==================== design 1
==> src/rtl/scan_pkg.sv <==
// Shared encodings and default widths for the scan controller (fsm) and its
// counter generator.
package scan_pkg;

  localparam int DW = 6;
  localparam int LW = 4;
  localparam int WW = 2;

  typedef enum logic [1:0] {
    S0    = 2'b00,
    S1    = 2'b01,
    S2    = 2'b10,
    S_ILL = 2'b11
  } phase_e;

  typedef enum logic {
    IDLE = 1'b0,
    RUN  = 1'b1
  } ctrl_e;

endpackage

==> src/rtl/wrap_counter.sv <==
// Free-running modulo-2^WIDTH counter with synchronous clear (clear beats
// increment) and synchronous active-low reset.
module wrap_counter #(
  parameter int WIDTH = 4
) (
  input  logic             clk,
  input  logic             reset,
  input  logic             clr,
  input  logic             inc,
  output logic [WIDTH-1:0] count
);

  always_ff @(posedge clk) begin
    if (!reset) begin
      count <= '0;
    end else if (clr) begin
      count <= '0;
    end else if (inc) begin
      count <= count + 1'b1;
    end
  end

endmodule

==> src/rtl/scan_count_gen.sv <==
// Counter generator for the fsm scan controller: owns the data/line/window
// counters, drives the read-address stream and flags scan completion.
module scan_count_gen
  import scan_pkg::*;
#(
  parameter int  DW = scan_pkg::DW,
  parameter int  LW = scan_pkg::LW,
  parameter int  WW = scan_pkg::WW,
  localparam int AW = DW + LW + WW
) (
  input  logic          clk,
  input  logic          reset,
  input  logic          start,
  input  logic [1:0]    state,
  input  logic          ready,
  output logic [DW-1:0] count_data,
  output logic [LW-1:0] count_line,
  output logic [WW-1:0] count_wind,
  output logic [AW-1:0] addr,
  output logic          valid,
  output logic          busy,
  output logic          done,
  output logic          err
);

  ctrl_e ctrl;
  logic  run;
  logic  in_s0, in_s1, in_s2, in_ill;
  logic  transfer;
  logic  launch;
  logic  finish;

  always_comb begin
    in_s0  = 1'b0;
    in_s1  = 1'b0;
    in_s2  = 1'b0;
    in_ill = 1'b0;
    case (state)
      S0:      in_s0  = 1'b1;
      S1:      in_s1  = 1'b1;
      S2:      in_s2  = 1'b1;
      default: in_ill = 1'b1;
    endcase
  end

  assign run      = (ctrl == RUN);
  assign busy     = run;
  assign valid    = run && in_s0;
  assign transfer = valid && ready;
  assign launch   = !run && start;
  // The last window step both wraps count_wind and ends the scan.
  assign finish   = run && in_s2 && (count_wind == '1);
  assign addr     = {count_wind, count_line, count_data};

  wrap_counter #(.WIDTH(DW)) u_data (
    .clk   (clk),
    .reset (reset),
    .clr   (launch),
    .inc   (transfer),
    .count (count_data)
  );

  wrap_counter #(.WIDTH(LW)) u_line (
    .clk   (clk),
    .reset (reset),
    .clr   (launch || (run && in_s2)),
    .inc   (run && in_s1),
    .count (count_line)
  );

  wrap_counter #(.WIDTH(WW)) u_wind (
    .clk   (clk),
    .reset (reset),
    .clr   (launch || (run && in_s1)),
    .inc   (run && in_s2),
    .count (count_wind)
  );

  always_ff @(posedge clk) begin
    if (!reset) begin
      ctrl <= IDLE;
      done <= 1'b0;
      err  <= 1'b0;
    end else begin
      done <= finish;
      if (run && in_ill) begin
        err <= 1'b1;
      end
      if (ctrl == IDLE) begin
        if (start) begin
          ctrl <= RUN;
        end
      end else if (finish) begin
        ctrl <= IDLE;
      end
    end
  end

endmodule

==> config.mk <==
export PLATFORM = sky130hd
export DESIGN_NAME = scan_count_gen
export DESIGN_NICKNAME = d
export VERILOG_FILES = /design/src/rtl/scan_pkg.sv /design/src/rtl/wrap_counter.sv /design/src/rtl/scan_count_gen.sv
export SDC_FILE = /design/constraint.sdc
export NUM_CORES = 1
export LEC_CHECK = 0
export ABC_AREA = 1
export CELL_PAD_IN_SITES_DETAIL_PLACEMENT = 0
export CELL_PAD_IN_SITES_GLOBAL_PLACEMENT = 1
export CORE_ASPECT_RATIO = 0.8
export CORE_MARGIN = 10
export CORE_UTILIZATION = 29
export CTS_CLUSTER_DIAMETER = 100
export DETAILED_ROUTE_END_ITERATION = 8
export GPL_TIMING_DRIVEN = 0
export PLACE_DENSITY_LB_ADDON = 0.1
export SLEW_MARGIN = 10
export SYNTH_ARGS = -nofsm -noshare
export SYNTH_HDL_FRONTEND = slang
export SYNTH_SLANG_ARGS = --single-unit
==> constraint.sdc <==
create_clock -name clk -period 1.25 [get_ports clk]
set_input_delay 0.25 -clock clk [delete_from_list [all_inputs] [get_ports clk]]
set_output_delay 0.25 -clock clk [all_outputs]
set_load 0.1 [all_outputs]
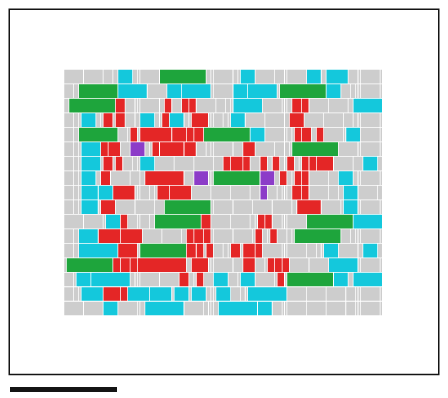
Design 1: placed cells, one colour a class
The bar under the picture is 20 µm long. Fill, decap, tap and diode cells in grey.
sequential cells -> green  # cells 15
remaining buffers and delay cells -> cyan  # cells 53
clock drivers and dummy loads -> purple  # cells 4
combinational and other logic -> red  # cells 80
post-route core utilization: 52.08%
Seq/total area: 24.24%

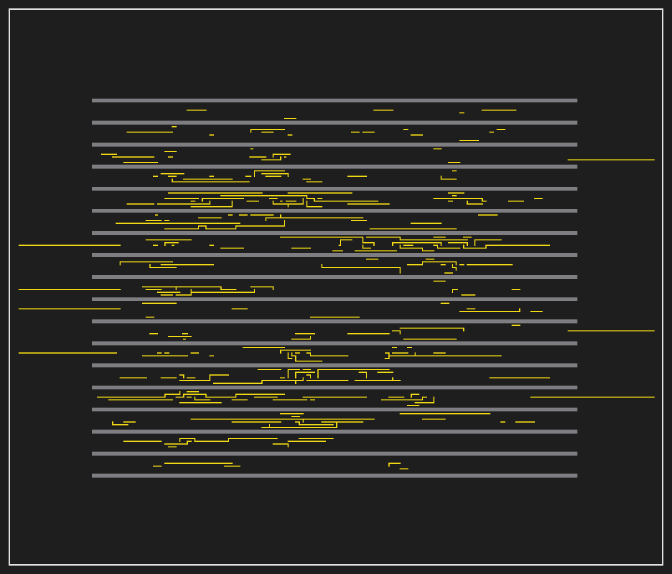
Design 1: M1 wires
Supply wires on this layer in grey.
nets with wire on the layer = 134
main direction = horizontal
vias: 793
WL final: 2031 µm
GRT met1 Usage: 8.321%

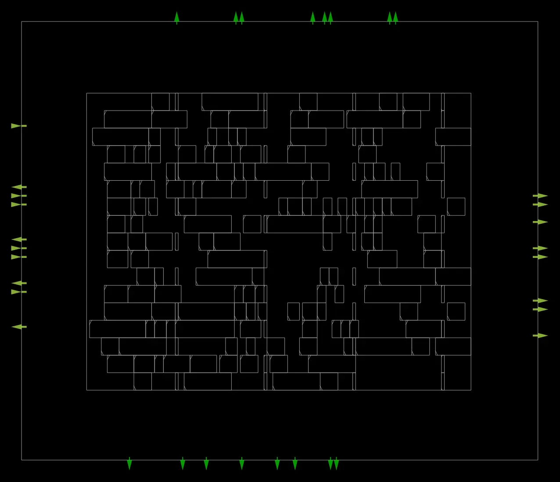
Design 1: placed standard cells
FF+latch count: 15
Fill cells: 275

==> worst max-delay path by stage <==
stage                   from  endpoint  slack (ns)  depth (start not counted)
floorplan               busy     valid       -0.11                          3
global placement    state[1]     valid       -1.31                          5
detailed placement  state[1]     valid       -1.31                          5
CTS                     busy     valid       -0.11                          4
global route            busy     valid       -0.14                          4
finish                  busy     valid       -0.08                          4
==> power by group through the flow <==
stage / Combinational (µW) / Clock (µW) / Sequential, µW
after floorplan: 108 / 0 / 536
after detailed placement: 224 / 0 / 481
final: 247 / 272 / 469
after global placement: 223 / 0 / 480
after global routing: 264 / 323 / 471
after CTS: 228 / 298 / 469
==> reports/metrics.cfg <==
[outcome]
status=complete, but fails checks
violations=negative setup slack

[grt]
grt_busiest_layer=met2
first_global_vias=800
grt_usage_pct=7.862
met3_usage_pct=4.974
grt_start_max_net_pins=9

[setup_path]
critPathBufInv=3
cp_slowest_cell=dfxtp_4
path_cells=buf_8, nand2_4, clkinvlp_4, buf_12

[synth]
netlist_top_cells_count=20 x nand2_1, 15 x dfxtp_1, 12 x buf_4
yosysCellCount=108
async_flop_share_pct=0
yosysUniqueCellTypes=24
top_cells_by_area=dfxtp_1 36%, buf_4 11%, nand2_1 8.9%
synth_top_cell_by_count=nand2_1

[layout]
fin_nets=162
top_register=u_data.count
antenna_cells=0
top_area_cell_class=non-clock buffers
fin_area_um2=1440
logic_gates=67
lay_top_cells=30 x buf_4, 19 x nand2_1, 13 x dfxtp_4, 10 x nor2_1, 10 x inv_1
stdcell_count=190

[sta]
tightest_slew_ns=0.3308
setup_viol=1
setup_tns_ns=-0.07958
fin_skew_ns=0.004130
postLayoutSetupSlackWorst_ns=-0.07958
timing.fmax_mhz=752.1
finalCriticalPeriod_ns=1.330
period_used_pct=106.4

[power_and_ir_drop]
power_frac_seq_pct=47.4
pwr-share-comb_pct=25.0
leakagePower_uw=0.0006564

[floorplanning]
die_y_um=68.27
io_pins=34
dieArea_um2=5484

[flow_run]
warnings=29

[cts]
insertion_delay_ns=0.28
cts_buffers=3

[hold_path]
holdPathEnd=err

[drt]
first_iter_violations=17
met2WireLength_um=938

[placement]
gp_congestion=0.7472


==================== design 2
Design 2, placed standard cells:
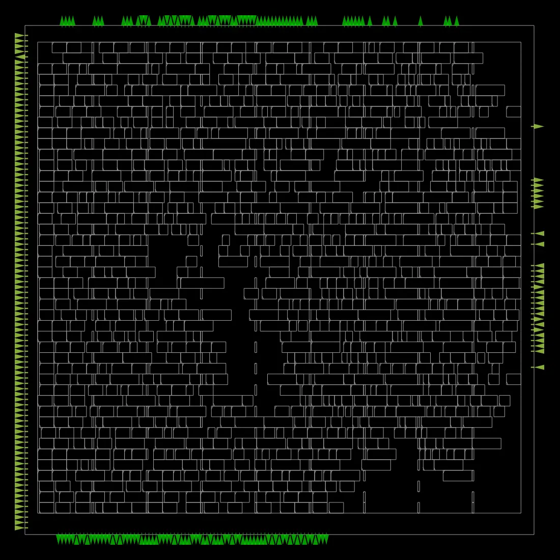
Design 2, metal layers overlaid:
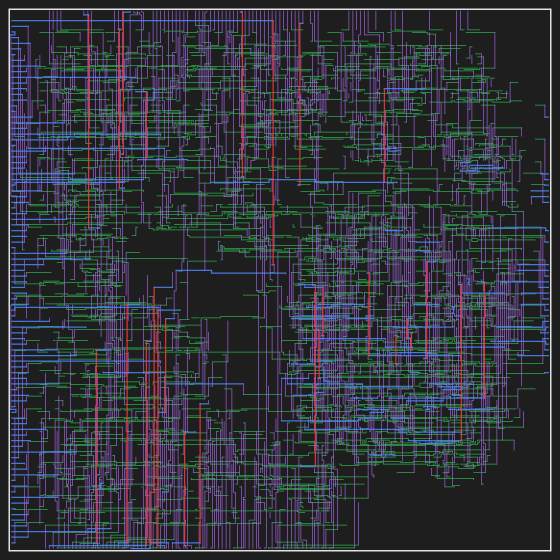
File: src/rtl/regfile_wb_ctrl.sv
// Write-back controller for the integer register file.
// Arbitrates the LSU and ALU result streams onto the single write port through
// one registered output stage. LSU has fixed priority over ALU. Also keeps a
// busy scoreboard of destination registers that the issue stage uses to detect
// RAW and WAW hazards.
module regfile_wb_ctrl #(
    parameter int ADDR_WIDTH = 5,
    parameter int DATA_WIDTH = 64,
    parameter int CNT_WIDTH  = 32
) (
    input  logic                  clk,
    input  logic                  rst,
    input  logic                  iss_valid,
    input  logic [ADDR_WIDTH-1:0] iss_rd,
    output logic                  iss_ready,
    input  logic [ADDR_WIDTH-1:0] rs1_addr,
    input  logic [ADDR_WIDTH-1:0] rs2_addr,
    output logic                  rs1_busy,
    output logic                  rs2_busy,
    input  logic                  alu_valid,
    output logic                  alu_ready,
    input  logic [ADDR_WIDTH-1:0] alu_rd,
    input  logic [DATA_WIDTH-1:0] alu_data,
    input  logic                  lsu_valid,
    output logic                  lsu_ready,
    input  logic [ADDR_WIDTH-1:0] lsu_rd,
    input  logic [DATA_WIDTH-1:0] lsu_data,
    output logic                  rf_wen,
    output logic [ADDR_WIDTH-1:0] rf_waddr,
    output logic [DATA_WIDTH-1:0] rf_wdata,
    output logic [CNT_WIDTH-1:0]  wb_count
);

    localparam int NREGS = 1 << ADDR_WIDTH;

    typedef struct packed {
        logic [ADDR_WIDTH-1:0] rd;
        logic [DATA_WIDTH-1:0] data;
    } wb_req_t;

    logic [NREGS-1:0]      busy_q, busy_d;
    logic                  rf_wen_q, rf_wen_d;
    logic [ADDR_WIDTH-1:0] rf_waddr_q, rf_waddr_d;
    logic [DATA_WIDTH-1:0] rf_wdata_q, rf_wdata_d;
    logic [CNT_WIDTH-1:0]  cnt_q, cnt_d;

    wb_req_t req;
    logic    req_fire;
    logic    iss_fire;

    // The register file never stalls, so the LSU can always be taken. The ALU
    // waits out any cycle in which the LSU presents a result.
    assign lsu_ready = 1'b1;
    assign alu_ready = ~lsu_valid;

    // No bypass: a register being written this cycle still reads as busy.
    // busy_q[0] is held at 0, so x0 always reports free.
    assign rs1_busy  = busy_q[rs1_addr];
    assign rs2_busy  = busy_q[rs2_addr];
    assign iss_ready = ~busy_q[iss_rd];
    assign iss_fire  = iss_valid & iss_ready & (iss_rd != '0);

    assign rf_wen   = rf_wen_q;
    assign rf_waddr = rf_waddr_q;
    assign rf_wdata = rf_wdata_q;
    assign wb_count = cnt_q;

    // Pick the winning source for this cycle's write-back transfer.
    always_comb begin
        req_fire = lsu_valid | alu_valid;
        if (lsu_valid) begin
            req.rd   = lsu_rd;
            req.data = lsu_data;
        end else begin
            req.rd   = alu_rd;
            req.data = alu_data;
        end
    end

    // Next state of output stage, scoreboard and commit counter.
    always_comb begin
        rf_wen_d   = req_fire & (req.rd != '0);
        rf_waddr_d = rf_waddr_q;
        rf_wdata_d = rf_wdata_q;
        if (rf_wen_d) begin
            rf_waddr_d = req.rd;
            rf_wdata_d = req.data;
        end

        // Clear on the edge the register file is written; a same-edge issue
        // of that address is applied afterwards so the set wins.
        busy_d = busy_q;
        if (rf_wen_q) busy_d[rf_waddr_q] = 1'b0;
        if (iss_fire) busy_d[iss_rd] = 1'b1;
        busy_d[0] = 1'b0;

        cnt_d = cnt_q + CNT_WIDTH'(rf_wen_q);
    end

    // State registers; reset discards any pending write.
    always_ff @(posedge clk) begin
        if (rst) begin
            busy_q     <= '0;
            rf_wen_q   <= 1'b0;
            rf_waddr_q <= '0;
            rf_wdata_q <= '0;
            cnt_q      <= '0;
        end else begin
            busy_q     <= busy_d;
            rf_wen_q   <= rf_wen_d;
            rf_waddr_q <= rf_waddr_d;
            rf_wdata_q <= rf_wdata_d;
            cnt_q      <= cnt_d;
        end
    end

endmodule

File: config.mk
export PLATFORM = sky130hd
export DESIGN_NAME = regfile_wb_ctrl
export DESIGN_NICKNAME = d
export VERILOG_FILES = /design/src/rtl/regfile_wb_ctrl.sv
export SDC_FILE = /design/constraint.sdc
export NUM_CORES = 1
export LEC_CHECK = 0
export CAP_MARGIN = 20
export CORE_MARGIN = 3
export CORE_UTILIZATION = 46
export CTS_BUF_LIST = sky130_fd_sc_hd__clkbuf_8
export DETAILED_ROUTE_END_ITERATION = 7
export GPL_TIMING_DRIVEN = 1
export PLACE_DENSITY = 0.83
export SLEW_MARGIN = 30
export SYNTH_ARGS = -nofsm -noshare
export SYNTH_HDL_FRONTEND = slang
export SYNTH_SLANG_ARGS = --single-unit
File: constraint.sdc
create_clock -name clk -period 2.7 [get_ports clk]
set_clock_uncertainty 0.05 [all_clocks]
set_input_delay 0.54 -clock clk [delete_from_list [all_inputs] [get_ports clk]]
set_output_delay 0.54 -clock clk [all_outputs]
set_load 0.02 [all_outputs]
==> reports/metrics.cfg <==
[outcome]
status=completed

[grt]
grt_use_met2_pct=46.43
met3_usage_pct=7.255
grt_busiest_layer=met2
grt_pass1_wl_um=35210

[drt]
top_layer_used=met4
met2WireLength_um=11570
first_iter_violations=468
route.met3.wl_um=1536

[floorplanning]
core_area_um2=14700
io_pins=265

[setup_path]
cp_top_family=multiplexers
cp_max_fo=3
path_class=flop to output pin
path_depth=5

[layout]
lay_top_count=clkdlybuf4s50_1
seq_cell_count=133
drive_gt1_share_pct=13.84
fin_area_um2=10470
nonClkBufAreaFrac_pct=29.25
logic_gates=546
fin_nets=1180
antenna_cells=1
nClkBuffers=20
seq_area_share_pct=25.47

[synth]
synth-simple-area-share_pct=21.89
compound_area_share_pct=13.71
ys_ff=133
yosysUniqueCellTypes=48
ys_sh_mux_pct=19.95
yosysWarnings=0
ys_sh_xor_pct=1.376
avgSynthCellArea_um2=9.235
async_flop_share_pct=0
synthAdderAreaFrac_pct=0.3575
ys_chip_area_um2=7000
netlist_top_cells_count=133 x dfxtp_1, 83 x nor3_1, 72 x mux2i_1

[placement]
dpl.hpwl_um=16760
placed_cells=1179
gp_congestion=0.9399

[sta]
maxSlewHeadroom_pct=42.04
period_used_pct=98.99
setup_viol=0
finalCriticalPeriod_ns=2.673

[cts]
numClockSinks=133
insertion_delay_ns=0.43
cts_hold_buf=0

[power_and_ir_drop]
leakagePower_uw=0.003918

Notes on 'placed standard cells' of design 2 above:
Non-Filler Instances: 1,218
Fill cells: 1,149
post-route core utilization: 71.21%
n_taps: 184

Notes on 'metal layers overlaid' of design 2 above:
metal 4 -> red  # wire length 844 µm
metal 2 -> purple  # wire length 11,600 µm
metal 1 -> green  # wire length 9,080 µm
metal 3 -> blue  # wire length 1,540 µm

what timing repair did:
item                                    CTS  global route
gates resized                            42             6
setup buffers                             5             1
endpoints found under the setup margin    3             3
pin swaps                                 4             5
report_power, final:
group / switching, µW / total, µW / internal [µW]
clock network: 753 / 1630 / 877
logic: 508 / 1080 / 571
registers: 63.6 / 2130 / 2060
state kept, by name, indices dropped and copies added (netlist names):
register	flops
rf_wen	1
rf_waddr	5
busy_q	31
wb_count	32
rf_wdata	64

==================== design 3
`src/rtl/alu_issue_stage.sv`:
```
// ALU issue stage: decodes a subset of RV32I ALU instructions at acceptance and
// buffers them in a main entry plus a skid entry ahead of the ALU.
package alu_pkg;
  typedef enum logic [1:0] {
    ADD_OP = 2'd0,
    SUB_OP = 2'd1,
    AND_OP = 2'd2,
    OR_OP  = 2'd3
  } alu_op_e;
endpackage

module alu_issue_stage
  import alu_pkg::*;
#(
  parameter int DATA_WIDTH = 32
) (
  input  logic                  i_clk,
  input  logic                  i_rst_n,
  input  logic                  i_instr_valid,
  output logic                  o_instr_ready,
  input  logic [31:0]           i_instr,
  input  logic [DATA_WIDTH-1:0] i_rs1_data,
  input  logic [DATA_WIDTH-1:0] i_rs2_data,
  output logic                  o_alu_valid,
  input  logic                  i_alu_ready,
  output logic [DATA_WIDTH-1:0] o_elemA,
  output logic [DATA_WIDTH-1:0] o_elemB,
  output alu_op_e               o_op,
  output logic [4:0]            o_rd,
  output logic                  o_illegal,
  output logic [7:0]            o_illegal_cnt
);

  logic                  dec_legal_s;
  alu_op_e               dec_op_s;
  logic [DATA_WIDTH-1:0] dec_elem_b_s;

  logic                  accept_s;
  logic                  consume_s;
  logic                  take_s;
  logic                  main_valid_nxt_s;
  logic                  skid_valid_nxt_s;
  logic                  load_main_new_s;
  logic                  load_main_skid_s;
  logic                  load_skid_s;

  logic                  main_valid_r;
  logic [DATA_WIDTH-1:0] main_a_r;
  logic [DATA_WIDTH-1:0] main_b_r;
  alu_op_e               main_op_r;
  logic [4:0]            main_rd_r;
  logic                  skid_valid_r;
  logic [DATA_WIDTH-1:0] skid_a_r;
  logic [DATA_WIDTH-1:0] skid_b_r;
  alu_op_e               skid_op_r;
  logic [4:0]            skid_rd_r;
  logic                  instr_ready_r;
  logic                  illegal_r;
  logic [7:0]            illegal_cnt_r;

  // The rs1 index is resolved by the register file upstream.
  logic unused_s;
  assign unused_s = ^i_instr[19:15];

  assign accept_s  = i_instr_valid & instr_ready_r;
  assign consume_s = main_valid_r & i_alu_ready;
  assign take_s    = accept_s & dec_legal_s;

  // Decode the offered instruction into operation and second operand.
  always_comb begin
    dec_legal_s  = 1'b0;
    dec_op_s     = ADD_OP;
    dec_elem_b_s = i_rs2_data;
    case (i_instr[6:0])
      7'b0110011: begin
        if (i_instr[31:25] == 7'b0000000) begin
          case (i_instr[14:12])
            3'b000:  begin dec_legal_s = 1'b1; dec_op_s = ADD_OP; end
            3'b111:  begin dec_legal_s = 1'b1; dec_op_s = AND_OP; end
            3'b110:  begin dec_legal_s = 1'b1; dec_op_s = OR_OP;  end
            default: begin dec_legal_s = 1'b0; dec_op_s = ADD_OP; end
          endcase
        end else if ((i_instr[31:25] == 7'b0100000) && (i_instr[14:12] == 3'b000)) begin
          dec_legal_s = 1'b1;
          dec_op_s    = SUB_OP;
        end else begin
          dec_legal_s = 1'b0;
        end
      end
      7'b0010011: begin
        dec_elem_b_s = DATA_WIDTH'($signed(i_instr[31:20]));
        case (i_instr[14:12])
          3'b000:  begin dec_legal_s = 1'b1; dec_op_s = ADD_OP; end
          3'b111:  begin dec_legal_s = 1'b1; dec_op_s = AND_OP; end
          3'b110:  begin dec_legal_s = 1'b1; dec_op_s = OR_OP;  end
          default: begin dec_legal_s = 1'b0; dec_op_s = ADD_OP; end
        endcase
      end
      default: begin
        dec_legal_s = 1'b0;
      end
    endcase
  end

  // Route accepted entries between main and skid; skid always drains first.
  always_comb begin
    main_valid_nxt_s = main_valid_r;
    skid_valid_nxt_s = skid_valid_r;
    load_main_new_s  = 1'b0;
    load_main_skid_s = 1'b0;
    load_skid_s      = 1'b0;
    if (skid_valid_r) begin
      if (consume_s) begin
        load_main_skid_s = 1'b1;
        skid_valid_nxt_s = 1'b0;
      end else begin
        skid_valid_nxt_s = 1'b1;
      end
    end else if (!main_valid_r || consume_s) begin
      main_valid_nxt_s = take_s;
      load_main_new_s  = take_s;
    end else begin
      skid_valid_nxt_s = take_s;
      load_skid_s      = take_s;
    end
  end

  // Entry valid flags and the registered ready.
  always_ff @(posedge i_clk or negedge i_rst_n) begin
    if (!i_rst_n) begin
      main_valid_r  <= 1'b0;
      skid_valid_r  <= 1'b0;
      instr_ready_r <= 1'b1;
    end else begin
      main_valid_r  <= main_valid_nxt_s;
      skid_valid_r  <= skid_valid_nxt_s;
      instr_ready_r <= ~skid_valid_nxt_s;
    end
  end

  // Main entry payload; only changes on a load so it is stable while stalled.
  always_ff @(posedge i_clk or negedge i_rst_n) begin
    if (!i_rst_n) begin
      main_a_r  <= {DATA_WIDTH{1'b0}};
      main_b_r  <= {DATA_WIDTH{1'b0}};
      main_op_r <= ADD_OP;
      main_rd_r <= 5'd0;
    end else if (load_main_skid_s) begin
      main_a_r  <= skid_a_r;
      main_b_r  <= skid_b_r;
      main_op_r <= skid_op_r;
      main_rd_r <= skid_rd_r;
    end else if (load_main_new_s) begin
      main_a_r  <= i_rs1_data;
      main_b_r  <= dec_elem_b_s;
      main_op_r <= dec_op_s;
      main_rd_r <= i_instr[11:7];
    end
  end

  // Skid entry payload.
  always_ff @(posedge i_clk or negedge i_rst_n) begin
    if (!i_rst_n) begin
      skid_a_r  <= {DATA_WIDTH{1'b0}};
      skid_b_r  <= {DATA_WIDTH{1'b0}};
      skid_op_r <= ADD_OP;
      skid_rd_r <= 5'd0;
    end else if (load_skid_s) begin
      skid_a_r  <= i_rs1_data;
      skid_b_r  <= dec_elem_b_s;
      skid_op_r <= dec_op_s;
      skid_rd_r <= i_instr[11:7];
    end
  end

  // Illegal pulse and saturating reject counter.
  always_ff @(posedge i_clk or negedge i_rst_n) begin
    if (!i_rst_n) begin
      illegal_r     <= 1'b0;
      illegal_cnt_r <= 8'd0;
    end else if (accept_s && !dec_legal_s) begin
      illegal_r <= 1'b1;
      if (illegal_cnt_r != 8'hFF) begin
        illegal_cnt_r <= illegal_cnt_r + 8'd1;
      end
    end else begin
      illegal_r <= 1'b0;
    end
  end

  assign o_instr_ready = instr_ready_r;
  assign o_alu_valid   = main_valid_r;
  assign o_elemA       = main_a_r;
  assign o_elemB       = main_b_r;
  assign o_op          = main_op_r;
  assign o_rd          = main_rd_r;
  assign o_illegal     = illegal_r;
  assign o_illegal_cnt = illegal_cnt_r;

endmodule

```
`config.mk`:
```
export PLATFORM = sky130hd
export DESIGN_NAME = alu_issue_stage
export DESIGN_NICKNAME = d
export VERILOG_FILES = /design/src/rtl/alu_issue_stage.sv
export SDC_FILE = /design/constraint.sdc
export NUM_CORES = 1
export LEC_CHECK = 0
export CORE_ASPECT_RATIO = 2
export CORE_MARGIN = 1
export CORE_UTILIZATION = 48
export CTS_CLUSTER_SIZE = 10
export DETAILED_ROUTE_END_ITERATION = 10
export HOLD_SLACK_MARGIN = 0.02
export PLACE_DENSITY_LB_ADDON = 0.12
export SYNTH_ARGS = -nofsm -noshare
export SYNTH_HDL_FRONTEND = slang
export SYNTH_SLANG_ARGS = --single-unit
export TNS_END_PERCENT = 20
```
`constraint.sdc`:
```
create_clock -name i_clk -period 3.9 [get_ports i_clk]
set_input_delay 0.585 -clock i_clk [delete_from_list [all_inputs] [get_ports i_clk]]
set_output_delay 0.585 -clock i_clk [all_outputs]
set_load 0.02 [all_outputs]
```
==> reports/metrics.cfg <==
[drt]
viasPerCell=5.707
met2WireLength_um=9118
route.met3.wl_um=850
drt-pass1-iter-count=5
antenna_left=0

[synth]
yosysWarnings=0
ys_ff=154
yosysCellCount=651
yosysSeqAreaShare_pct=58.01
ys.flop_type=dfrtp_1
yosysUniqueCellTypes=39
yosysTopAreaCell=dfrtp_1
synthAdderAreaFrac_pct=0.1883
synthCells=651
syn_area_um2=6645
logic_family=simple AND/OR/NAND/NOR gates
synth-simple-area-share_pct=16.02

[setup_path]
cp_max_fo=81
cp_slowest_cell=or4_1
reg2reg_depth=5
r2r-start=o_illegal_cnt[0]
cp_data_required_time_ns=4.17

[power_and_ir_drop]
power.density_nw_per_um2=424.1
p_int_uw=2917
power_leader=registers
clock_power_uw=1670
power_frac_seq_pct=44.6
leakagePower_uw=0.004057

[layout]
logic_area_um2=2594
comb_share_pct=28.59
fin_area_um2=9074
lay_top_cells=175 x clkdlybuf4s50_1, 153 x dfrtp_1, 150 x nand2_1, 40 x nor2_1, 39 x mux2_2
antenna_cells=0
ff_latch_area_um2=3855
final_core_util_pct=67.15

[placement]
dpl.hpwl_um=11350
port_buffers=176

[grt]
grt_use_met2_pct=43.55
grt_start_max_net_pins=111
grt_overflow_total=0
grt_util_met1_pct=27.40

[sta]
postLayoutSetupSlackWorst_ns=0.9812
hold_violations=0
fin_skew_ns=0.01036
maxSlewHeadroom_pct=27.36
slew_violations=0
finalCriticalPeriod_ns=2.919
hold_slack_ns=0.2631

[cts]
clk_pin_slew_ns=0.06
cts_resized=0
post-cts-setup-buffers=0
cts_hold_buf=0

[floorplanning]
dieArea_um2=14350

[flow_run]
warnings=33

[outcome]
status=completed

==> synth_stat cells, drive strengths merged (2+ instances only) <==
library cell,count
a21oi,23
a31oi,37
and3,5
buf,16
clkbuf,34
dfrtp,153
mux2,39
mux2i,11
nand2,150
nand3,39
nand4,6
nor2,40
nor3,3
o21ai,35
o311ai,32
o41ai,2
or3,2
xnor2,6
==> worst max-delay path, delay by kind of cell <==
kind,cells,cell delay (ns)
AND-OR/OR-AND,2,0.94
AND/OR/NAND/NOR,2,0.82
buffers and inverters,2,0.82
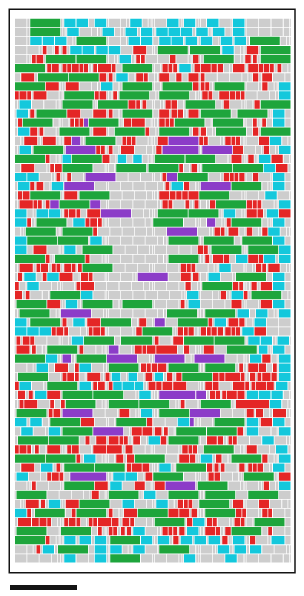
Design 3: placed cells, one colour a class
The bar under the picture is 20 µm long. Fill, decap, tap and diode cells in grey.
combinational and other logic -> red  # cells 447
clock drivers and dummy loads -> purple  # cells 31
remaining buffers and delay cells -> cyan  # cells 185
sequential cells -> green  # cells 154

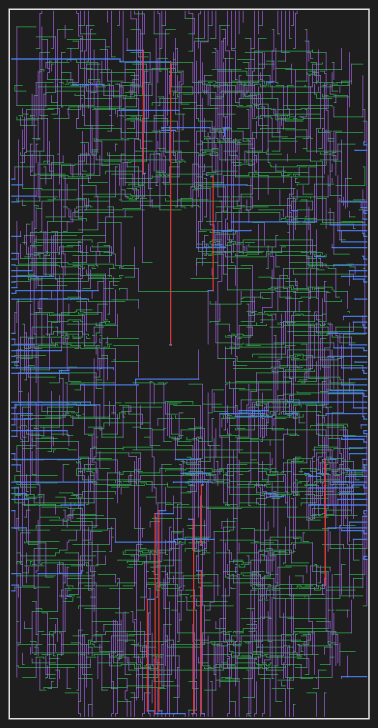
Design 3: metal layers overlaid
metal 2 -> purple  # wire length 9,120 µm
metal 3 -> blue  # wire length 850 µm
metal 1 -> green  # wire length 6,550 µm
metal 4 -> red  # wire length 370 µm
vias: 5,547
Total GRT Usage: 24.29%
wire per inst: 17.37 µm
WL final: 16,880 µm


==================== design 4
===== src/rtl/mips_mem_pkg.sv =====
// mips_mem_pkg: shared state encoding and sizing constants for the MEM-stage data memory.
package mips_mem_pkg;
    typedef enum logic [1:0] {IDLE = 2'd0, BUSY = 2'd1, DONE = 2'd2} memStateT;
    localparam int WORD_BYTES = 4;
    localparam int BYTE_OFF_W = 2;
    localparam int MAX_WAIT_CYCLES = 15;
endpackage


===== src/rtl/dmem_responder_if.sv =====
// dmem_responder_if: MEM-stage request/response bundle between pipeline and data memory.
interface dmem_responder_if;
    logic        DEnM;
    logic        MemWriteM;
    logic [31:0] AddrM;
    logic [31:0] WriteDataM;
    logic [31:0] ReadDataM;
    logic        StallM;
    logic        ErrM;
    modport master (output DEnM, MemWriteM, AddrM, WriteDataM, input ReadDataM, StallM, ErrM);
    modport slave  (input DEnM, MemWriteM, AddrM, WriteDataM, output ReadDataM, StallM, ErrM);
endinterface


===== src/rtl/dmem_array.sv =====
// dmem_array: word storage with synchronous write and a registered, resettable read port.
module dmem_array #(
    parameter int DEPTH  = 64,
    parameter int ADDR_W = $clog2(DEPTH)
) (
    input  logic              CLK,
    input  logic              ResetN,
    input  logic              writeEn,
    input  logic              readEn,
    input  logic [ADDR_W-1:0] idx,
    input  logic [31:0]       writeData,
    output logic [31:0]       readData
);
    logic [31:0] mem [DEPTH];
    always_ff @(posedge CLK)
        if (writeEn) mem[idx] <= writeData;
    always_ff @(posedge CLK or negedge ResetN)
        if (!ResetN) readData <= '0;
        else if (readEn) readData <= mem[idx];
endmodule


===== src/rtl/dmem_responder.sv =====
// dmem_responder: wait-state data memory that stalls the MEM stage for WAIT_CYCLES+1 cycles per access.
module dmem_responder
    import mips_mem_pkg::*;
#(
    parameter int DEPTH       = 64,
    parameter int ADDR_W      = $clog2(DEPTH),
    parameter int WAIT_CYCLES = 2
) (
    input logic             CLK,
    input logic             ResetN,
    dmem_responder_if.slave bus
);
    localparam int CNT_W = WAIT_CYCLES > 0 ? $clog2(WAIT_CYCLES + 1) : 1;
    localparam logic [CNT_W-1:0] CNT_LOAD = CNT_W'(WAIT_CYCLES > 0 ? WAIT_CYCLES - 1 : 0);

    if (WAIT_CYCLES < 0 || WAIT_CYCLES > MAX_WAIT_CYCLES) begin : g_badWait
        $error("dmem_responder: WAIT_CYCLES out of range");
    end

    memStateT         state;
    logic [CNT_W-1:0] cnt;
    logic             aligned;
    logic             accessEn;

    assign aligned      = bus.DEnM & (bus.AddrM[BYTE_OFF_W-1:0] == '0);
    assign bus.ErrM     = bus.DEnM & ~aligned & (state == IDLE);
    assign bus.StallM   = bus.DEnM & ~bus.ErrM & (state == IDLE || state == BUSY);
    // A zero-wait build commits straight from IDLE; otherwise the last BUSY cycle commits.
    assign accessEn     = state == IDLE ? aligned & (WAIT_CYCLES == 0)
                                        : (state == BUSY) & bus.DEnM & (cnt == '0);

    always_ff @(posedge CLK or negedge ResetN)
        if (!ResetN) begin
            state <= IDLE;
            cnt   <= '0;
        end else
            case (state)
                IDLE:
                    if (aligned) begin
                        state <= WAIT_CYCLES == 0 ? DONE : BUSY;
                        cnt   <= CNT_LOAD;
                    end
                BUSY:
                    if (!bus.DEnM) state <= IDLE;
                    else if (cnt == '0) state <= DONE;
                    else cnt <= cnt - 1'b1;
                default: state <= IDLE;
            endcase

    dmem_array #(.DEPTH(DEPTH), .ADDR_W(ADDR_W)) u_array (
        .CLK      (CLK),
        .ResetN   (ResetN),
        .writeEn  (accessEn & bus.MemWriteM),
        .readEn   (accessEn & ~bus.MemWriteM),
        .idx      (bus.AddrM[ADDR_W+BYTE_OFF_W-1:BYTE_OFF_W]),
        .writeData(bus.WriteDataM),
        .readData (bus.ReadDataM)
    );
endmodule


===== src/flat_wrapper.sv =====
// flat-port wrapper written by rule: the top's interface ports become plain ports
module dmem_responder_flat import mips_mem_pkg::*;
#(
    parameter int DEPTH       = 64,
    parameter int ADDR_W      = $clog2(DEPTH),
    parameter int WAIT_CYCLES = 2
)
  (CLK, ResetN, bus_DEnM, bus_MemWriteM, bus_AddrM, bus_WriteDataM, bus_ReadDataM, bus_StallM, bus_ErrM);
  dmem_responder_if bus_i ();
  input logic CLK;
  input logic ResetN;
  input wire logic [$bits(bus_i.DEnM)-1:0] bus_DEnM;
  input wire logic [$bits(bus_i.MemWriteM)-1:0] bus_MemWriteM;
  input wire logic [$bits(bus_i.AddrM)-1:0] bus_AddrM;
  input wire logic [$bits(bus_i.WriteDataM)-1:0] bus_WriteDataM;
  output wire logic [$bits(bus_i.ReadDataM)-1:0] bus_ReadDataM;
  output wire logic [$bits(bus_i.StallM)-1:0] bus_StallM;
  output wire logic [$bits(bus_i.ErrM)-1:0] bus_ErrM;
  assign bus_i.DEnM = bus_DEnM;
  assign bus_i.MemWriteM = bus_MemWriteM;
  assign bus_i.AddrM = bus_AddrM;
  assign bus_i.WriteDataM = bus_WriteDataM;
  assign bus_ReadDataM = bus_i.ReadDataM;
  assign bus_StallM = bus_i.StallM;
  assign bus_ErrM = bus_i.ErrM;
  dmem_responder #(.DEPTH(DEPTH), .ADDR_W(ADDR_W), .WAIT_CYCLES(WAIT_CYCLES)) u_core (.CLK(CLK), .ResetN(ResetN), .bus(bus_i));
endmodule

===== config.mk =====
export PLATFORM = sky130hd
export DESIGN_NAME = dmem_responder_flat
export DESIGN_NICKNAME = d
export VERILOG_FILES = /design/src/rtl/mips_mem_pkg.sv /design/src/rtl/dmem_responder_if.sv /design/src/rtl/dmem_array.sv /design/src/rtl/dmem_responder.sv /design/src/flat_wrapper.sv
export SDC_FILE = /design/constraint.sdc
export NUM_CORES = 2
export LEC_CHECK = 0
export ABC_AREA = 1
export CAP_MARGIN = 40
export CORE_UTILIZATION = 30
export CTS_CLUSTER_DIAMETER = 40
export DETAILED_ROUTE_END_ITERATION = 10
export PLACE_DENSITY = 0.48
export REMOVE_ABC_BUFFERS = 1
export SETUP_SLACK_MARGIN = 0.5
export SYNTH_ARGS = -nofsm -noshare
export SYNTH_HDL_FRONTEND = slang
export SYNTH_SLANG_ARGS = --single-unit

===== constraint.sdc =====
create_clock -name CLK -period 5.05 [get_ports CLK]
set_input_delay 0.505 -clock CLK [delete_from_list [all_inputs] [get_ports CLK]]
set_output_delay 0.505 -clock CLK [all_outputs]
set_load 0.01 [all_outputs]

==> reports/metrics.cfg <==
[synth]
yosysSeqAreaShare_pct=71.23
synth-edff-count=2048
yosysWarnings=0
synth.top_cell.area_share_pct=70.20

[setup_path]
critPathCaptureType=flop
crit_path_start=bus_AddrM[4]

[sta]
setup_viol=0

[cts]
clk_path_buf_depth=4
htreeDepth=5
insertion_delay_ns=0.87

[outcome]
status=completed

[layout]
largest_reg_flops=2048
top_regs=u_core.u_array.mem x2048, u_core.u_array.readData x32
inverters=1454
seq_cell_count=2084

[drt]
vias=55914

==> final timing paths <==
kind | slack [ns] | end
worst max-delay path | 1.95 | u_core.u_array.readData[13]
worst min-delay path | 0.11 | u_core.u_array.readData[11]
worst max register to register | 2.10 | u_core.u_array.mem[26][15]
worst min register to register | 0.52 | u_core.cnt[0]
max in group asynchronous | 4.34 | u_core.cnt[0]
min in group CLK | 0.12 | u_core.u_array.mem[13][20]
==> repair_timing <==
action,in CTS,in global routing
hold buffers,2,0
hold endpoints to repair,37,0
setup buffers,0,0
gates resized,0,0
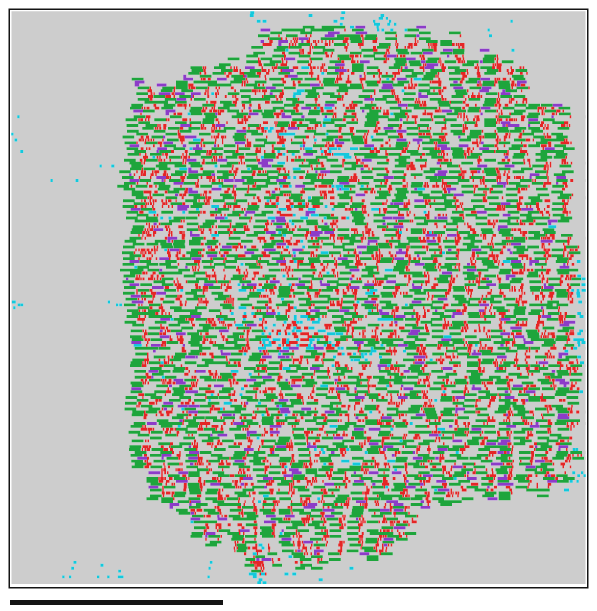
Design 4: placed cells, one colour a class
The bar under the picture is 200 µm long. Fill, decap, tap and diode cells in grey.
clock drivers and dummy loads -> purple  # cells 535
combinational and other logic -> red  # cells 5,546
sequential cells -> green  # cells 2,084
remaining buffers and delay cells -> cyan  # cells 357

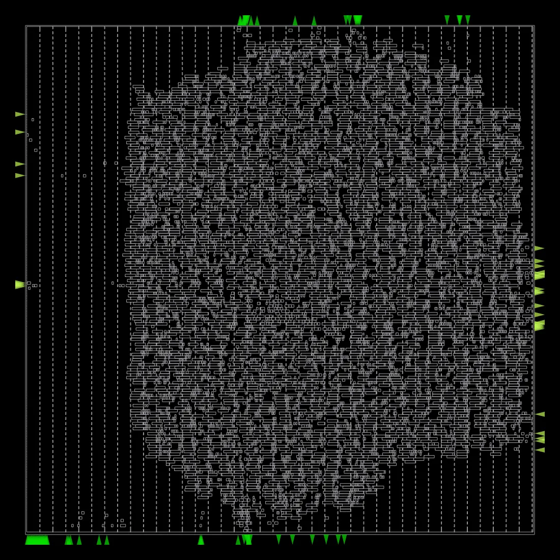
Design 4: placed standard cells
Seq/total area: 59.47%
post-route core utilization: 36.10%
Non-Filler Instances: 12,427
n_taps: 3,900


==================== design 5
Design 5, M1 wires:
Supply wires on this layer in grey.
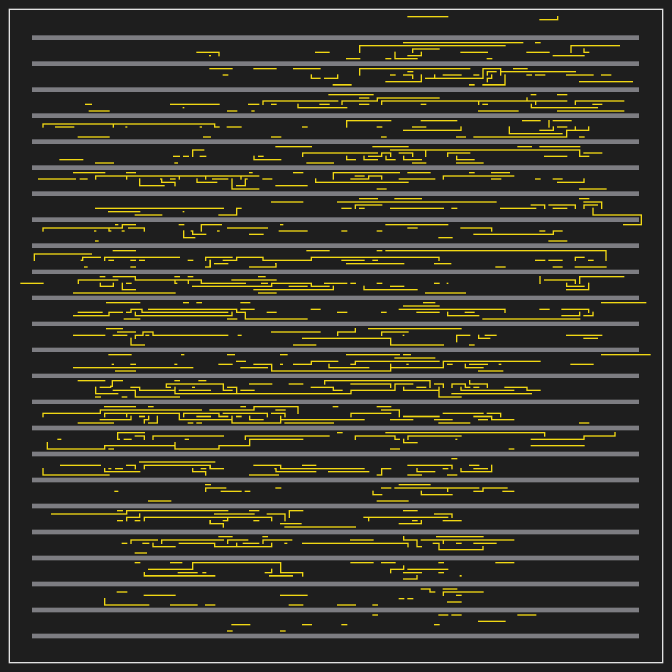
Design 5, placed standard cells:
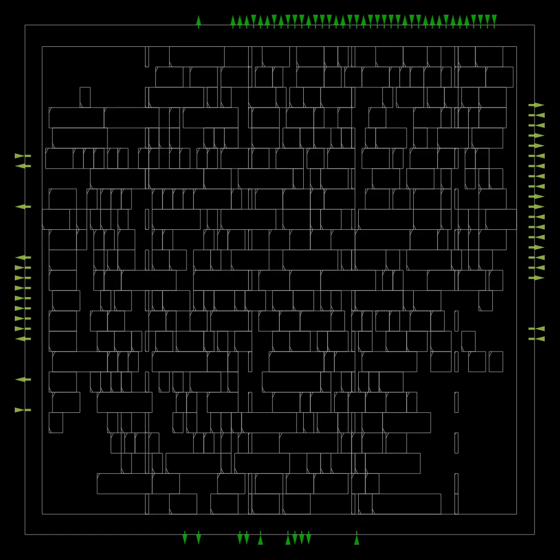
Design 5, placed cells, one colour a class:
The bar under the picture is 20 µm long. Fill, decap, tap and diode cells in grey.
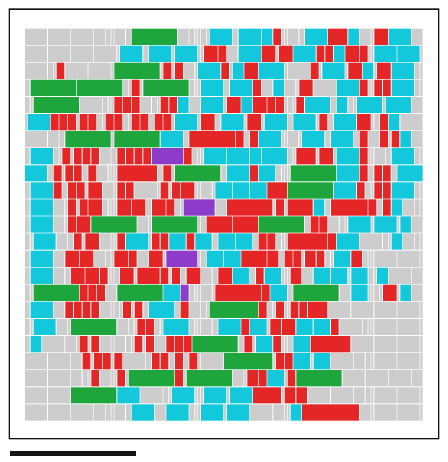
File: src/rtl/dmem_arbiter.sv
// dmem_arbiter: two-master (core, host) arbiter in front of a single-port
// data memory. Grants are combinational and every access completes in its
// grant cycle. Read data is captured into the winner's rdat register and
// flagged with rvalid on the following cycle.
//
// The host can hold the memory across consecutive cycles with h_lock. To
// prevent core starvation, a wait counter forces one core grant after
// MAXWAIT denied core cycles. After that forced grant the host lock resumes.
//
// Optional feature macro: DMEM_ARB_RR_EN
//   defined   -> ties are resolved round-robin (core wins first after reset)
//   undefined -> ties always go to the core (fixed priority)
module dmem_arbiter #(
   parameter int AW      = 8,
   parameter int DW      = 8,
   parameter int MAXWAIT = 4
) (
   input  logic          clk,
   input  logic          reset,
   // core port
   input  logic          c_req,
   input  logic          c_we,
   input  logic [AW-1:0] c_addr,
   input  logic [DW-1:0] c_wdat,
   output logic          c_gnt,
   output logic          c_rvalid,
   output logic [DW-1:0] c_rdat,
   // host port
   input  logic          h_req,
   input  logic          h_we,
   input  logic          h_lock,
   input  logic [AW-1:0] h_addr,
   input  logic [DW-1:0] h_wdat,
   output logic          h_gnt,
   output logic          h_rvalid,
   output logic [DW-1:0] h_rdat,
   // memory port
   output logic          m_wen,
   output logic [AW-1:0] m_addr,
   output logic [DW-1:0] m_wdat,
   input  logic [DW-1:0] m_rdat
);

   // The wait counter is four bits wide, so the threshold is held to the same width.
   localparam logic [3:0] MAXWAIT_C = 4'(MAXWAIT);

   // The state records which master owned the memory in the previous cycle.
   typedef enum logic [1:0] {
      IDLE = 2'd0,
      CORE = 2'd1,
      HOST = 2'd2
   } state_t;

   state_t     state_reg, state_next;
   logic [3:0] wait_cnt_reg, wait_cnt_next;
   // This flag is set for one cycle after a forced core grant. While it is
   // set, a still-held host lock resumes even though the state is CORE.
   logic       preempt_reg, preempt_next;

   logic       lock_active;
   logic       starve;
   logic       tie_core;

   // The host lock is active when the host kept the memory in the previous
   // cycle, or lost it only to a forced core grant. It is active only while
   // the host still requests and still holds h_lock.
   assign lock_active = ((state_reg == HOST) || preempt_reg) && h_lock && h_req;

   // The core has waited long enough under the lock, so it overrides the lock.
   assign starve = lock_active && c_req && (wait_cnt_reg == MAXWAIT_C);

`ifdef DMEM_ARB_RR_EN
   // Last winner: 1 = host, 0 = core. The reset value of host lets the core win the first tie.
   logic last_host_reg;

   // Track which master won most recently. The value holds through idle cycles.
   always_ff @(posedge clk) begin
      if (reset) begin
         last_host_reg <= 1'b1;
      end else if (c_gnt || h_gnt) begin
         last_host_reg <= h_gnt;
      end
   end

   assign tie_core = last_host_reg;
`else
   assign tie_core = 1'b1;
`endif

   // This block holds the ownership state, the starvation counter and the preempt flag.
   always_ff @(posedge clk) begin
      if (reset) begin
         state_reg    <= IDLE;
         wait_cnt_reg <= 4'd0;
         preempt_reg  <= 1'b0;
      end else begin
         state_reg    <= state_next;
         wait_cnt_reg <= wait_cnt_next;
         preempt_reg  <= preempt_next;
      end
   end

   // This block computes the grant decision and the next state and counter values.
   always_comb begin
      c_gnt         = 1'b0;
      h_gnt         = 1'b0;
      state_next    = IDLE;
      wait_cnt_next = wait_cnt_reg;
      preempt_next  = 1'b0;

      if (!reset) begin
         if (lock_active) begin
            if (starve) begin
               c_gnt = 1'b1;
            end else begin
               h_gnt = 1'b1;
            end
         end else if (c_req && h_req) begin
            if (tie_core) begin
               c_gnt = 1'b1;
            end else begin
               h_gnt = 1'b1;
            end
         end else if (c_req) begin
            c_gnt = 1'b1;
         end else if (h_req) begin
            h_gnt = 1'b1;
         end
      end

      case (1'b1)
         c_gnt:   state_next = CORE;
         h_gnt:   state_next = HOST;
         default: state_next = IDLE;
      endcase

      // The counter restarts when the core gets in or the lock is gone.
      // It counts only the core cycles denied under the lock.
      if (c_gnt || !lock_active) begin
         wait_cnt_next = 4'd0;
      end else if (c_req) begin
         wait_cnt_next = wait_cnt_reg + 4'd1;
      end

      preempt_next = starve && !reset;
   end

   // Memory-side mux. A grant is one-hot or zero, so an AND-OR per bit is
   // enough, and an idle cycle drives zeros.
   genvar gi;
   generate
      for (gi = 0; gi < AW; gi++) begin : g_addr_mux
         assign m_addr[gi] = (c_gnt & c_addr[gi]) | (h_gnt & h_addr[gi]);
      end
      for (gi = 0; gi < DW; gi++) begin : g_wdat_mux
         assign m_wdat[gi] = (c_gnt & c_wdat[gi]) | (h_gnt & h_wdat[gi]);
      end
   endgenerate

   assign m_wen = (c_gnt & c_we) | (h_gnt & h_we);

   // Capture read data for the winning reader. The other master keeps its last read value.
   always_ff @(posedge clk) begin
      if (reset) begin
         c_rvalid <= 1'b0;
         h_rvalid <= 1'b0;
         c_rdat   <= '0;
         h_rdat   <= '0;
      end else begin
         c_rvalid <= c_gnt & ~c_we;
         h_rvalid <= h_gnt & ~h_we;
         if (c_gnt && !c_we) begin
            c_rdat <= m_rdat;
         end
         if (h_gnt && !h_we) begin
            h_rdat <= m_rdat;
         end
      end
   end

endmodule

File: config.mk
export PLATFORM = sky130hd
export DESIGN_NAME = dmem_arbiter
export DESIGN_NICKNAME = d
export VERILOG_FILES = /design/src/rtl/dmem_arbiter.sv
export SDC_FILE = /design/constraint.sdc
export NUM_CORES = 1
export LEC_CHECK = 0
export ABC_AREA = 1
export CAP_MARGIN = 20
export CORE_MARGIN = 2
export CORE_UTILIZATION = 35
export CTS_BUF_LIST = sky130_fd_sc_hd__clkbuf_8
export DETAILED_ROUTE_END_ITERATION = 16
export PLACE_DENSITY = 0.8
export SLEW_MARGIN = 25
export SYNTH_ARGS = -nofsm -noshare
export SYNTH_HDL_FRONTEND = slang
export SYNTH_SLANG_ARGS = --single-unit
File: constraint.sdc
create_clock -name clk -period 2 [get_ports clk]
set_clock_uncertainty 0.1 [all_clocks]
set_input_delay 0.6 -clock clk [delete_from_list [all_inputs] [get_ports clk]]
set_output_delay 0.6 -clock clk [all_outputs]
set_load 0.005 [all_outputs]
==> reports/metrics.cfg <==
[synth]
synth_top_cell_by_count=nand2_1
yosysCellCount=226
synth-edff-count=0
async_flop_share_pct=0
top_cells_by_area=dfxtp_1 35%, nand2_1 24%, inv_1 11%
ys.flop_type=dfxtp_1
ys_sh_mux_pct=0
ys_sh_xor_pct=0.6076
yosysSeqAreaShare_pct=34.72
syn_area_um2=1441

[power_and_ir_drop]
power_leader=registers
clock_power_share_pct=25.5
clock_power_uw=294
ir_worst_vdd_v=0.0002994
switching_share_pct=26.89

[placement]
gp_congestion=0.8330
port_buffers=83

[sta]
postLayoutSetupSlackWorst_ns=-0.2300
setup_viol=18

[flow_run]
warnings=29

[layout]
nClkBuffers=3
lay_top_cells=74 x nand2_1, 60 x clkdlybuf4s50_1, 41 x inv_1, 27 x buf_4, 23 x dfxtp_1
lay_top_count=nand2_1
signal_buffers=115
logic_area_um2=787.0
stdcell_count=392
final-clk-cell-share_pct=1.712
ff_latch_area_um2=503.0

[grt]
grt_start_max_net_pins=19

[hold_path]
whs_path_depth=4

[cts]
numClockSinks=25
cts_hold_buf=0
cts_buffers=3
clockRootBuffer=clkbuf_8

[floorplanning]
dieArea_um2=4648
die_y_um=68.18

[outcome]
status=complete, but fails checks
violations=negative setup slack

[setup_path]
endpoint=m_wdat[5]

[drt]
wl_per_cell_um=11.52

## Picture notes: 'M1 wires' of design 5
longest straight run = 23.0 µm
main direction = horizontal
share of all routed wire = 40%
vias: 1,700
WL final: 4517 µm
GRT met1 Usage: 22.17%

## Picture notes: 'placed standard cells' of design 5
n_taps: 50
Seq/total area: 19.12%

## Picture notes: 'placed cells, one colour a class' of design 5
clock drivers and dummy loads -> purple  # cells 4
sequential cells -> green  # cells 25
remaining buffers and delay cells -> cyan  # cells 115
combinational and other logic -> red  # cells 198
post-route core utilization: 66.26%
Final Cell Area: 2631 µm²

## per-stage QoR
stage / hold slack [ns] / total power [µW] / instance area (µm²)
floorplan: 0.3688 / 650.7 / 1455
global placement: 0.3975 / 844.1 / 2410
detailed placement: 0.3951 / 849.9 / 2410
CTS: 0.4109 / 1153 / 2555
global route: 0.4370 / 1216 / 2631
finish: 0.4098 / 1154 / 2631
## metal layers
metal	GRT usage, %	part of all wire, %
met1	22.17	40
met2	34.59	54
met3	4.276	6.5
met4	3.750	0.29
met5	0	0

==================== design 6
Design 6, M1 wires:
Supply wires on this layer in grey.
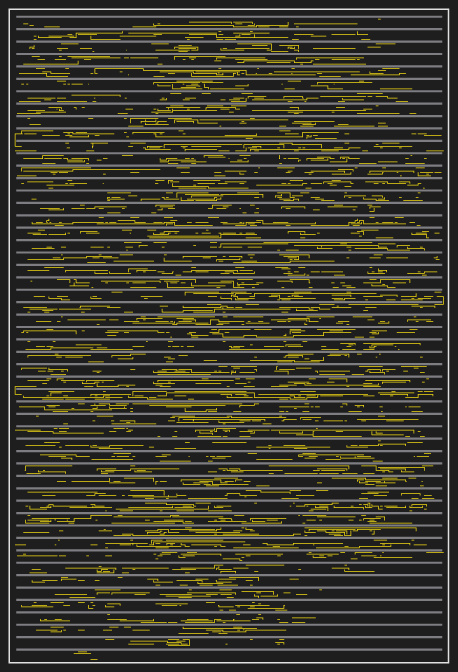
Design 6, placed standard cells:
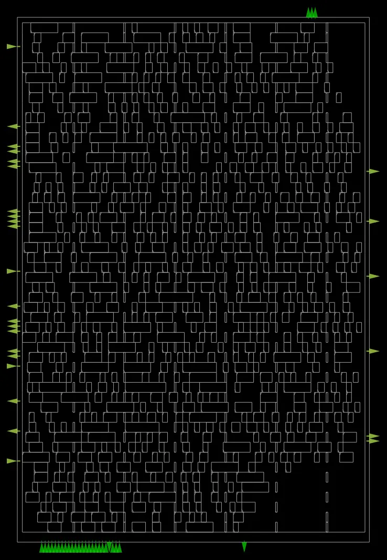
==> config.mk <==
export PLATFORM = sky130hd
export DESIGN_NAME = run_sequencer
export DESIGN_NICKNAME = d
export VERILOG_FILES = /design/src/rtl/run_seq_pkg.sv /design/src/rtl/key_edge_sync.sv /design/src/rtl/run_sequencer.sv
export SDC_FILE = /design/constraint.sdc
export NUM_CORES = 1
export LEC_CHECK = 0
export ABC_AREA = 1
export CELL_PAD_IN_SITES_DETAIL_PLACEMENT = 2
export CELL_PAD_IN_SITES_GLOBAL_PLACEMENT = 2
export CORE_ASPECT_RATIO = 1.5
export CORE_UTILIZATION = 33
export DETAILED_ROUTE_END_ITERATION = 7
export GPL_TIMING_DRIVEN = 0
export PLACE_DENSITY = 0.84
export RECOVER_POWER = 50
export SLEW_MARGIN = 20
export SYNTH_ARGS = -nofsm -noshare
export SYNTH_HDL_FRONTEND = slang
export SYNTH_SLANG_ARGS = --single-unit
==> constraint.sdc <==
create_clock -name clock -period 6.45 [get_ports clock]
set_input_delay 1.29 -clock clock [delete_from_list [all_inputs] [get_ports clock]]
set_output_delay 1.29 -clock clock [all_outputs]
set_load 0.01 [all_outputs]
==> src/rtl/run_seq_pkg.sv <==
// Shared types and widths for the ScreamRun frame sequencer.
// Contents:
//   jump_state_t   - jump FSM state (GROUND, ASCEND, DESCEND)
//   COL_W/ROW_W    - VGA counter widths
//   HEIGHT_W       - character height / velocity width
//   SPEED_W        - scroll speed width
//   sat_add_height - unsigned add that clamps at the all-ones height value
package run_seq_pkg;

  localparam int unsigned COL_W    = 12;
  localparam int unsigned ROW_W    = 11;
  localparam int unsigned HEIGHT_W = 10;
  localparam int unsigned SPEED_W  = 4;

  typedef enum logic [1:0] {
    GROUND  = 2'd0,
    ASCEND  = 2'd1,
    DESCEND = 2'd2
  } jump_state_t;

  function automatic logic [HEIGHT_W-1:0] sat_add_height(input logic [HEIGHT_W-1:0] a,
                                                         input logic [HEIGHT_W-1:0] b);
    logic [HEIGHT_W:0] sum;
    sum = {1'b0, a} + {1'b0, b};
    return sum[HEIGHT_W] ? {HEIGHT_W{1'b1}} : sum[HEIGHT_W-1:0];
  endfunction

endpackage

==> src/rtl/key_edge_sync.sv <==
// Two-flop synchroniser for an asynchronous level input, plus a rising-edge pulse.
// Ports:
//   clock    in  - sampling clock
//   reset    in  - synchronous, active-low reset
//   async_in in  - asynchronous level input
//   level    out - synchronised level
//   rise     out - one-cycle pulse on a rising edge of level
module key_edge_sync (
  input  logic clock,
  input  logic reset,
  input  logic async_in,
  output logic level,
  output logic rise
);

  logic meta_q, sync_q, prev_q;

  always_ff @(posedge clock) begin
    if (!reset) begin
      meta_q <= 1'b0;
      sync_q <= 1'b0;
      prev_q <= 1'b0;
    end else begin
      meta_q <= async_in;
      sync_q <= meta_q;
      prev_q <= sync_q;
    end
  end

  assign level = sync_q;
  assign rise  = sync_q & ~prev_q;

endmodule

==> src/rtl/run_sequencer.sv <==
// Per-frame game sequencer: background scroll, speed ramp and jump physics.
// State advances once per frame, at the edge where display_col/display_row are both 0.
// Optional feature macro: RUN_SEQ_DOUBLE_JUMP_EN (one extra mid-air jump per airborne period).
// Ports:
//   clock, reset              - pixel clock, synchronous active-low reset
//   display_col, display_row  - VGA scan position
//   jump_key, pause           - asynchronous user inputs
//   scroll_offset             - background column offset
//   char_height               - character height above ground
//   airborne                  - high when not on the ground
//   speed                     - scroll px/frame
//   frame_tick                - one-cycle pulse when the outputs have just updated
module run_sequencer
  import run_seq_pkg::*;
#(
  parameter int unsigned JUMP_V0           = 24,
  parameter int unsigned GRAVITY           = 1,
  parameter int unsigned SPEED_MIN         = 1,
  parameter int unsigned SPEED_MAX         = 8,
  parameter int unsigned SPEED_STEP_FRAMES = 600
) (
  input  logic                clock,
  input  logic                reset,
  input  logic [COL_W-1:0]    display_col,
  input  logic [ROW_W-1:0]    display_row,
  input  logic                jump_key,
  input  logic                pause,
  output logic [COL_W-1:0]    scroll_offset,
  output logic [HEIGHT_W-1:0] char_height,
  output logic                airborne,
  output logic [SPEED_W-1:0]  speed,
  output logic                frame_tick
);

  localparam int unsigned StepW = (SPEED_STEP_FRAMES > 1) ? $clog2(SPEED_STEP_FRAMES) : 1;

  localparam logic [StepW-1:0]    StepLast = StepW'(SPEED_STEP_FRAMES - 1);
  localparam logic [HEIGHT_W-1:0] V0       = HEIGHT_W'(JUMP_V0);
  localparam logic [HEIGHT_W-1:0] Grav     = HEIGHT_W'(GRAVITY);
  localparam logic [SPEED_W-1:0]  SpeedLo  = SPEED_W'(SPEED_MIN);
  localparam logic [SPEED_W-1:0]  SpeedHi  = SPEED_W'(SPEED_MAX);

  logic jump_rise, jump_level_unused;
  logic pause_level, pause_rise_unused;

  key_edge_sync u_jump_sync (
    .clock    (clock),
    .reset    (reset),
    .async_in (jump_key),
    .level    (jump_level_unused),
    .rise     (jump_rise)
  );

  key_edge_sync u_pause_sync (
    .clock    (clock),
    .reset    (reset),
    .async_in (pause),
    .level    (pause_level),
    .rise     (pause_rise_unused)
  );

  jump_state_t         state_q;
  logic [HEIGHT_W-1:0] vel_q;
  logic [StepW-1:0]    step_q;
  logic                jump_pending_q;

  logic                frame_start, advance, double_ok;
  logic [HEIGHT_W-1:0] asc_height, asc_vel, desc_vel, desc_height;

  assign frame_start = (display_col == '0) && (display_row == '0);
  assign advance     = frame_start && !pause_level;

  // Physics candidates for the airborne states.
  always_comb begin
    asc_height  = sat_add_height(char_height, vel_q);
    asc_vel     = (vel_q > Grav) ? vel_q - Grav : '0;
    desc_vel    = sat_add_height(vel_q, Grav);
    desc_height = (char_height > desc_vel) ? char_height - desc_vel : '0;
  end

`ifdef RUN_SEQ_DOUBLE_JUMP_EN
  logic used_double_q;

  assign double_ok = jump_pending_q && !used_double_q;

  always_ff @(posedge clock) begin
    if (!reset) begin
      used_double_q <= 1'b0;
    end else if (advance) begin
      if (state_q == GROUND) begin
        used_double_q <= 1'b0;
      end else if (double_ok) begin
        used_double_q <= 1'b1;
      end
    end
  end
`else
  assign double_ok = 1'b0;
`endif

  always_ff @(posedge clock) begin
    if (!reset) begin
      state_q        <= GROUND;
      vel_q          <= '0;
      step_q         <= '0;
      jump_pending_q <= 1'b0;
      scroll_offset  <= '0;
      char_height    <= '0;
      airborne       <= 1'b0;
      speed          <= SpeedLo;
      frame_tick     <= 1'b0;
    end else begin
      frame_tick <= 1'b0;

      // A rise coinciding with frame start survives into the next frame.
      if (jump_rise) begin
        jump_pending_q <= 1'b1;
      end else if (frame_start) begin
        jump_pending_q <= 1'b0;
      end

      if (advance) begin
        frame_tick    <= 1'b1;
        scroll_offset <= scroll_offset + COL_W'(speed);

        if (step_q == StepLast) begin
          step_q <= '0;
          if (speed < SpeedHi) begin
            speed <= speed + SPEED_W'(1);
          end
        end else begin
          step_q <= step_q + StepW'(1);
        end

        unique case (state_q)
          GROUND: begin
            if (jump_pending_q) begin
              state_q  <= ASCEND;
              vel_q    <= V0;
              airborne <= 1'b1;
            end
          end
          ASCEND: begin
            if (double_ok) begin
              vel_q <= V0;
            end else begin
              char_height <= asc_height;
              vel_q       <= asc_vel;
              if (asc_vel == '0) begin
                state_q <= DESCEND;
              end
            end
          end
          DESCEND: begin
            if (double_ok) begin
              state_q <= ASCEND;
              vel_q   <= V0;
            end else begin
              char_height <= desc_height;
              vel_q       <= desc_vel;
              if (desc_height == '0) begin
                state_q  <= GROUND;
                vel_q    <= '0;
                airborne <= 1'b0;
              end
            end
          end
          default: begin
            state_q  <= GROUND;
            vel_q    <= '0;
            airborne <= 1'b0;
          end
        endcase
      end
    end
  end

endmodule
==> reports/metrics.cfg <==
[outcome]
status=completed

[setup_path]
crit_arrival_ns=4.61
crit_top_cell=inv_1
path_cells=inv_1, nor4_1, inv_1, nor2_1, inv_1, nand3b_1, inv_1, ha_1, nand2_1, inv_1, a21oi_1, nand3_2, nand3_1, nand2_1, nor2_1, nand3_4, nand2_2, nand3_2, nand2_1, nand2_1, nor2_1
critPathBufInv=5

[synth]
synth-edff-count=0
compound_area_share_pct=12.14
synth_top_cell_by_count=nand2_1
ys.flop_type=dfxtp_1
synth_nets=755

[flow_run]
cap_viol_max_count=0

[power_and_ir_drop]
ir_worst_vdd_v=0.00008681
finalPower_uw=711.9

[grt]
antenna_found_initial=0
grt_usage_pct=25.27
grt_overflow_total=0

[cts]
htreeDepth=2

[placement]
port_buffers=54

[layout]
seq_cell_count=56
seq_area_share_pct=21.24
nonClkBufAreaFrac_pct=11.36

[sta]
rsz0062_at_grt=false
maxSlewHeadroom_pct=44.97

[drt]
wl_per_cell_um=18.06

## Picture notes: 'M1 wires' of design 6
main direction = horizontal
share of all routed wire = 36%
nets with wire on the layer = 760
wire length on this layer = 5,990 µm
WL final: 16,490 µm
GRT met1 Usage: 24.14%
vias: 4,782

## Picture notes: 'placed standard cells' of design 6
Non-Filler Instances: 913
core region area: 12,950 µm²
Fill cells: 1,643
post-route core utilization: 40.74%
Site Rows: 51

[registers in the layout (all words and copies together) (netlist names)]
signal               count
step_q                  10
speed                    4
scroll_offset           12
u_pause_sync.meta_q      1
u_pause_sync.level       1
state_q                  2
vel_q                   10
jump_pending_q           1
u_jump_sync.meta_q       1
u_jump_sync.prev_q       1
frame_tick               1
airborne                 1
u_jump_sync.level        1
char_height             10
[power by group]
part / leakage, µW / switching (µW) / internal (µW)
clock network: 0.0000840 / 150 / 185
registers: 0.000452 / 0.677 / 347
logic: 0.00201 / 13.0 / 16.1
total: 0.00254 / 163 / 549

==================== design 7
Design 7, metal layers overlaid:
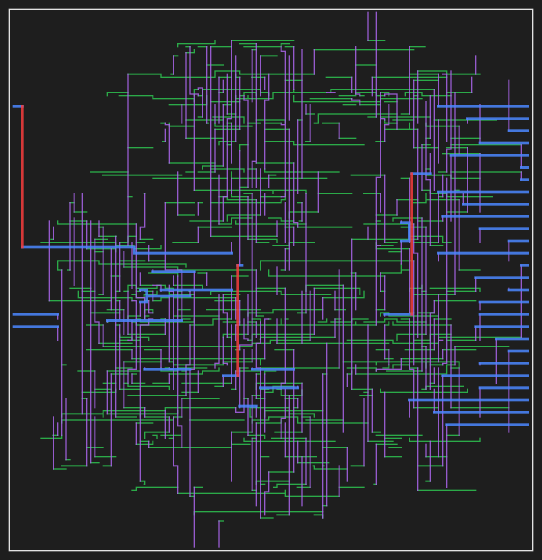
## src/rtl/cdc_in_arbiter.sv

```systemverilog
// Two-source byte-stream arbiter for the usb_cdc IN channel. It grants per message (burst limit, EOP byte or idle timeout).
// Output is a registered single-entry stage. From IDLE it takes 2 cycles from valid to in_valid_o, and the granted ready tracks the free slot.
module cdc_in_arbiter #(
    parameter int unsigned BURST_MAX = 8,
    parameter bit          EOP_EN    = 1'b1,
    parameter logic [7:0]  EOP_BYTE  = 8'h0A,
    parameter int unsigned IDLE_MAX  = 16
) (
    input  logic       clk_i,
    input  logic       rst_i,
    input  logic [7:0] a_data_i,
    input  logic       a_valid_i,
    output logic       a_ready_o,
    input  logic [7:0] b_data_i,
    input  logic       b_valid_i,
    output logic       b_ready_o,
    output logic [7:0] in_data_o,
    output logic       in_valid_o,
    input  logic       in_ready_i,
    output logic [1:0] grant_o
);
    typedef enum logic [1:0] {S_IDLE, S_GNT_A, S_GNT_B} state_t;

    localparam logic [7:0] LP_BURST = 8'(BURST_MAX);
    localparam logic [7:0] LP_IDLE  = 8'(IDLE_MAX);

    state_t     r_state;
    state_t     w_state_nxt;
    logic       r_last;         // 1: B was the last source released
    logic [7:0] r_burst_cnt;
    logic [7:0] r_idle_cnt;
    logic [7:0] r_in_data;
    logic       r_in_valid;

    logic       w_slot_free;
    logic       w_granted;
    logic       w_gnt_vld;
    logic [7:0] w_gnt_dat;
    logic       w_accept;
    logic [7:0] w_idle_inc;
    logic       w_rel_burst;
    logic       w_rel_eop;
    logic       w_rel_idle;
    logic       w_release;

    assign w_slot_free = ~r_in_valid | in_ready_i;
    assign w_granted   = (r_state == S_GNT_A) || (r_state == S_GNT_B);
    assign w_gnt_vld   = (r_state == S_GNT_A) ? a_valid_i :
                         (r_state == S_GNT_B) ? b_valid_i : 1'b0;
    assign w_gnt_dat   = (r_state == S_GNT_B) ? b_data_i : a_data_i;
    assign w_accept    = w_granted & w_gnt_vld & w_slot_free;

    assign w_idle_inc  = (r_idle_cnt == 8'hFF) ? r_idle_cnt : r_idle_cnt + 8'd1;
    assign w_rel_burst = w_accept & ((r_burst_cnt + 8'd1) == LP_BURST);
    assign w_rel_eop   = w_accept & EOP_EN & (w_gnt_dat == EOP_BYTE);
    assign w_rel_idle  = w_granted & ~w_gnt_vld & (w_idle_inc >= LP_IDLE);
    assign w_release   = w_rel_burst | w_rel_eop | w_rel_idle;

    assign a_ready_o  = (r_state == S_GNT_A) & w_slot_free;
    assign b_ready_o  = (r_state == S_GNT_B) & w_slot_free;
    assign grant_o    = {r_state == S_GNT_B, r_state == S_GNT_A};
    assign in_data_o  = r_in_data;
    assign in_valid_o = r_in_valid;

    always_comb begin
        w_state_nxt = r_state;
        case (r_state)
            S_IDLE: begin
                // On a tie, the source that was not served last wins.
                if (a_valid_i && (!b_valid_i || r_last))
                    w_state_nxt = S_GNT_A;
                else if (b_valid_i)
                    w_state_nxt = S_GNT_B;
            end
            S_GNT_A, S_GNT_B: begin
                if (w_release)
                    w_state_nxt = S_IDLE;
            end
            default: w_state_nxt = S_IDLE;
        endcase
    end

    always_ff @(posedge clk_i) begin
        if (rst_i) begin
            r_state     <= S_IDLE;
            r_last      <= 1'b1;
            r_burst_cnt <= 8'd0;
            r_idle_cnt  <= 8'd0;
            r_in_data   <= 8'h00;
            r_in_valid  <= 1'b0;
        end else begin
            r_state <= w_state_nxt;
            if (w_release) begin
                r_last      <= (r_state == S_GNT_B);
                r_burst_cnt <= 8'd0;
                r_idle_cnt  <= 8'd0;
            end else if (w_accept) begin
                r_burst_cnt <= r_burst_cnt + 8'd1;
                r_idle_cnt  <= 8'd0;
            end else if (w_granted && !w_gnt_vld) begin
                r_idle_cnt <= w_idle_inc;
            end
            // The final byte of a grant still lands in the output stage.
            if (w_accept) begin
                r_in_data  <= w_gnt_dat;
                r_in_valid <= 1'b1;
            end else if (r_in_valid && in_ready_i) begin
                r_in_valid <= 1'b0;
            end
        end
    end
endmodule

```

## config.mk

```make
export PLATFORM = sky130hd
export DESIGN_NAME = cdc_in_arbiter
export DESIGN_NICKNAME = d
export VERILOG_FILES = /design/src/rtl/cdc_in_arbiter.sv
export SDC_FILE = /design/constraint.sdc
export NUM_CORES = 1
export LEC_CHECK = 0
export CORE_AREA = 2 2 56 58
export CTS_CLUSTER_DIAMETER = 30
export DETAILED_ROUTE_END_ITERATION = 8
export DIE_AREA = 0 0 58 60
export PLACE_DENSITY = 0.82
export SLEW_MARGIN = 15
export SYNTH_ARGS = -nofsm -noshare
export SYNTH_HDL_FRONTEND = slang
export SYNTH_SLANG_ARGS = --single-unit
```

## constraint.sdc

```tcl
create_clock -name clk_i -period 5.9 [get_ports clk_i]
set_input_delay 1.18 -clock clk_i [delete_from_list [all_inputs] [get_ports clk_i]]
set_output_delay 1.18 -clock clk_i [all_outputs]
set_load 0.05 [all_outputs]
```

==> reports/metrics.cfg <==
[grt]
grt_busiest_layer=met2
grt_usage_pct=21.78
grt_overflow_total=0
grt_util_met1_pct=26.07
grt_pass1_wl_um=5961

[outcome]
status=completed

[synth]
logic_family=simple AND/OR/NAND/NOR gates
compound_area_share_pct=17.19
synth_nets=199

[floorplanning]
fp-row-count=20
tap-cell-count=33
core_area_um2=2903
die_y_um=60

[setup_path]
r2r-start=r_state[0]
path_cells=clkdlybuf4s50_1, inv_1, nand2_1, and2_1, clkdlybuf4s50_1
slowest_delay_ns=0.80
cp_top_family=buffers and inverters
reg2reg_depth=7

[layout]
areaGrowthSynthToFinish_pct=26.37
final-clk-cell-share_pct=2.800
fillers=248
logic_area_um2=858.3
drive_gt1_share_pct=3.941
final_core_util_pct=64.66

[sta]
setup_viol=0

[drt]
drc=0
route.met3.wl_um=249
drt-pass1-iter-count=4
met2WireLength_um=1691

[cts]
cts_buffers=3
clk_pin_slew_ns=0.15
insertion_delay_ns=0.33

[placement]
placed_area_um2=1824

[power_and_ir_drop]
p_switching_uw=269.7
leakagePower_uw=0.0006620
power_frac_seq_pct=33.8

Notes on 'metal layers overlaid' of design 7 above:
metal 3 -> blue  # wire length 250 µm
metal 4 -> red  # wire length 43.5 µm
metal 1 -> green  # wire length 1,500 µm
metal 2 -> purple  # wire length 1,690 µm

[worst max-delay path by stage]
| stage | to | cells after the start |
|---|---|---|
| final | a_ready_o | 5 |
| after global routing | b_ready_o | 5 |
| after CTS | a_ready_o | 5 |
| after detailed placement | a_ready_o | 5 |
| after global placement | b_ready_o | 5 |
| after floorplan | b_ready_o | 4 |
[state kept, by name, indices dropped and copies added (netlist names)]
| name | flops |
|---|---|
| r_state | 2 |
| r_idle_cnt | 8 |
| r_last | 1 |
| in_data_o | 8 |
| in_valid_o | 1 |
| r_burst_cnt | 8 |

==================== design 8
Design 8, placed standard cells:
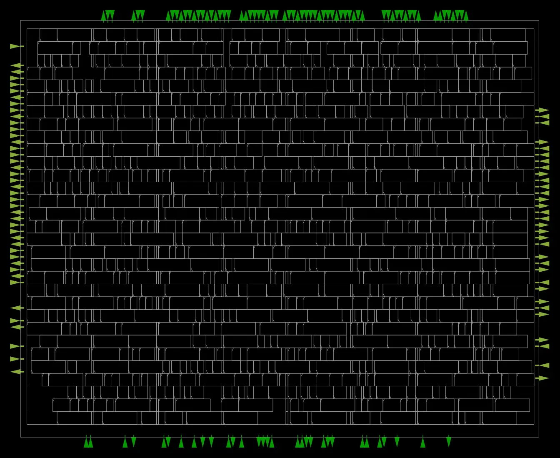
--- src/rtl/decomp_fetch_arbiter.sv ---
// decomp_fetch_arbiter
// Shares one registered instruction decompressor between two fetch
// requesters. A round-robin grant issues at most one PC per cycle, a
// requester-tag pipeline matched to the decompressor latency follows each
// lookup, and the returning instruction is steered back to its owner.
// Per-requester flush drops stale lookups after a branch redirect.
// Optional feature: define DECOMP_ARB_STATS_EN to add the saturating
// per-requester grant counters gnt_cnt0_o / gnt_cnt1_o.
module decomp_fetch_arbiter #(
    parameter int ADDR_W  = 32,
    parameter int INSTR_W = 32,
    parameter int DEC_LAT = 1
) (
    input  logic               clk,
    input  logic               reset,
    input  logic [1:0]         req_i,
    input  logic [ADDR_W-1:0]  pc0_i,
    input  logic [ADDR_W-1:0]  pc1_i,
    input  logic [1:0]         flush_i,
    output logic [1:0]         gnt_o,
    output logic [ADDR_W-1:0]  dec_pc_o,
    input  logic [INSTR_W-1:0] dec_instr_i,
    output logic [1:0]         rsp_valid_o,
    output logic [INSTR_W-1:0] rsp_instr_o,
`ifdef DECOMP_ARB_STATS_EN
    output logic [31:0]        gnt_cnt0_o,
    output logic [31:0]        gnt_cnt1_o,
`endif
    output logic               busy_o
);

    logic                r_rr_ptr;
    logic [ADDR_W-1:0]   r_last_pc;
    logic [DEC_LAT-1:0]  r_tag_valid;
    logic [DEC_LAT-1:0]  r_tag_id;
    logic                r_rsp_pend;
    logic                r_rsp_id;
    logic [INSTR_W-1:0]  r_rsp_data;
    logic [INSTR_W-1:0]  r_rsp_hold;

    logic [1:0]          w_elig;
    logic [1:0]          w_gnt;
    logic                w_gnt_id;
    logic [DEC_LAT-1:0]  w_tag_valid_nxt;
    logic [DEC_LAT-1:0]  w_tag_id_nxt;
    logic                w_exit_valid;
    logic                w_deliver;

    // Round-robin grant: a flushing requester is never eligible, reset blocks all grants
    always_comb begin
        w_elig   = req_i & ~flush_i;
        w_gnt    = 2'b00;
        w_gnt_id = 1'b0;
        if (reset) begin
            w_gnt    = 2'b00;
            w_gnt_id = 1'b0;
        end else begin
            case (w_elig)
                2'b01: begin
                    w_gnt    = 2'b01;
                    w_gnt_id = 1'b0;
                end
                2'b10: begin
                    w_gnt    = 2'b10;
                    w_gnt_id = 1'b1;
                end
                2'b11: begin
                    if (r_rr_ptr) begin
                        w_gnt    = 2'b10;
                        w_gnt_id = 1'b1;
                    end else begin
                        w_gnt    = 2'b01;
                        w_gnt_id = 1'b0;
                    end
                end
                default: begin
                    w_gnt    = 2'b00;
                    w_gnt_id = 1'b0;
                end
            endcase
        end
    end

    // Decompressor PC: granted PC this cycle, otherwise the last one issued
    always_comb begin
        if (w_gnt[1]) begin
            dec_pc_o = pc1_i;
        end else if (w_gnt[0]) begin
            dec_pc_o = pc0_i;
        end else begin
            dec_pc_o = r_last_pc;
        end
    end

    // Next tag-pipeline contents: shift by one, killing tags of flushing requesters
    always_comb begin
        w_tag_valid_nxt    = '0;
        w_tag_id_nxt       = '0;
        w_tag_valid_nxt[0] = |w_gnt;
        w_tag_id_nxt[0]    = w_gnt_id;
        for (int i = 1; i < DEC_LAT; i++) begin
            w_tag_valid_nxt[i] = r_tag_valid[i-1] & ~flush_i[r_tag_id[i-1]];
            w_tag_id_nxt[i]    = r_tag_id[i-1];
        end
        w_exit_valid = r_tag_valid[DEC_LAT-1] & ~flush_i[r_tag_id[DEC_LAT-1]];
    end

    // Response strobe: the captured result can still be cancelled by flush in its delivery cycle
    always_comb begin
        w_deliver = r_rsp_pend & ~flush_i[r_rsp_id] & ~reset;
        if (w_deliver) begin
            rsp_valid_o = r_rsp_id ? 2'b10 : 2'b01;
            rsp_instr_o = r_rsp_data;
        end else begin
            rsp_valid_o = 2'b00;
            rsp_instr_o = r_rsp_hold;
        end
        gnt_o  = w_gnt;
        busy_o = |r_tag_valid;
    end

    // Arbiter state, tag pipeline and response capture
    always_ff @(posedge clk) begin
        if (reset) begin
            r_rr_ptr    <= 1'b0;
            r_last_pc   <= '0;
            r_tag_valid <= '0;
            r_tag_id    <= '0;
            r_rsp_pend  <= 1'b0;
            r_rsp_id    <= 1'b0;
            r_rsp_data  <= '0;
            r_rsp_hold  <= '0;
        end else begin
            r_tag_valid <= w_tag_valid_nxt;
            r_tag_id    <= w_tag_id_nxt;
            r_rsp_pend  <= w_exit_valid;
            r_rsp_id    <= r_tag_id[DEC_LAT-1];
            r_rsp_hold  <= rsp_instr_o;
            if (|w_gnt) begin
                r_rr_ptr  <= ~w_gnt_id;
                r_last_pc <= dec_pc_o;
            end else begin
                r_rr_ptr  <= r_rr_ptr;
                r_last_pc <= r_last_pc;
            end
            if (w_exit_valid) begin
                r_rsp_data <= dec_instr_i;
            end else begin
                r_rsp_data <= r_rsp_data;
            end
        end
    end

`ifdef DECOMP_ARB_STATS_EN
    logic [31:0] r_gnt_cnt0;
    logic [31:0] r_gnt_cnt1;

    // Saturating grant counters per requester
    always_ff @(posedge clk) begin
        if (reset) begin
            r_gnt_cnt0 <= 32'd0;
            r_gnt_cnt1 <= 32'd0;
        end else begin
            if (w_gnt[0] && (r_gnt_cnt0 != 32'hFFFF_FFFF)) begin
                r_gnt_cnt0 <= r_gnt_cnt0 + 32'd1;
            end else begin
                r_gnt_cnt0 <= r_gnt_cnt0;
            end
            if (w_gnt[1] && (r_gnt_cnt1 != 32'hFFFF_FFFF)) begin
                r_gnt_cnt1 <= r_gnt_cnt1 + 32'd1;
            end else begin
                r_gnt_cnt1 <= r_gnt_cnt1;
            end
        end
    end

    assign gnt_cnt0_o = r_gnt_cnt0;
    assign gnt_cnt1_o = r_gnt_cnt1;
`endif

endmodule

--- config.mk ---
export PLATFORM = sky130hd
export DESIGN_NAME = decomp_fetch_arbiter
export DESIGN_NICKNAME = d
export VERILOG_FILES = /design/src/rtl/decomp_fetch_arbiter.sv
export SDC_FILE = /design/constraint.sdc
export NUM_CORES = 1
export LEC_CHECK = 0
export ABC_AREA = 1
export CORE_ASPECT_RATIO = 0.8
export CORE_UTILIZATION = 47
export CTS_CLUSTER_DIAMETER = 30
export DETAILED_ROUTE_END_ITERATION = 7
export GPL_TIMING_DRIVEN = 1
export PLACE_DENSITY_LB_ADDON = 0.08
export REMOVE_ABC_BUFFERS = 1
export SYNTH_ARGS = -nofsm -noshare
export SYNTH_HDL_FRONTEND = slang
export SYNTH_SLANG_ARGS = --single-unit
--- constraint.sdc ---
create_clock -name clk -period 2.05 [get_ports clk]
set_input_delay 0.41 -clock clk [delete_from_list [all_inputs] [get_ports clk]]
set_output_delay 0.41 -clock clk [all_outputs]
set_load 0.05 [all_outputs]
==> reports/metrics.cfg <==
[outcome]
status=complete, but fails checks
violations=negative setup slack

[layout]
logic_area_um2=2137
top_area_cell_class=non-clock buffers
nonClkBufAreaFrac_pct=37.02
ff_latch_area_um2=2023
signal_buffers=260
fillers=461
drive_gt1_share_pct=34.15
nClkBuffers=10

[sta]
rsz0062_at_grt=true
timing.fmax_mhz=472.5
period_used_pct=103.2
postLayoutSetupSlackWorst_ns=-0.06623
setup_tns_ns=-0.3025
setup_viol=12
slew_violations=0

[grt]
grt_util_met1_pct=34.14
grt_use_met2_pct=52.85
first_global_vias=4907

[placement]
placed_cells=946
dp_slack_ns=-0.2271
gp_congestion=0.7778
dpl.hpwl_um=9413

[power_and_ir_drop]
clock_power_share_pct=32.9
ir_worst_vdd_v=0.0004473
pwr-share-comb_pct=25.3
p_switching_uw=1545
leakagePower_uw=0.003847

[setup_path]
slowest_delay_ns=0.37
reg2reg_depth=10
cp_top_family=buffers and inverters
cp_data_required_time_ns=1.64
path_cells=nand2_1, nand4_1, buf_6, buf_8, nand2_1, o21ai_2, inv_2, buf_12
cp_max_fo=13
crit_path_start=r_rsp_id

[synth]
synth-edff-count=0
ys_ff=101
synthAdderAreaFrac_pct=0
ys_sh_xor_pct=0
synth_top_cell_by_count=inv_1
yosysUniqueCellTypes=20
ys.flop_type=dfxtp_1
compound_area_share_pct=11.02
top_cells_by_area=dfxtp_1 46%, nand3_1 13%, inv_1 10%
synthCells=619

[floorplanning]
die_x_um=110.5
fp-row-count=31

[cts]
post-cts-setup-buffers=3
tritoncts=built
cts_hold_buf=0
clockRootBuffer=clkbuf_16

[flow_run]
warnings=27

[drt]
wirelength_met1_um=6207
antenna_left=0
vias=5333
wl_per_cell_um=16.92
first_iter_violations=502

[hold_path]
holdCritStartpoint=r_tag_id

Notes on 'placed standard cells' of design 8 above:
n_taps: 115
Non-Filler Instances: 977
core region area: 9115 µm²

==> power by group through the flow <==
stage / sequential (µW) / combinational (µW) / clock, µW
final: 2120 / 1280 / 1670
after global routing: 2130 / 1340 / 1770
after CTS: 2100 / 1210 / 1670
after detailed placement: 2140 / 1180 / 0
after global placement: 2140 / 1160 / 0
after floorplan: 2130 / 528 / 0
==> registers in the layout (all words and copies together) (netlist names) <==
register    flops
r_rr_ptr        1
r_rsp_data     32
r_rsp_id        1
r_tag_id        1
busy_o          1
r_rsp_pend      1
r_last_pc      32
r_rsp_hold     32


## Gallery

M1 wires.
Supply wires on this layer in grey.
picture 1
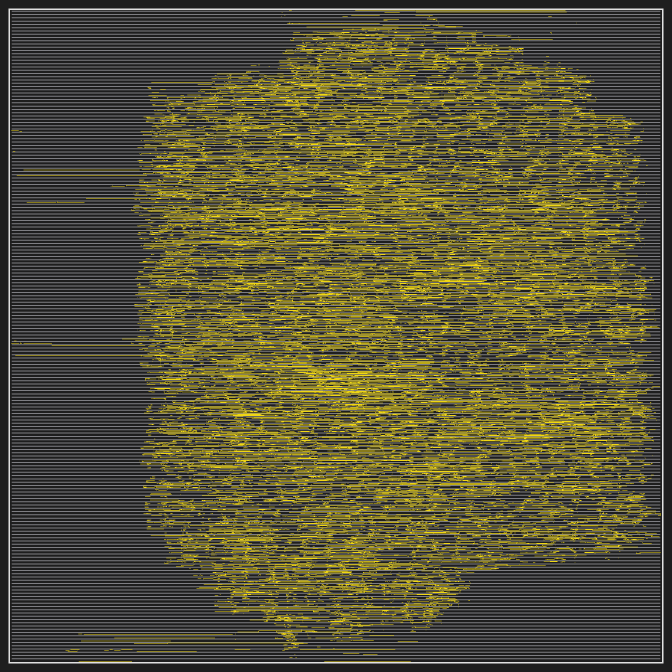
picture 2
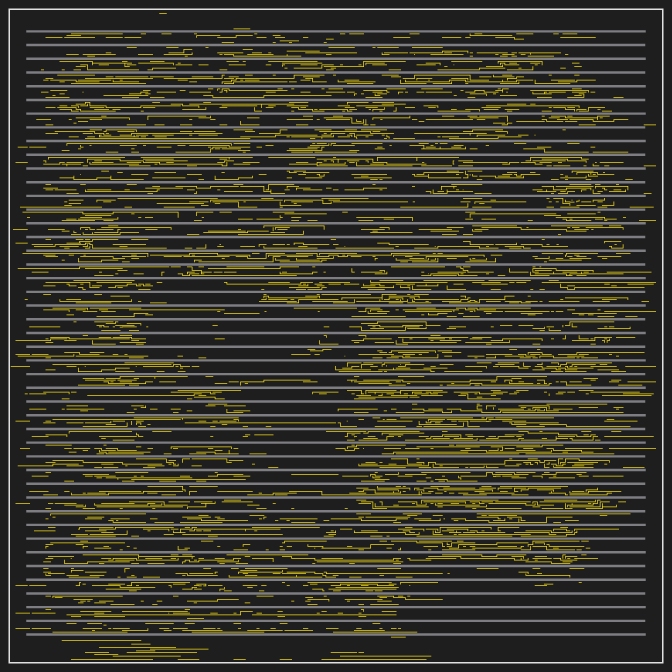
picture 3
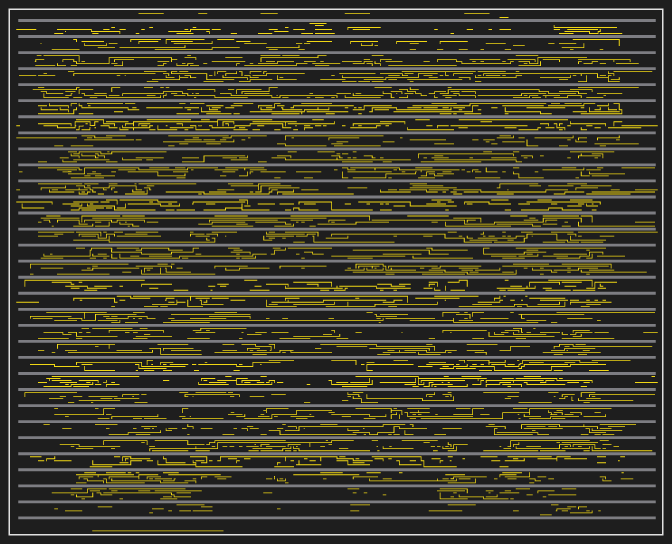
picture 4
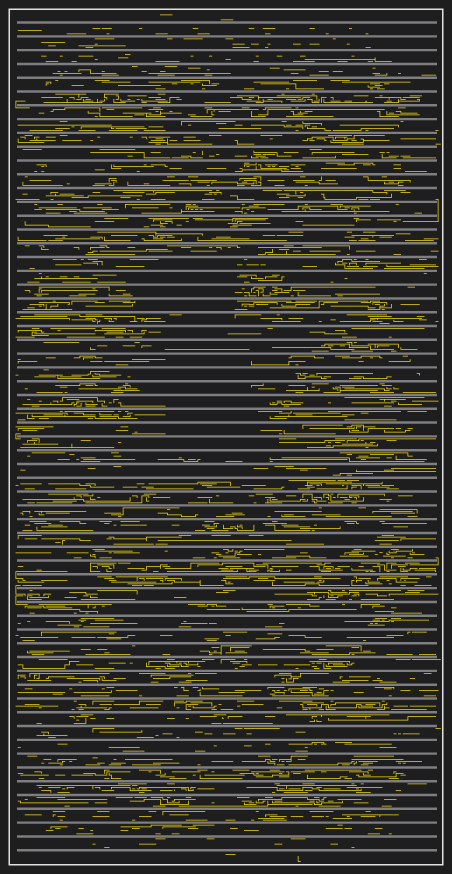
picture 5
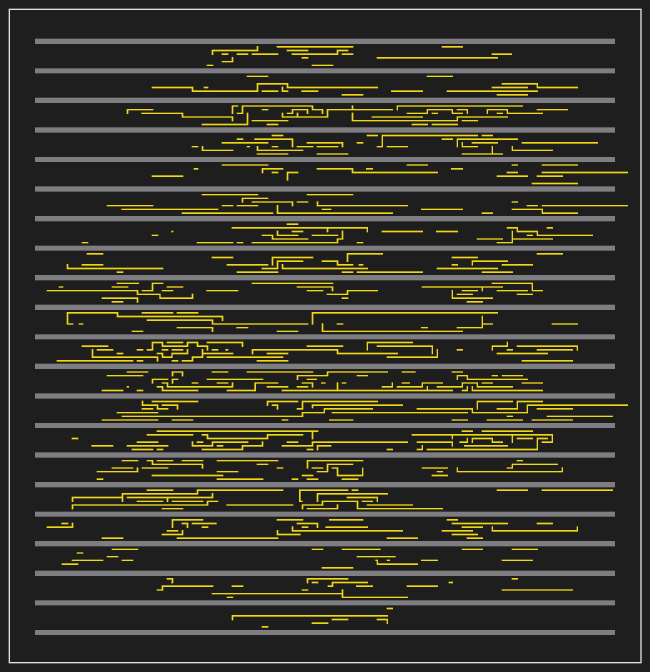
Picture 4 comes from design 3.
Picture 1 comes from design 4.
Picture 5 comes from design 7.
Picture 2 comes from design 2.
Picture 3 comes from design 8.


==> gallery <==
Placed cells, one colour a class.
image #1
The bar under the picture is 20 µm long. Fill, decap, tap and diode cells in grey.
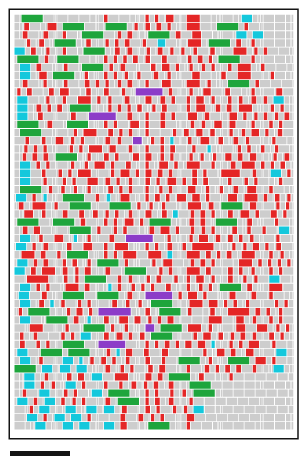
image #2
The bar under the picture is 20 µm long. Fill, decap, tap and diode cells in grey.
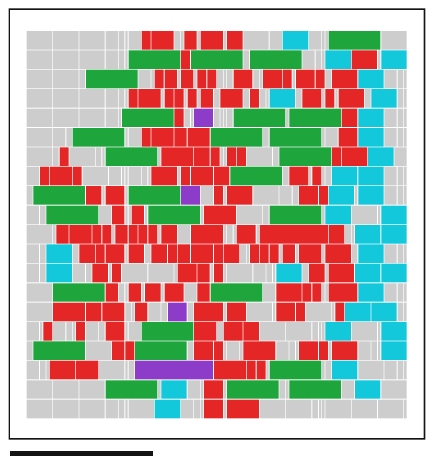
image #3
The bar under the picture is 20 µm long. Fill, decap, tap and diode cells in grey.
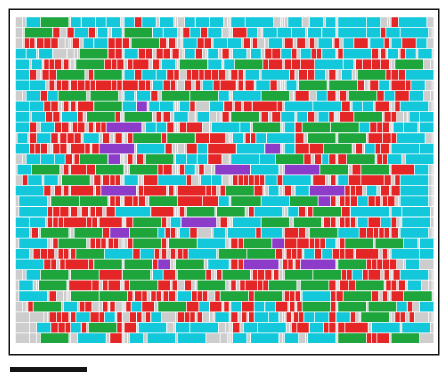
image #4
The bar under the picture is 50 µm long. Fill, decap, tap and diode cells in grey.
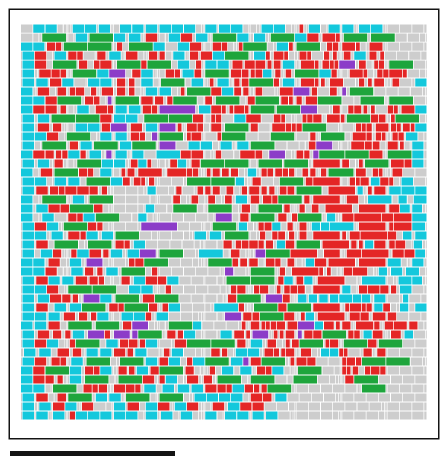
- image #1 = design 6
- image #2 = design 7
- image #4 = design 2
- image #3 = design 8
The one with the highest utilization is image #3.
The one with the largest die is image #4.

Power is estimated from default activity; no workload was simulated.
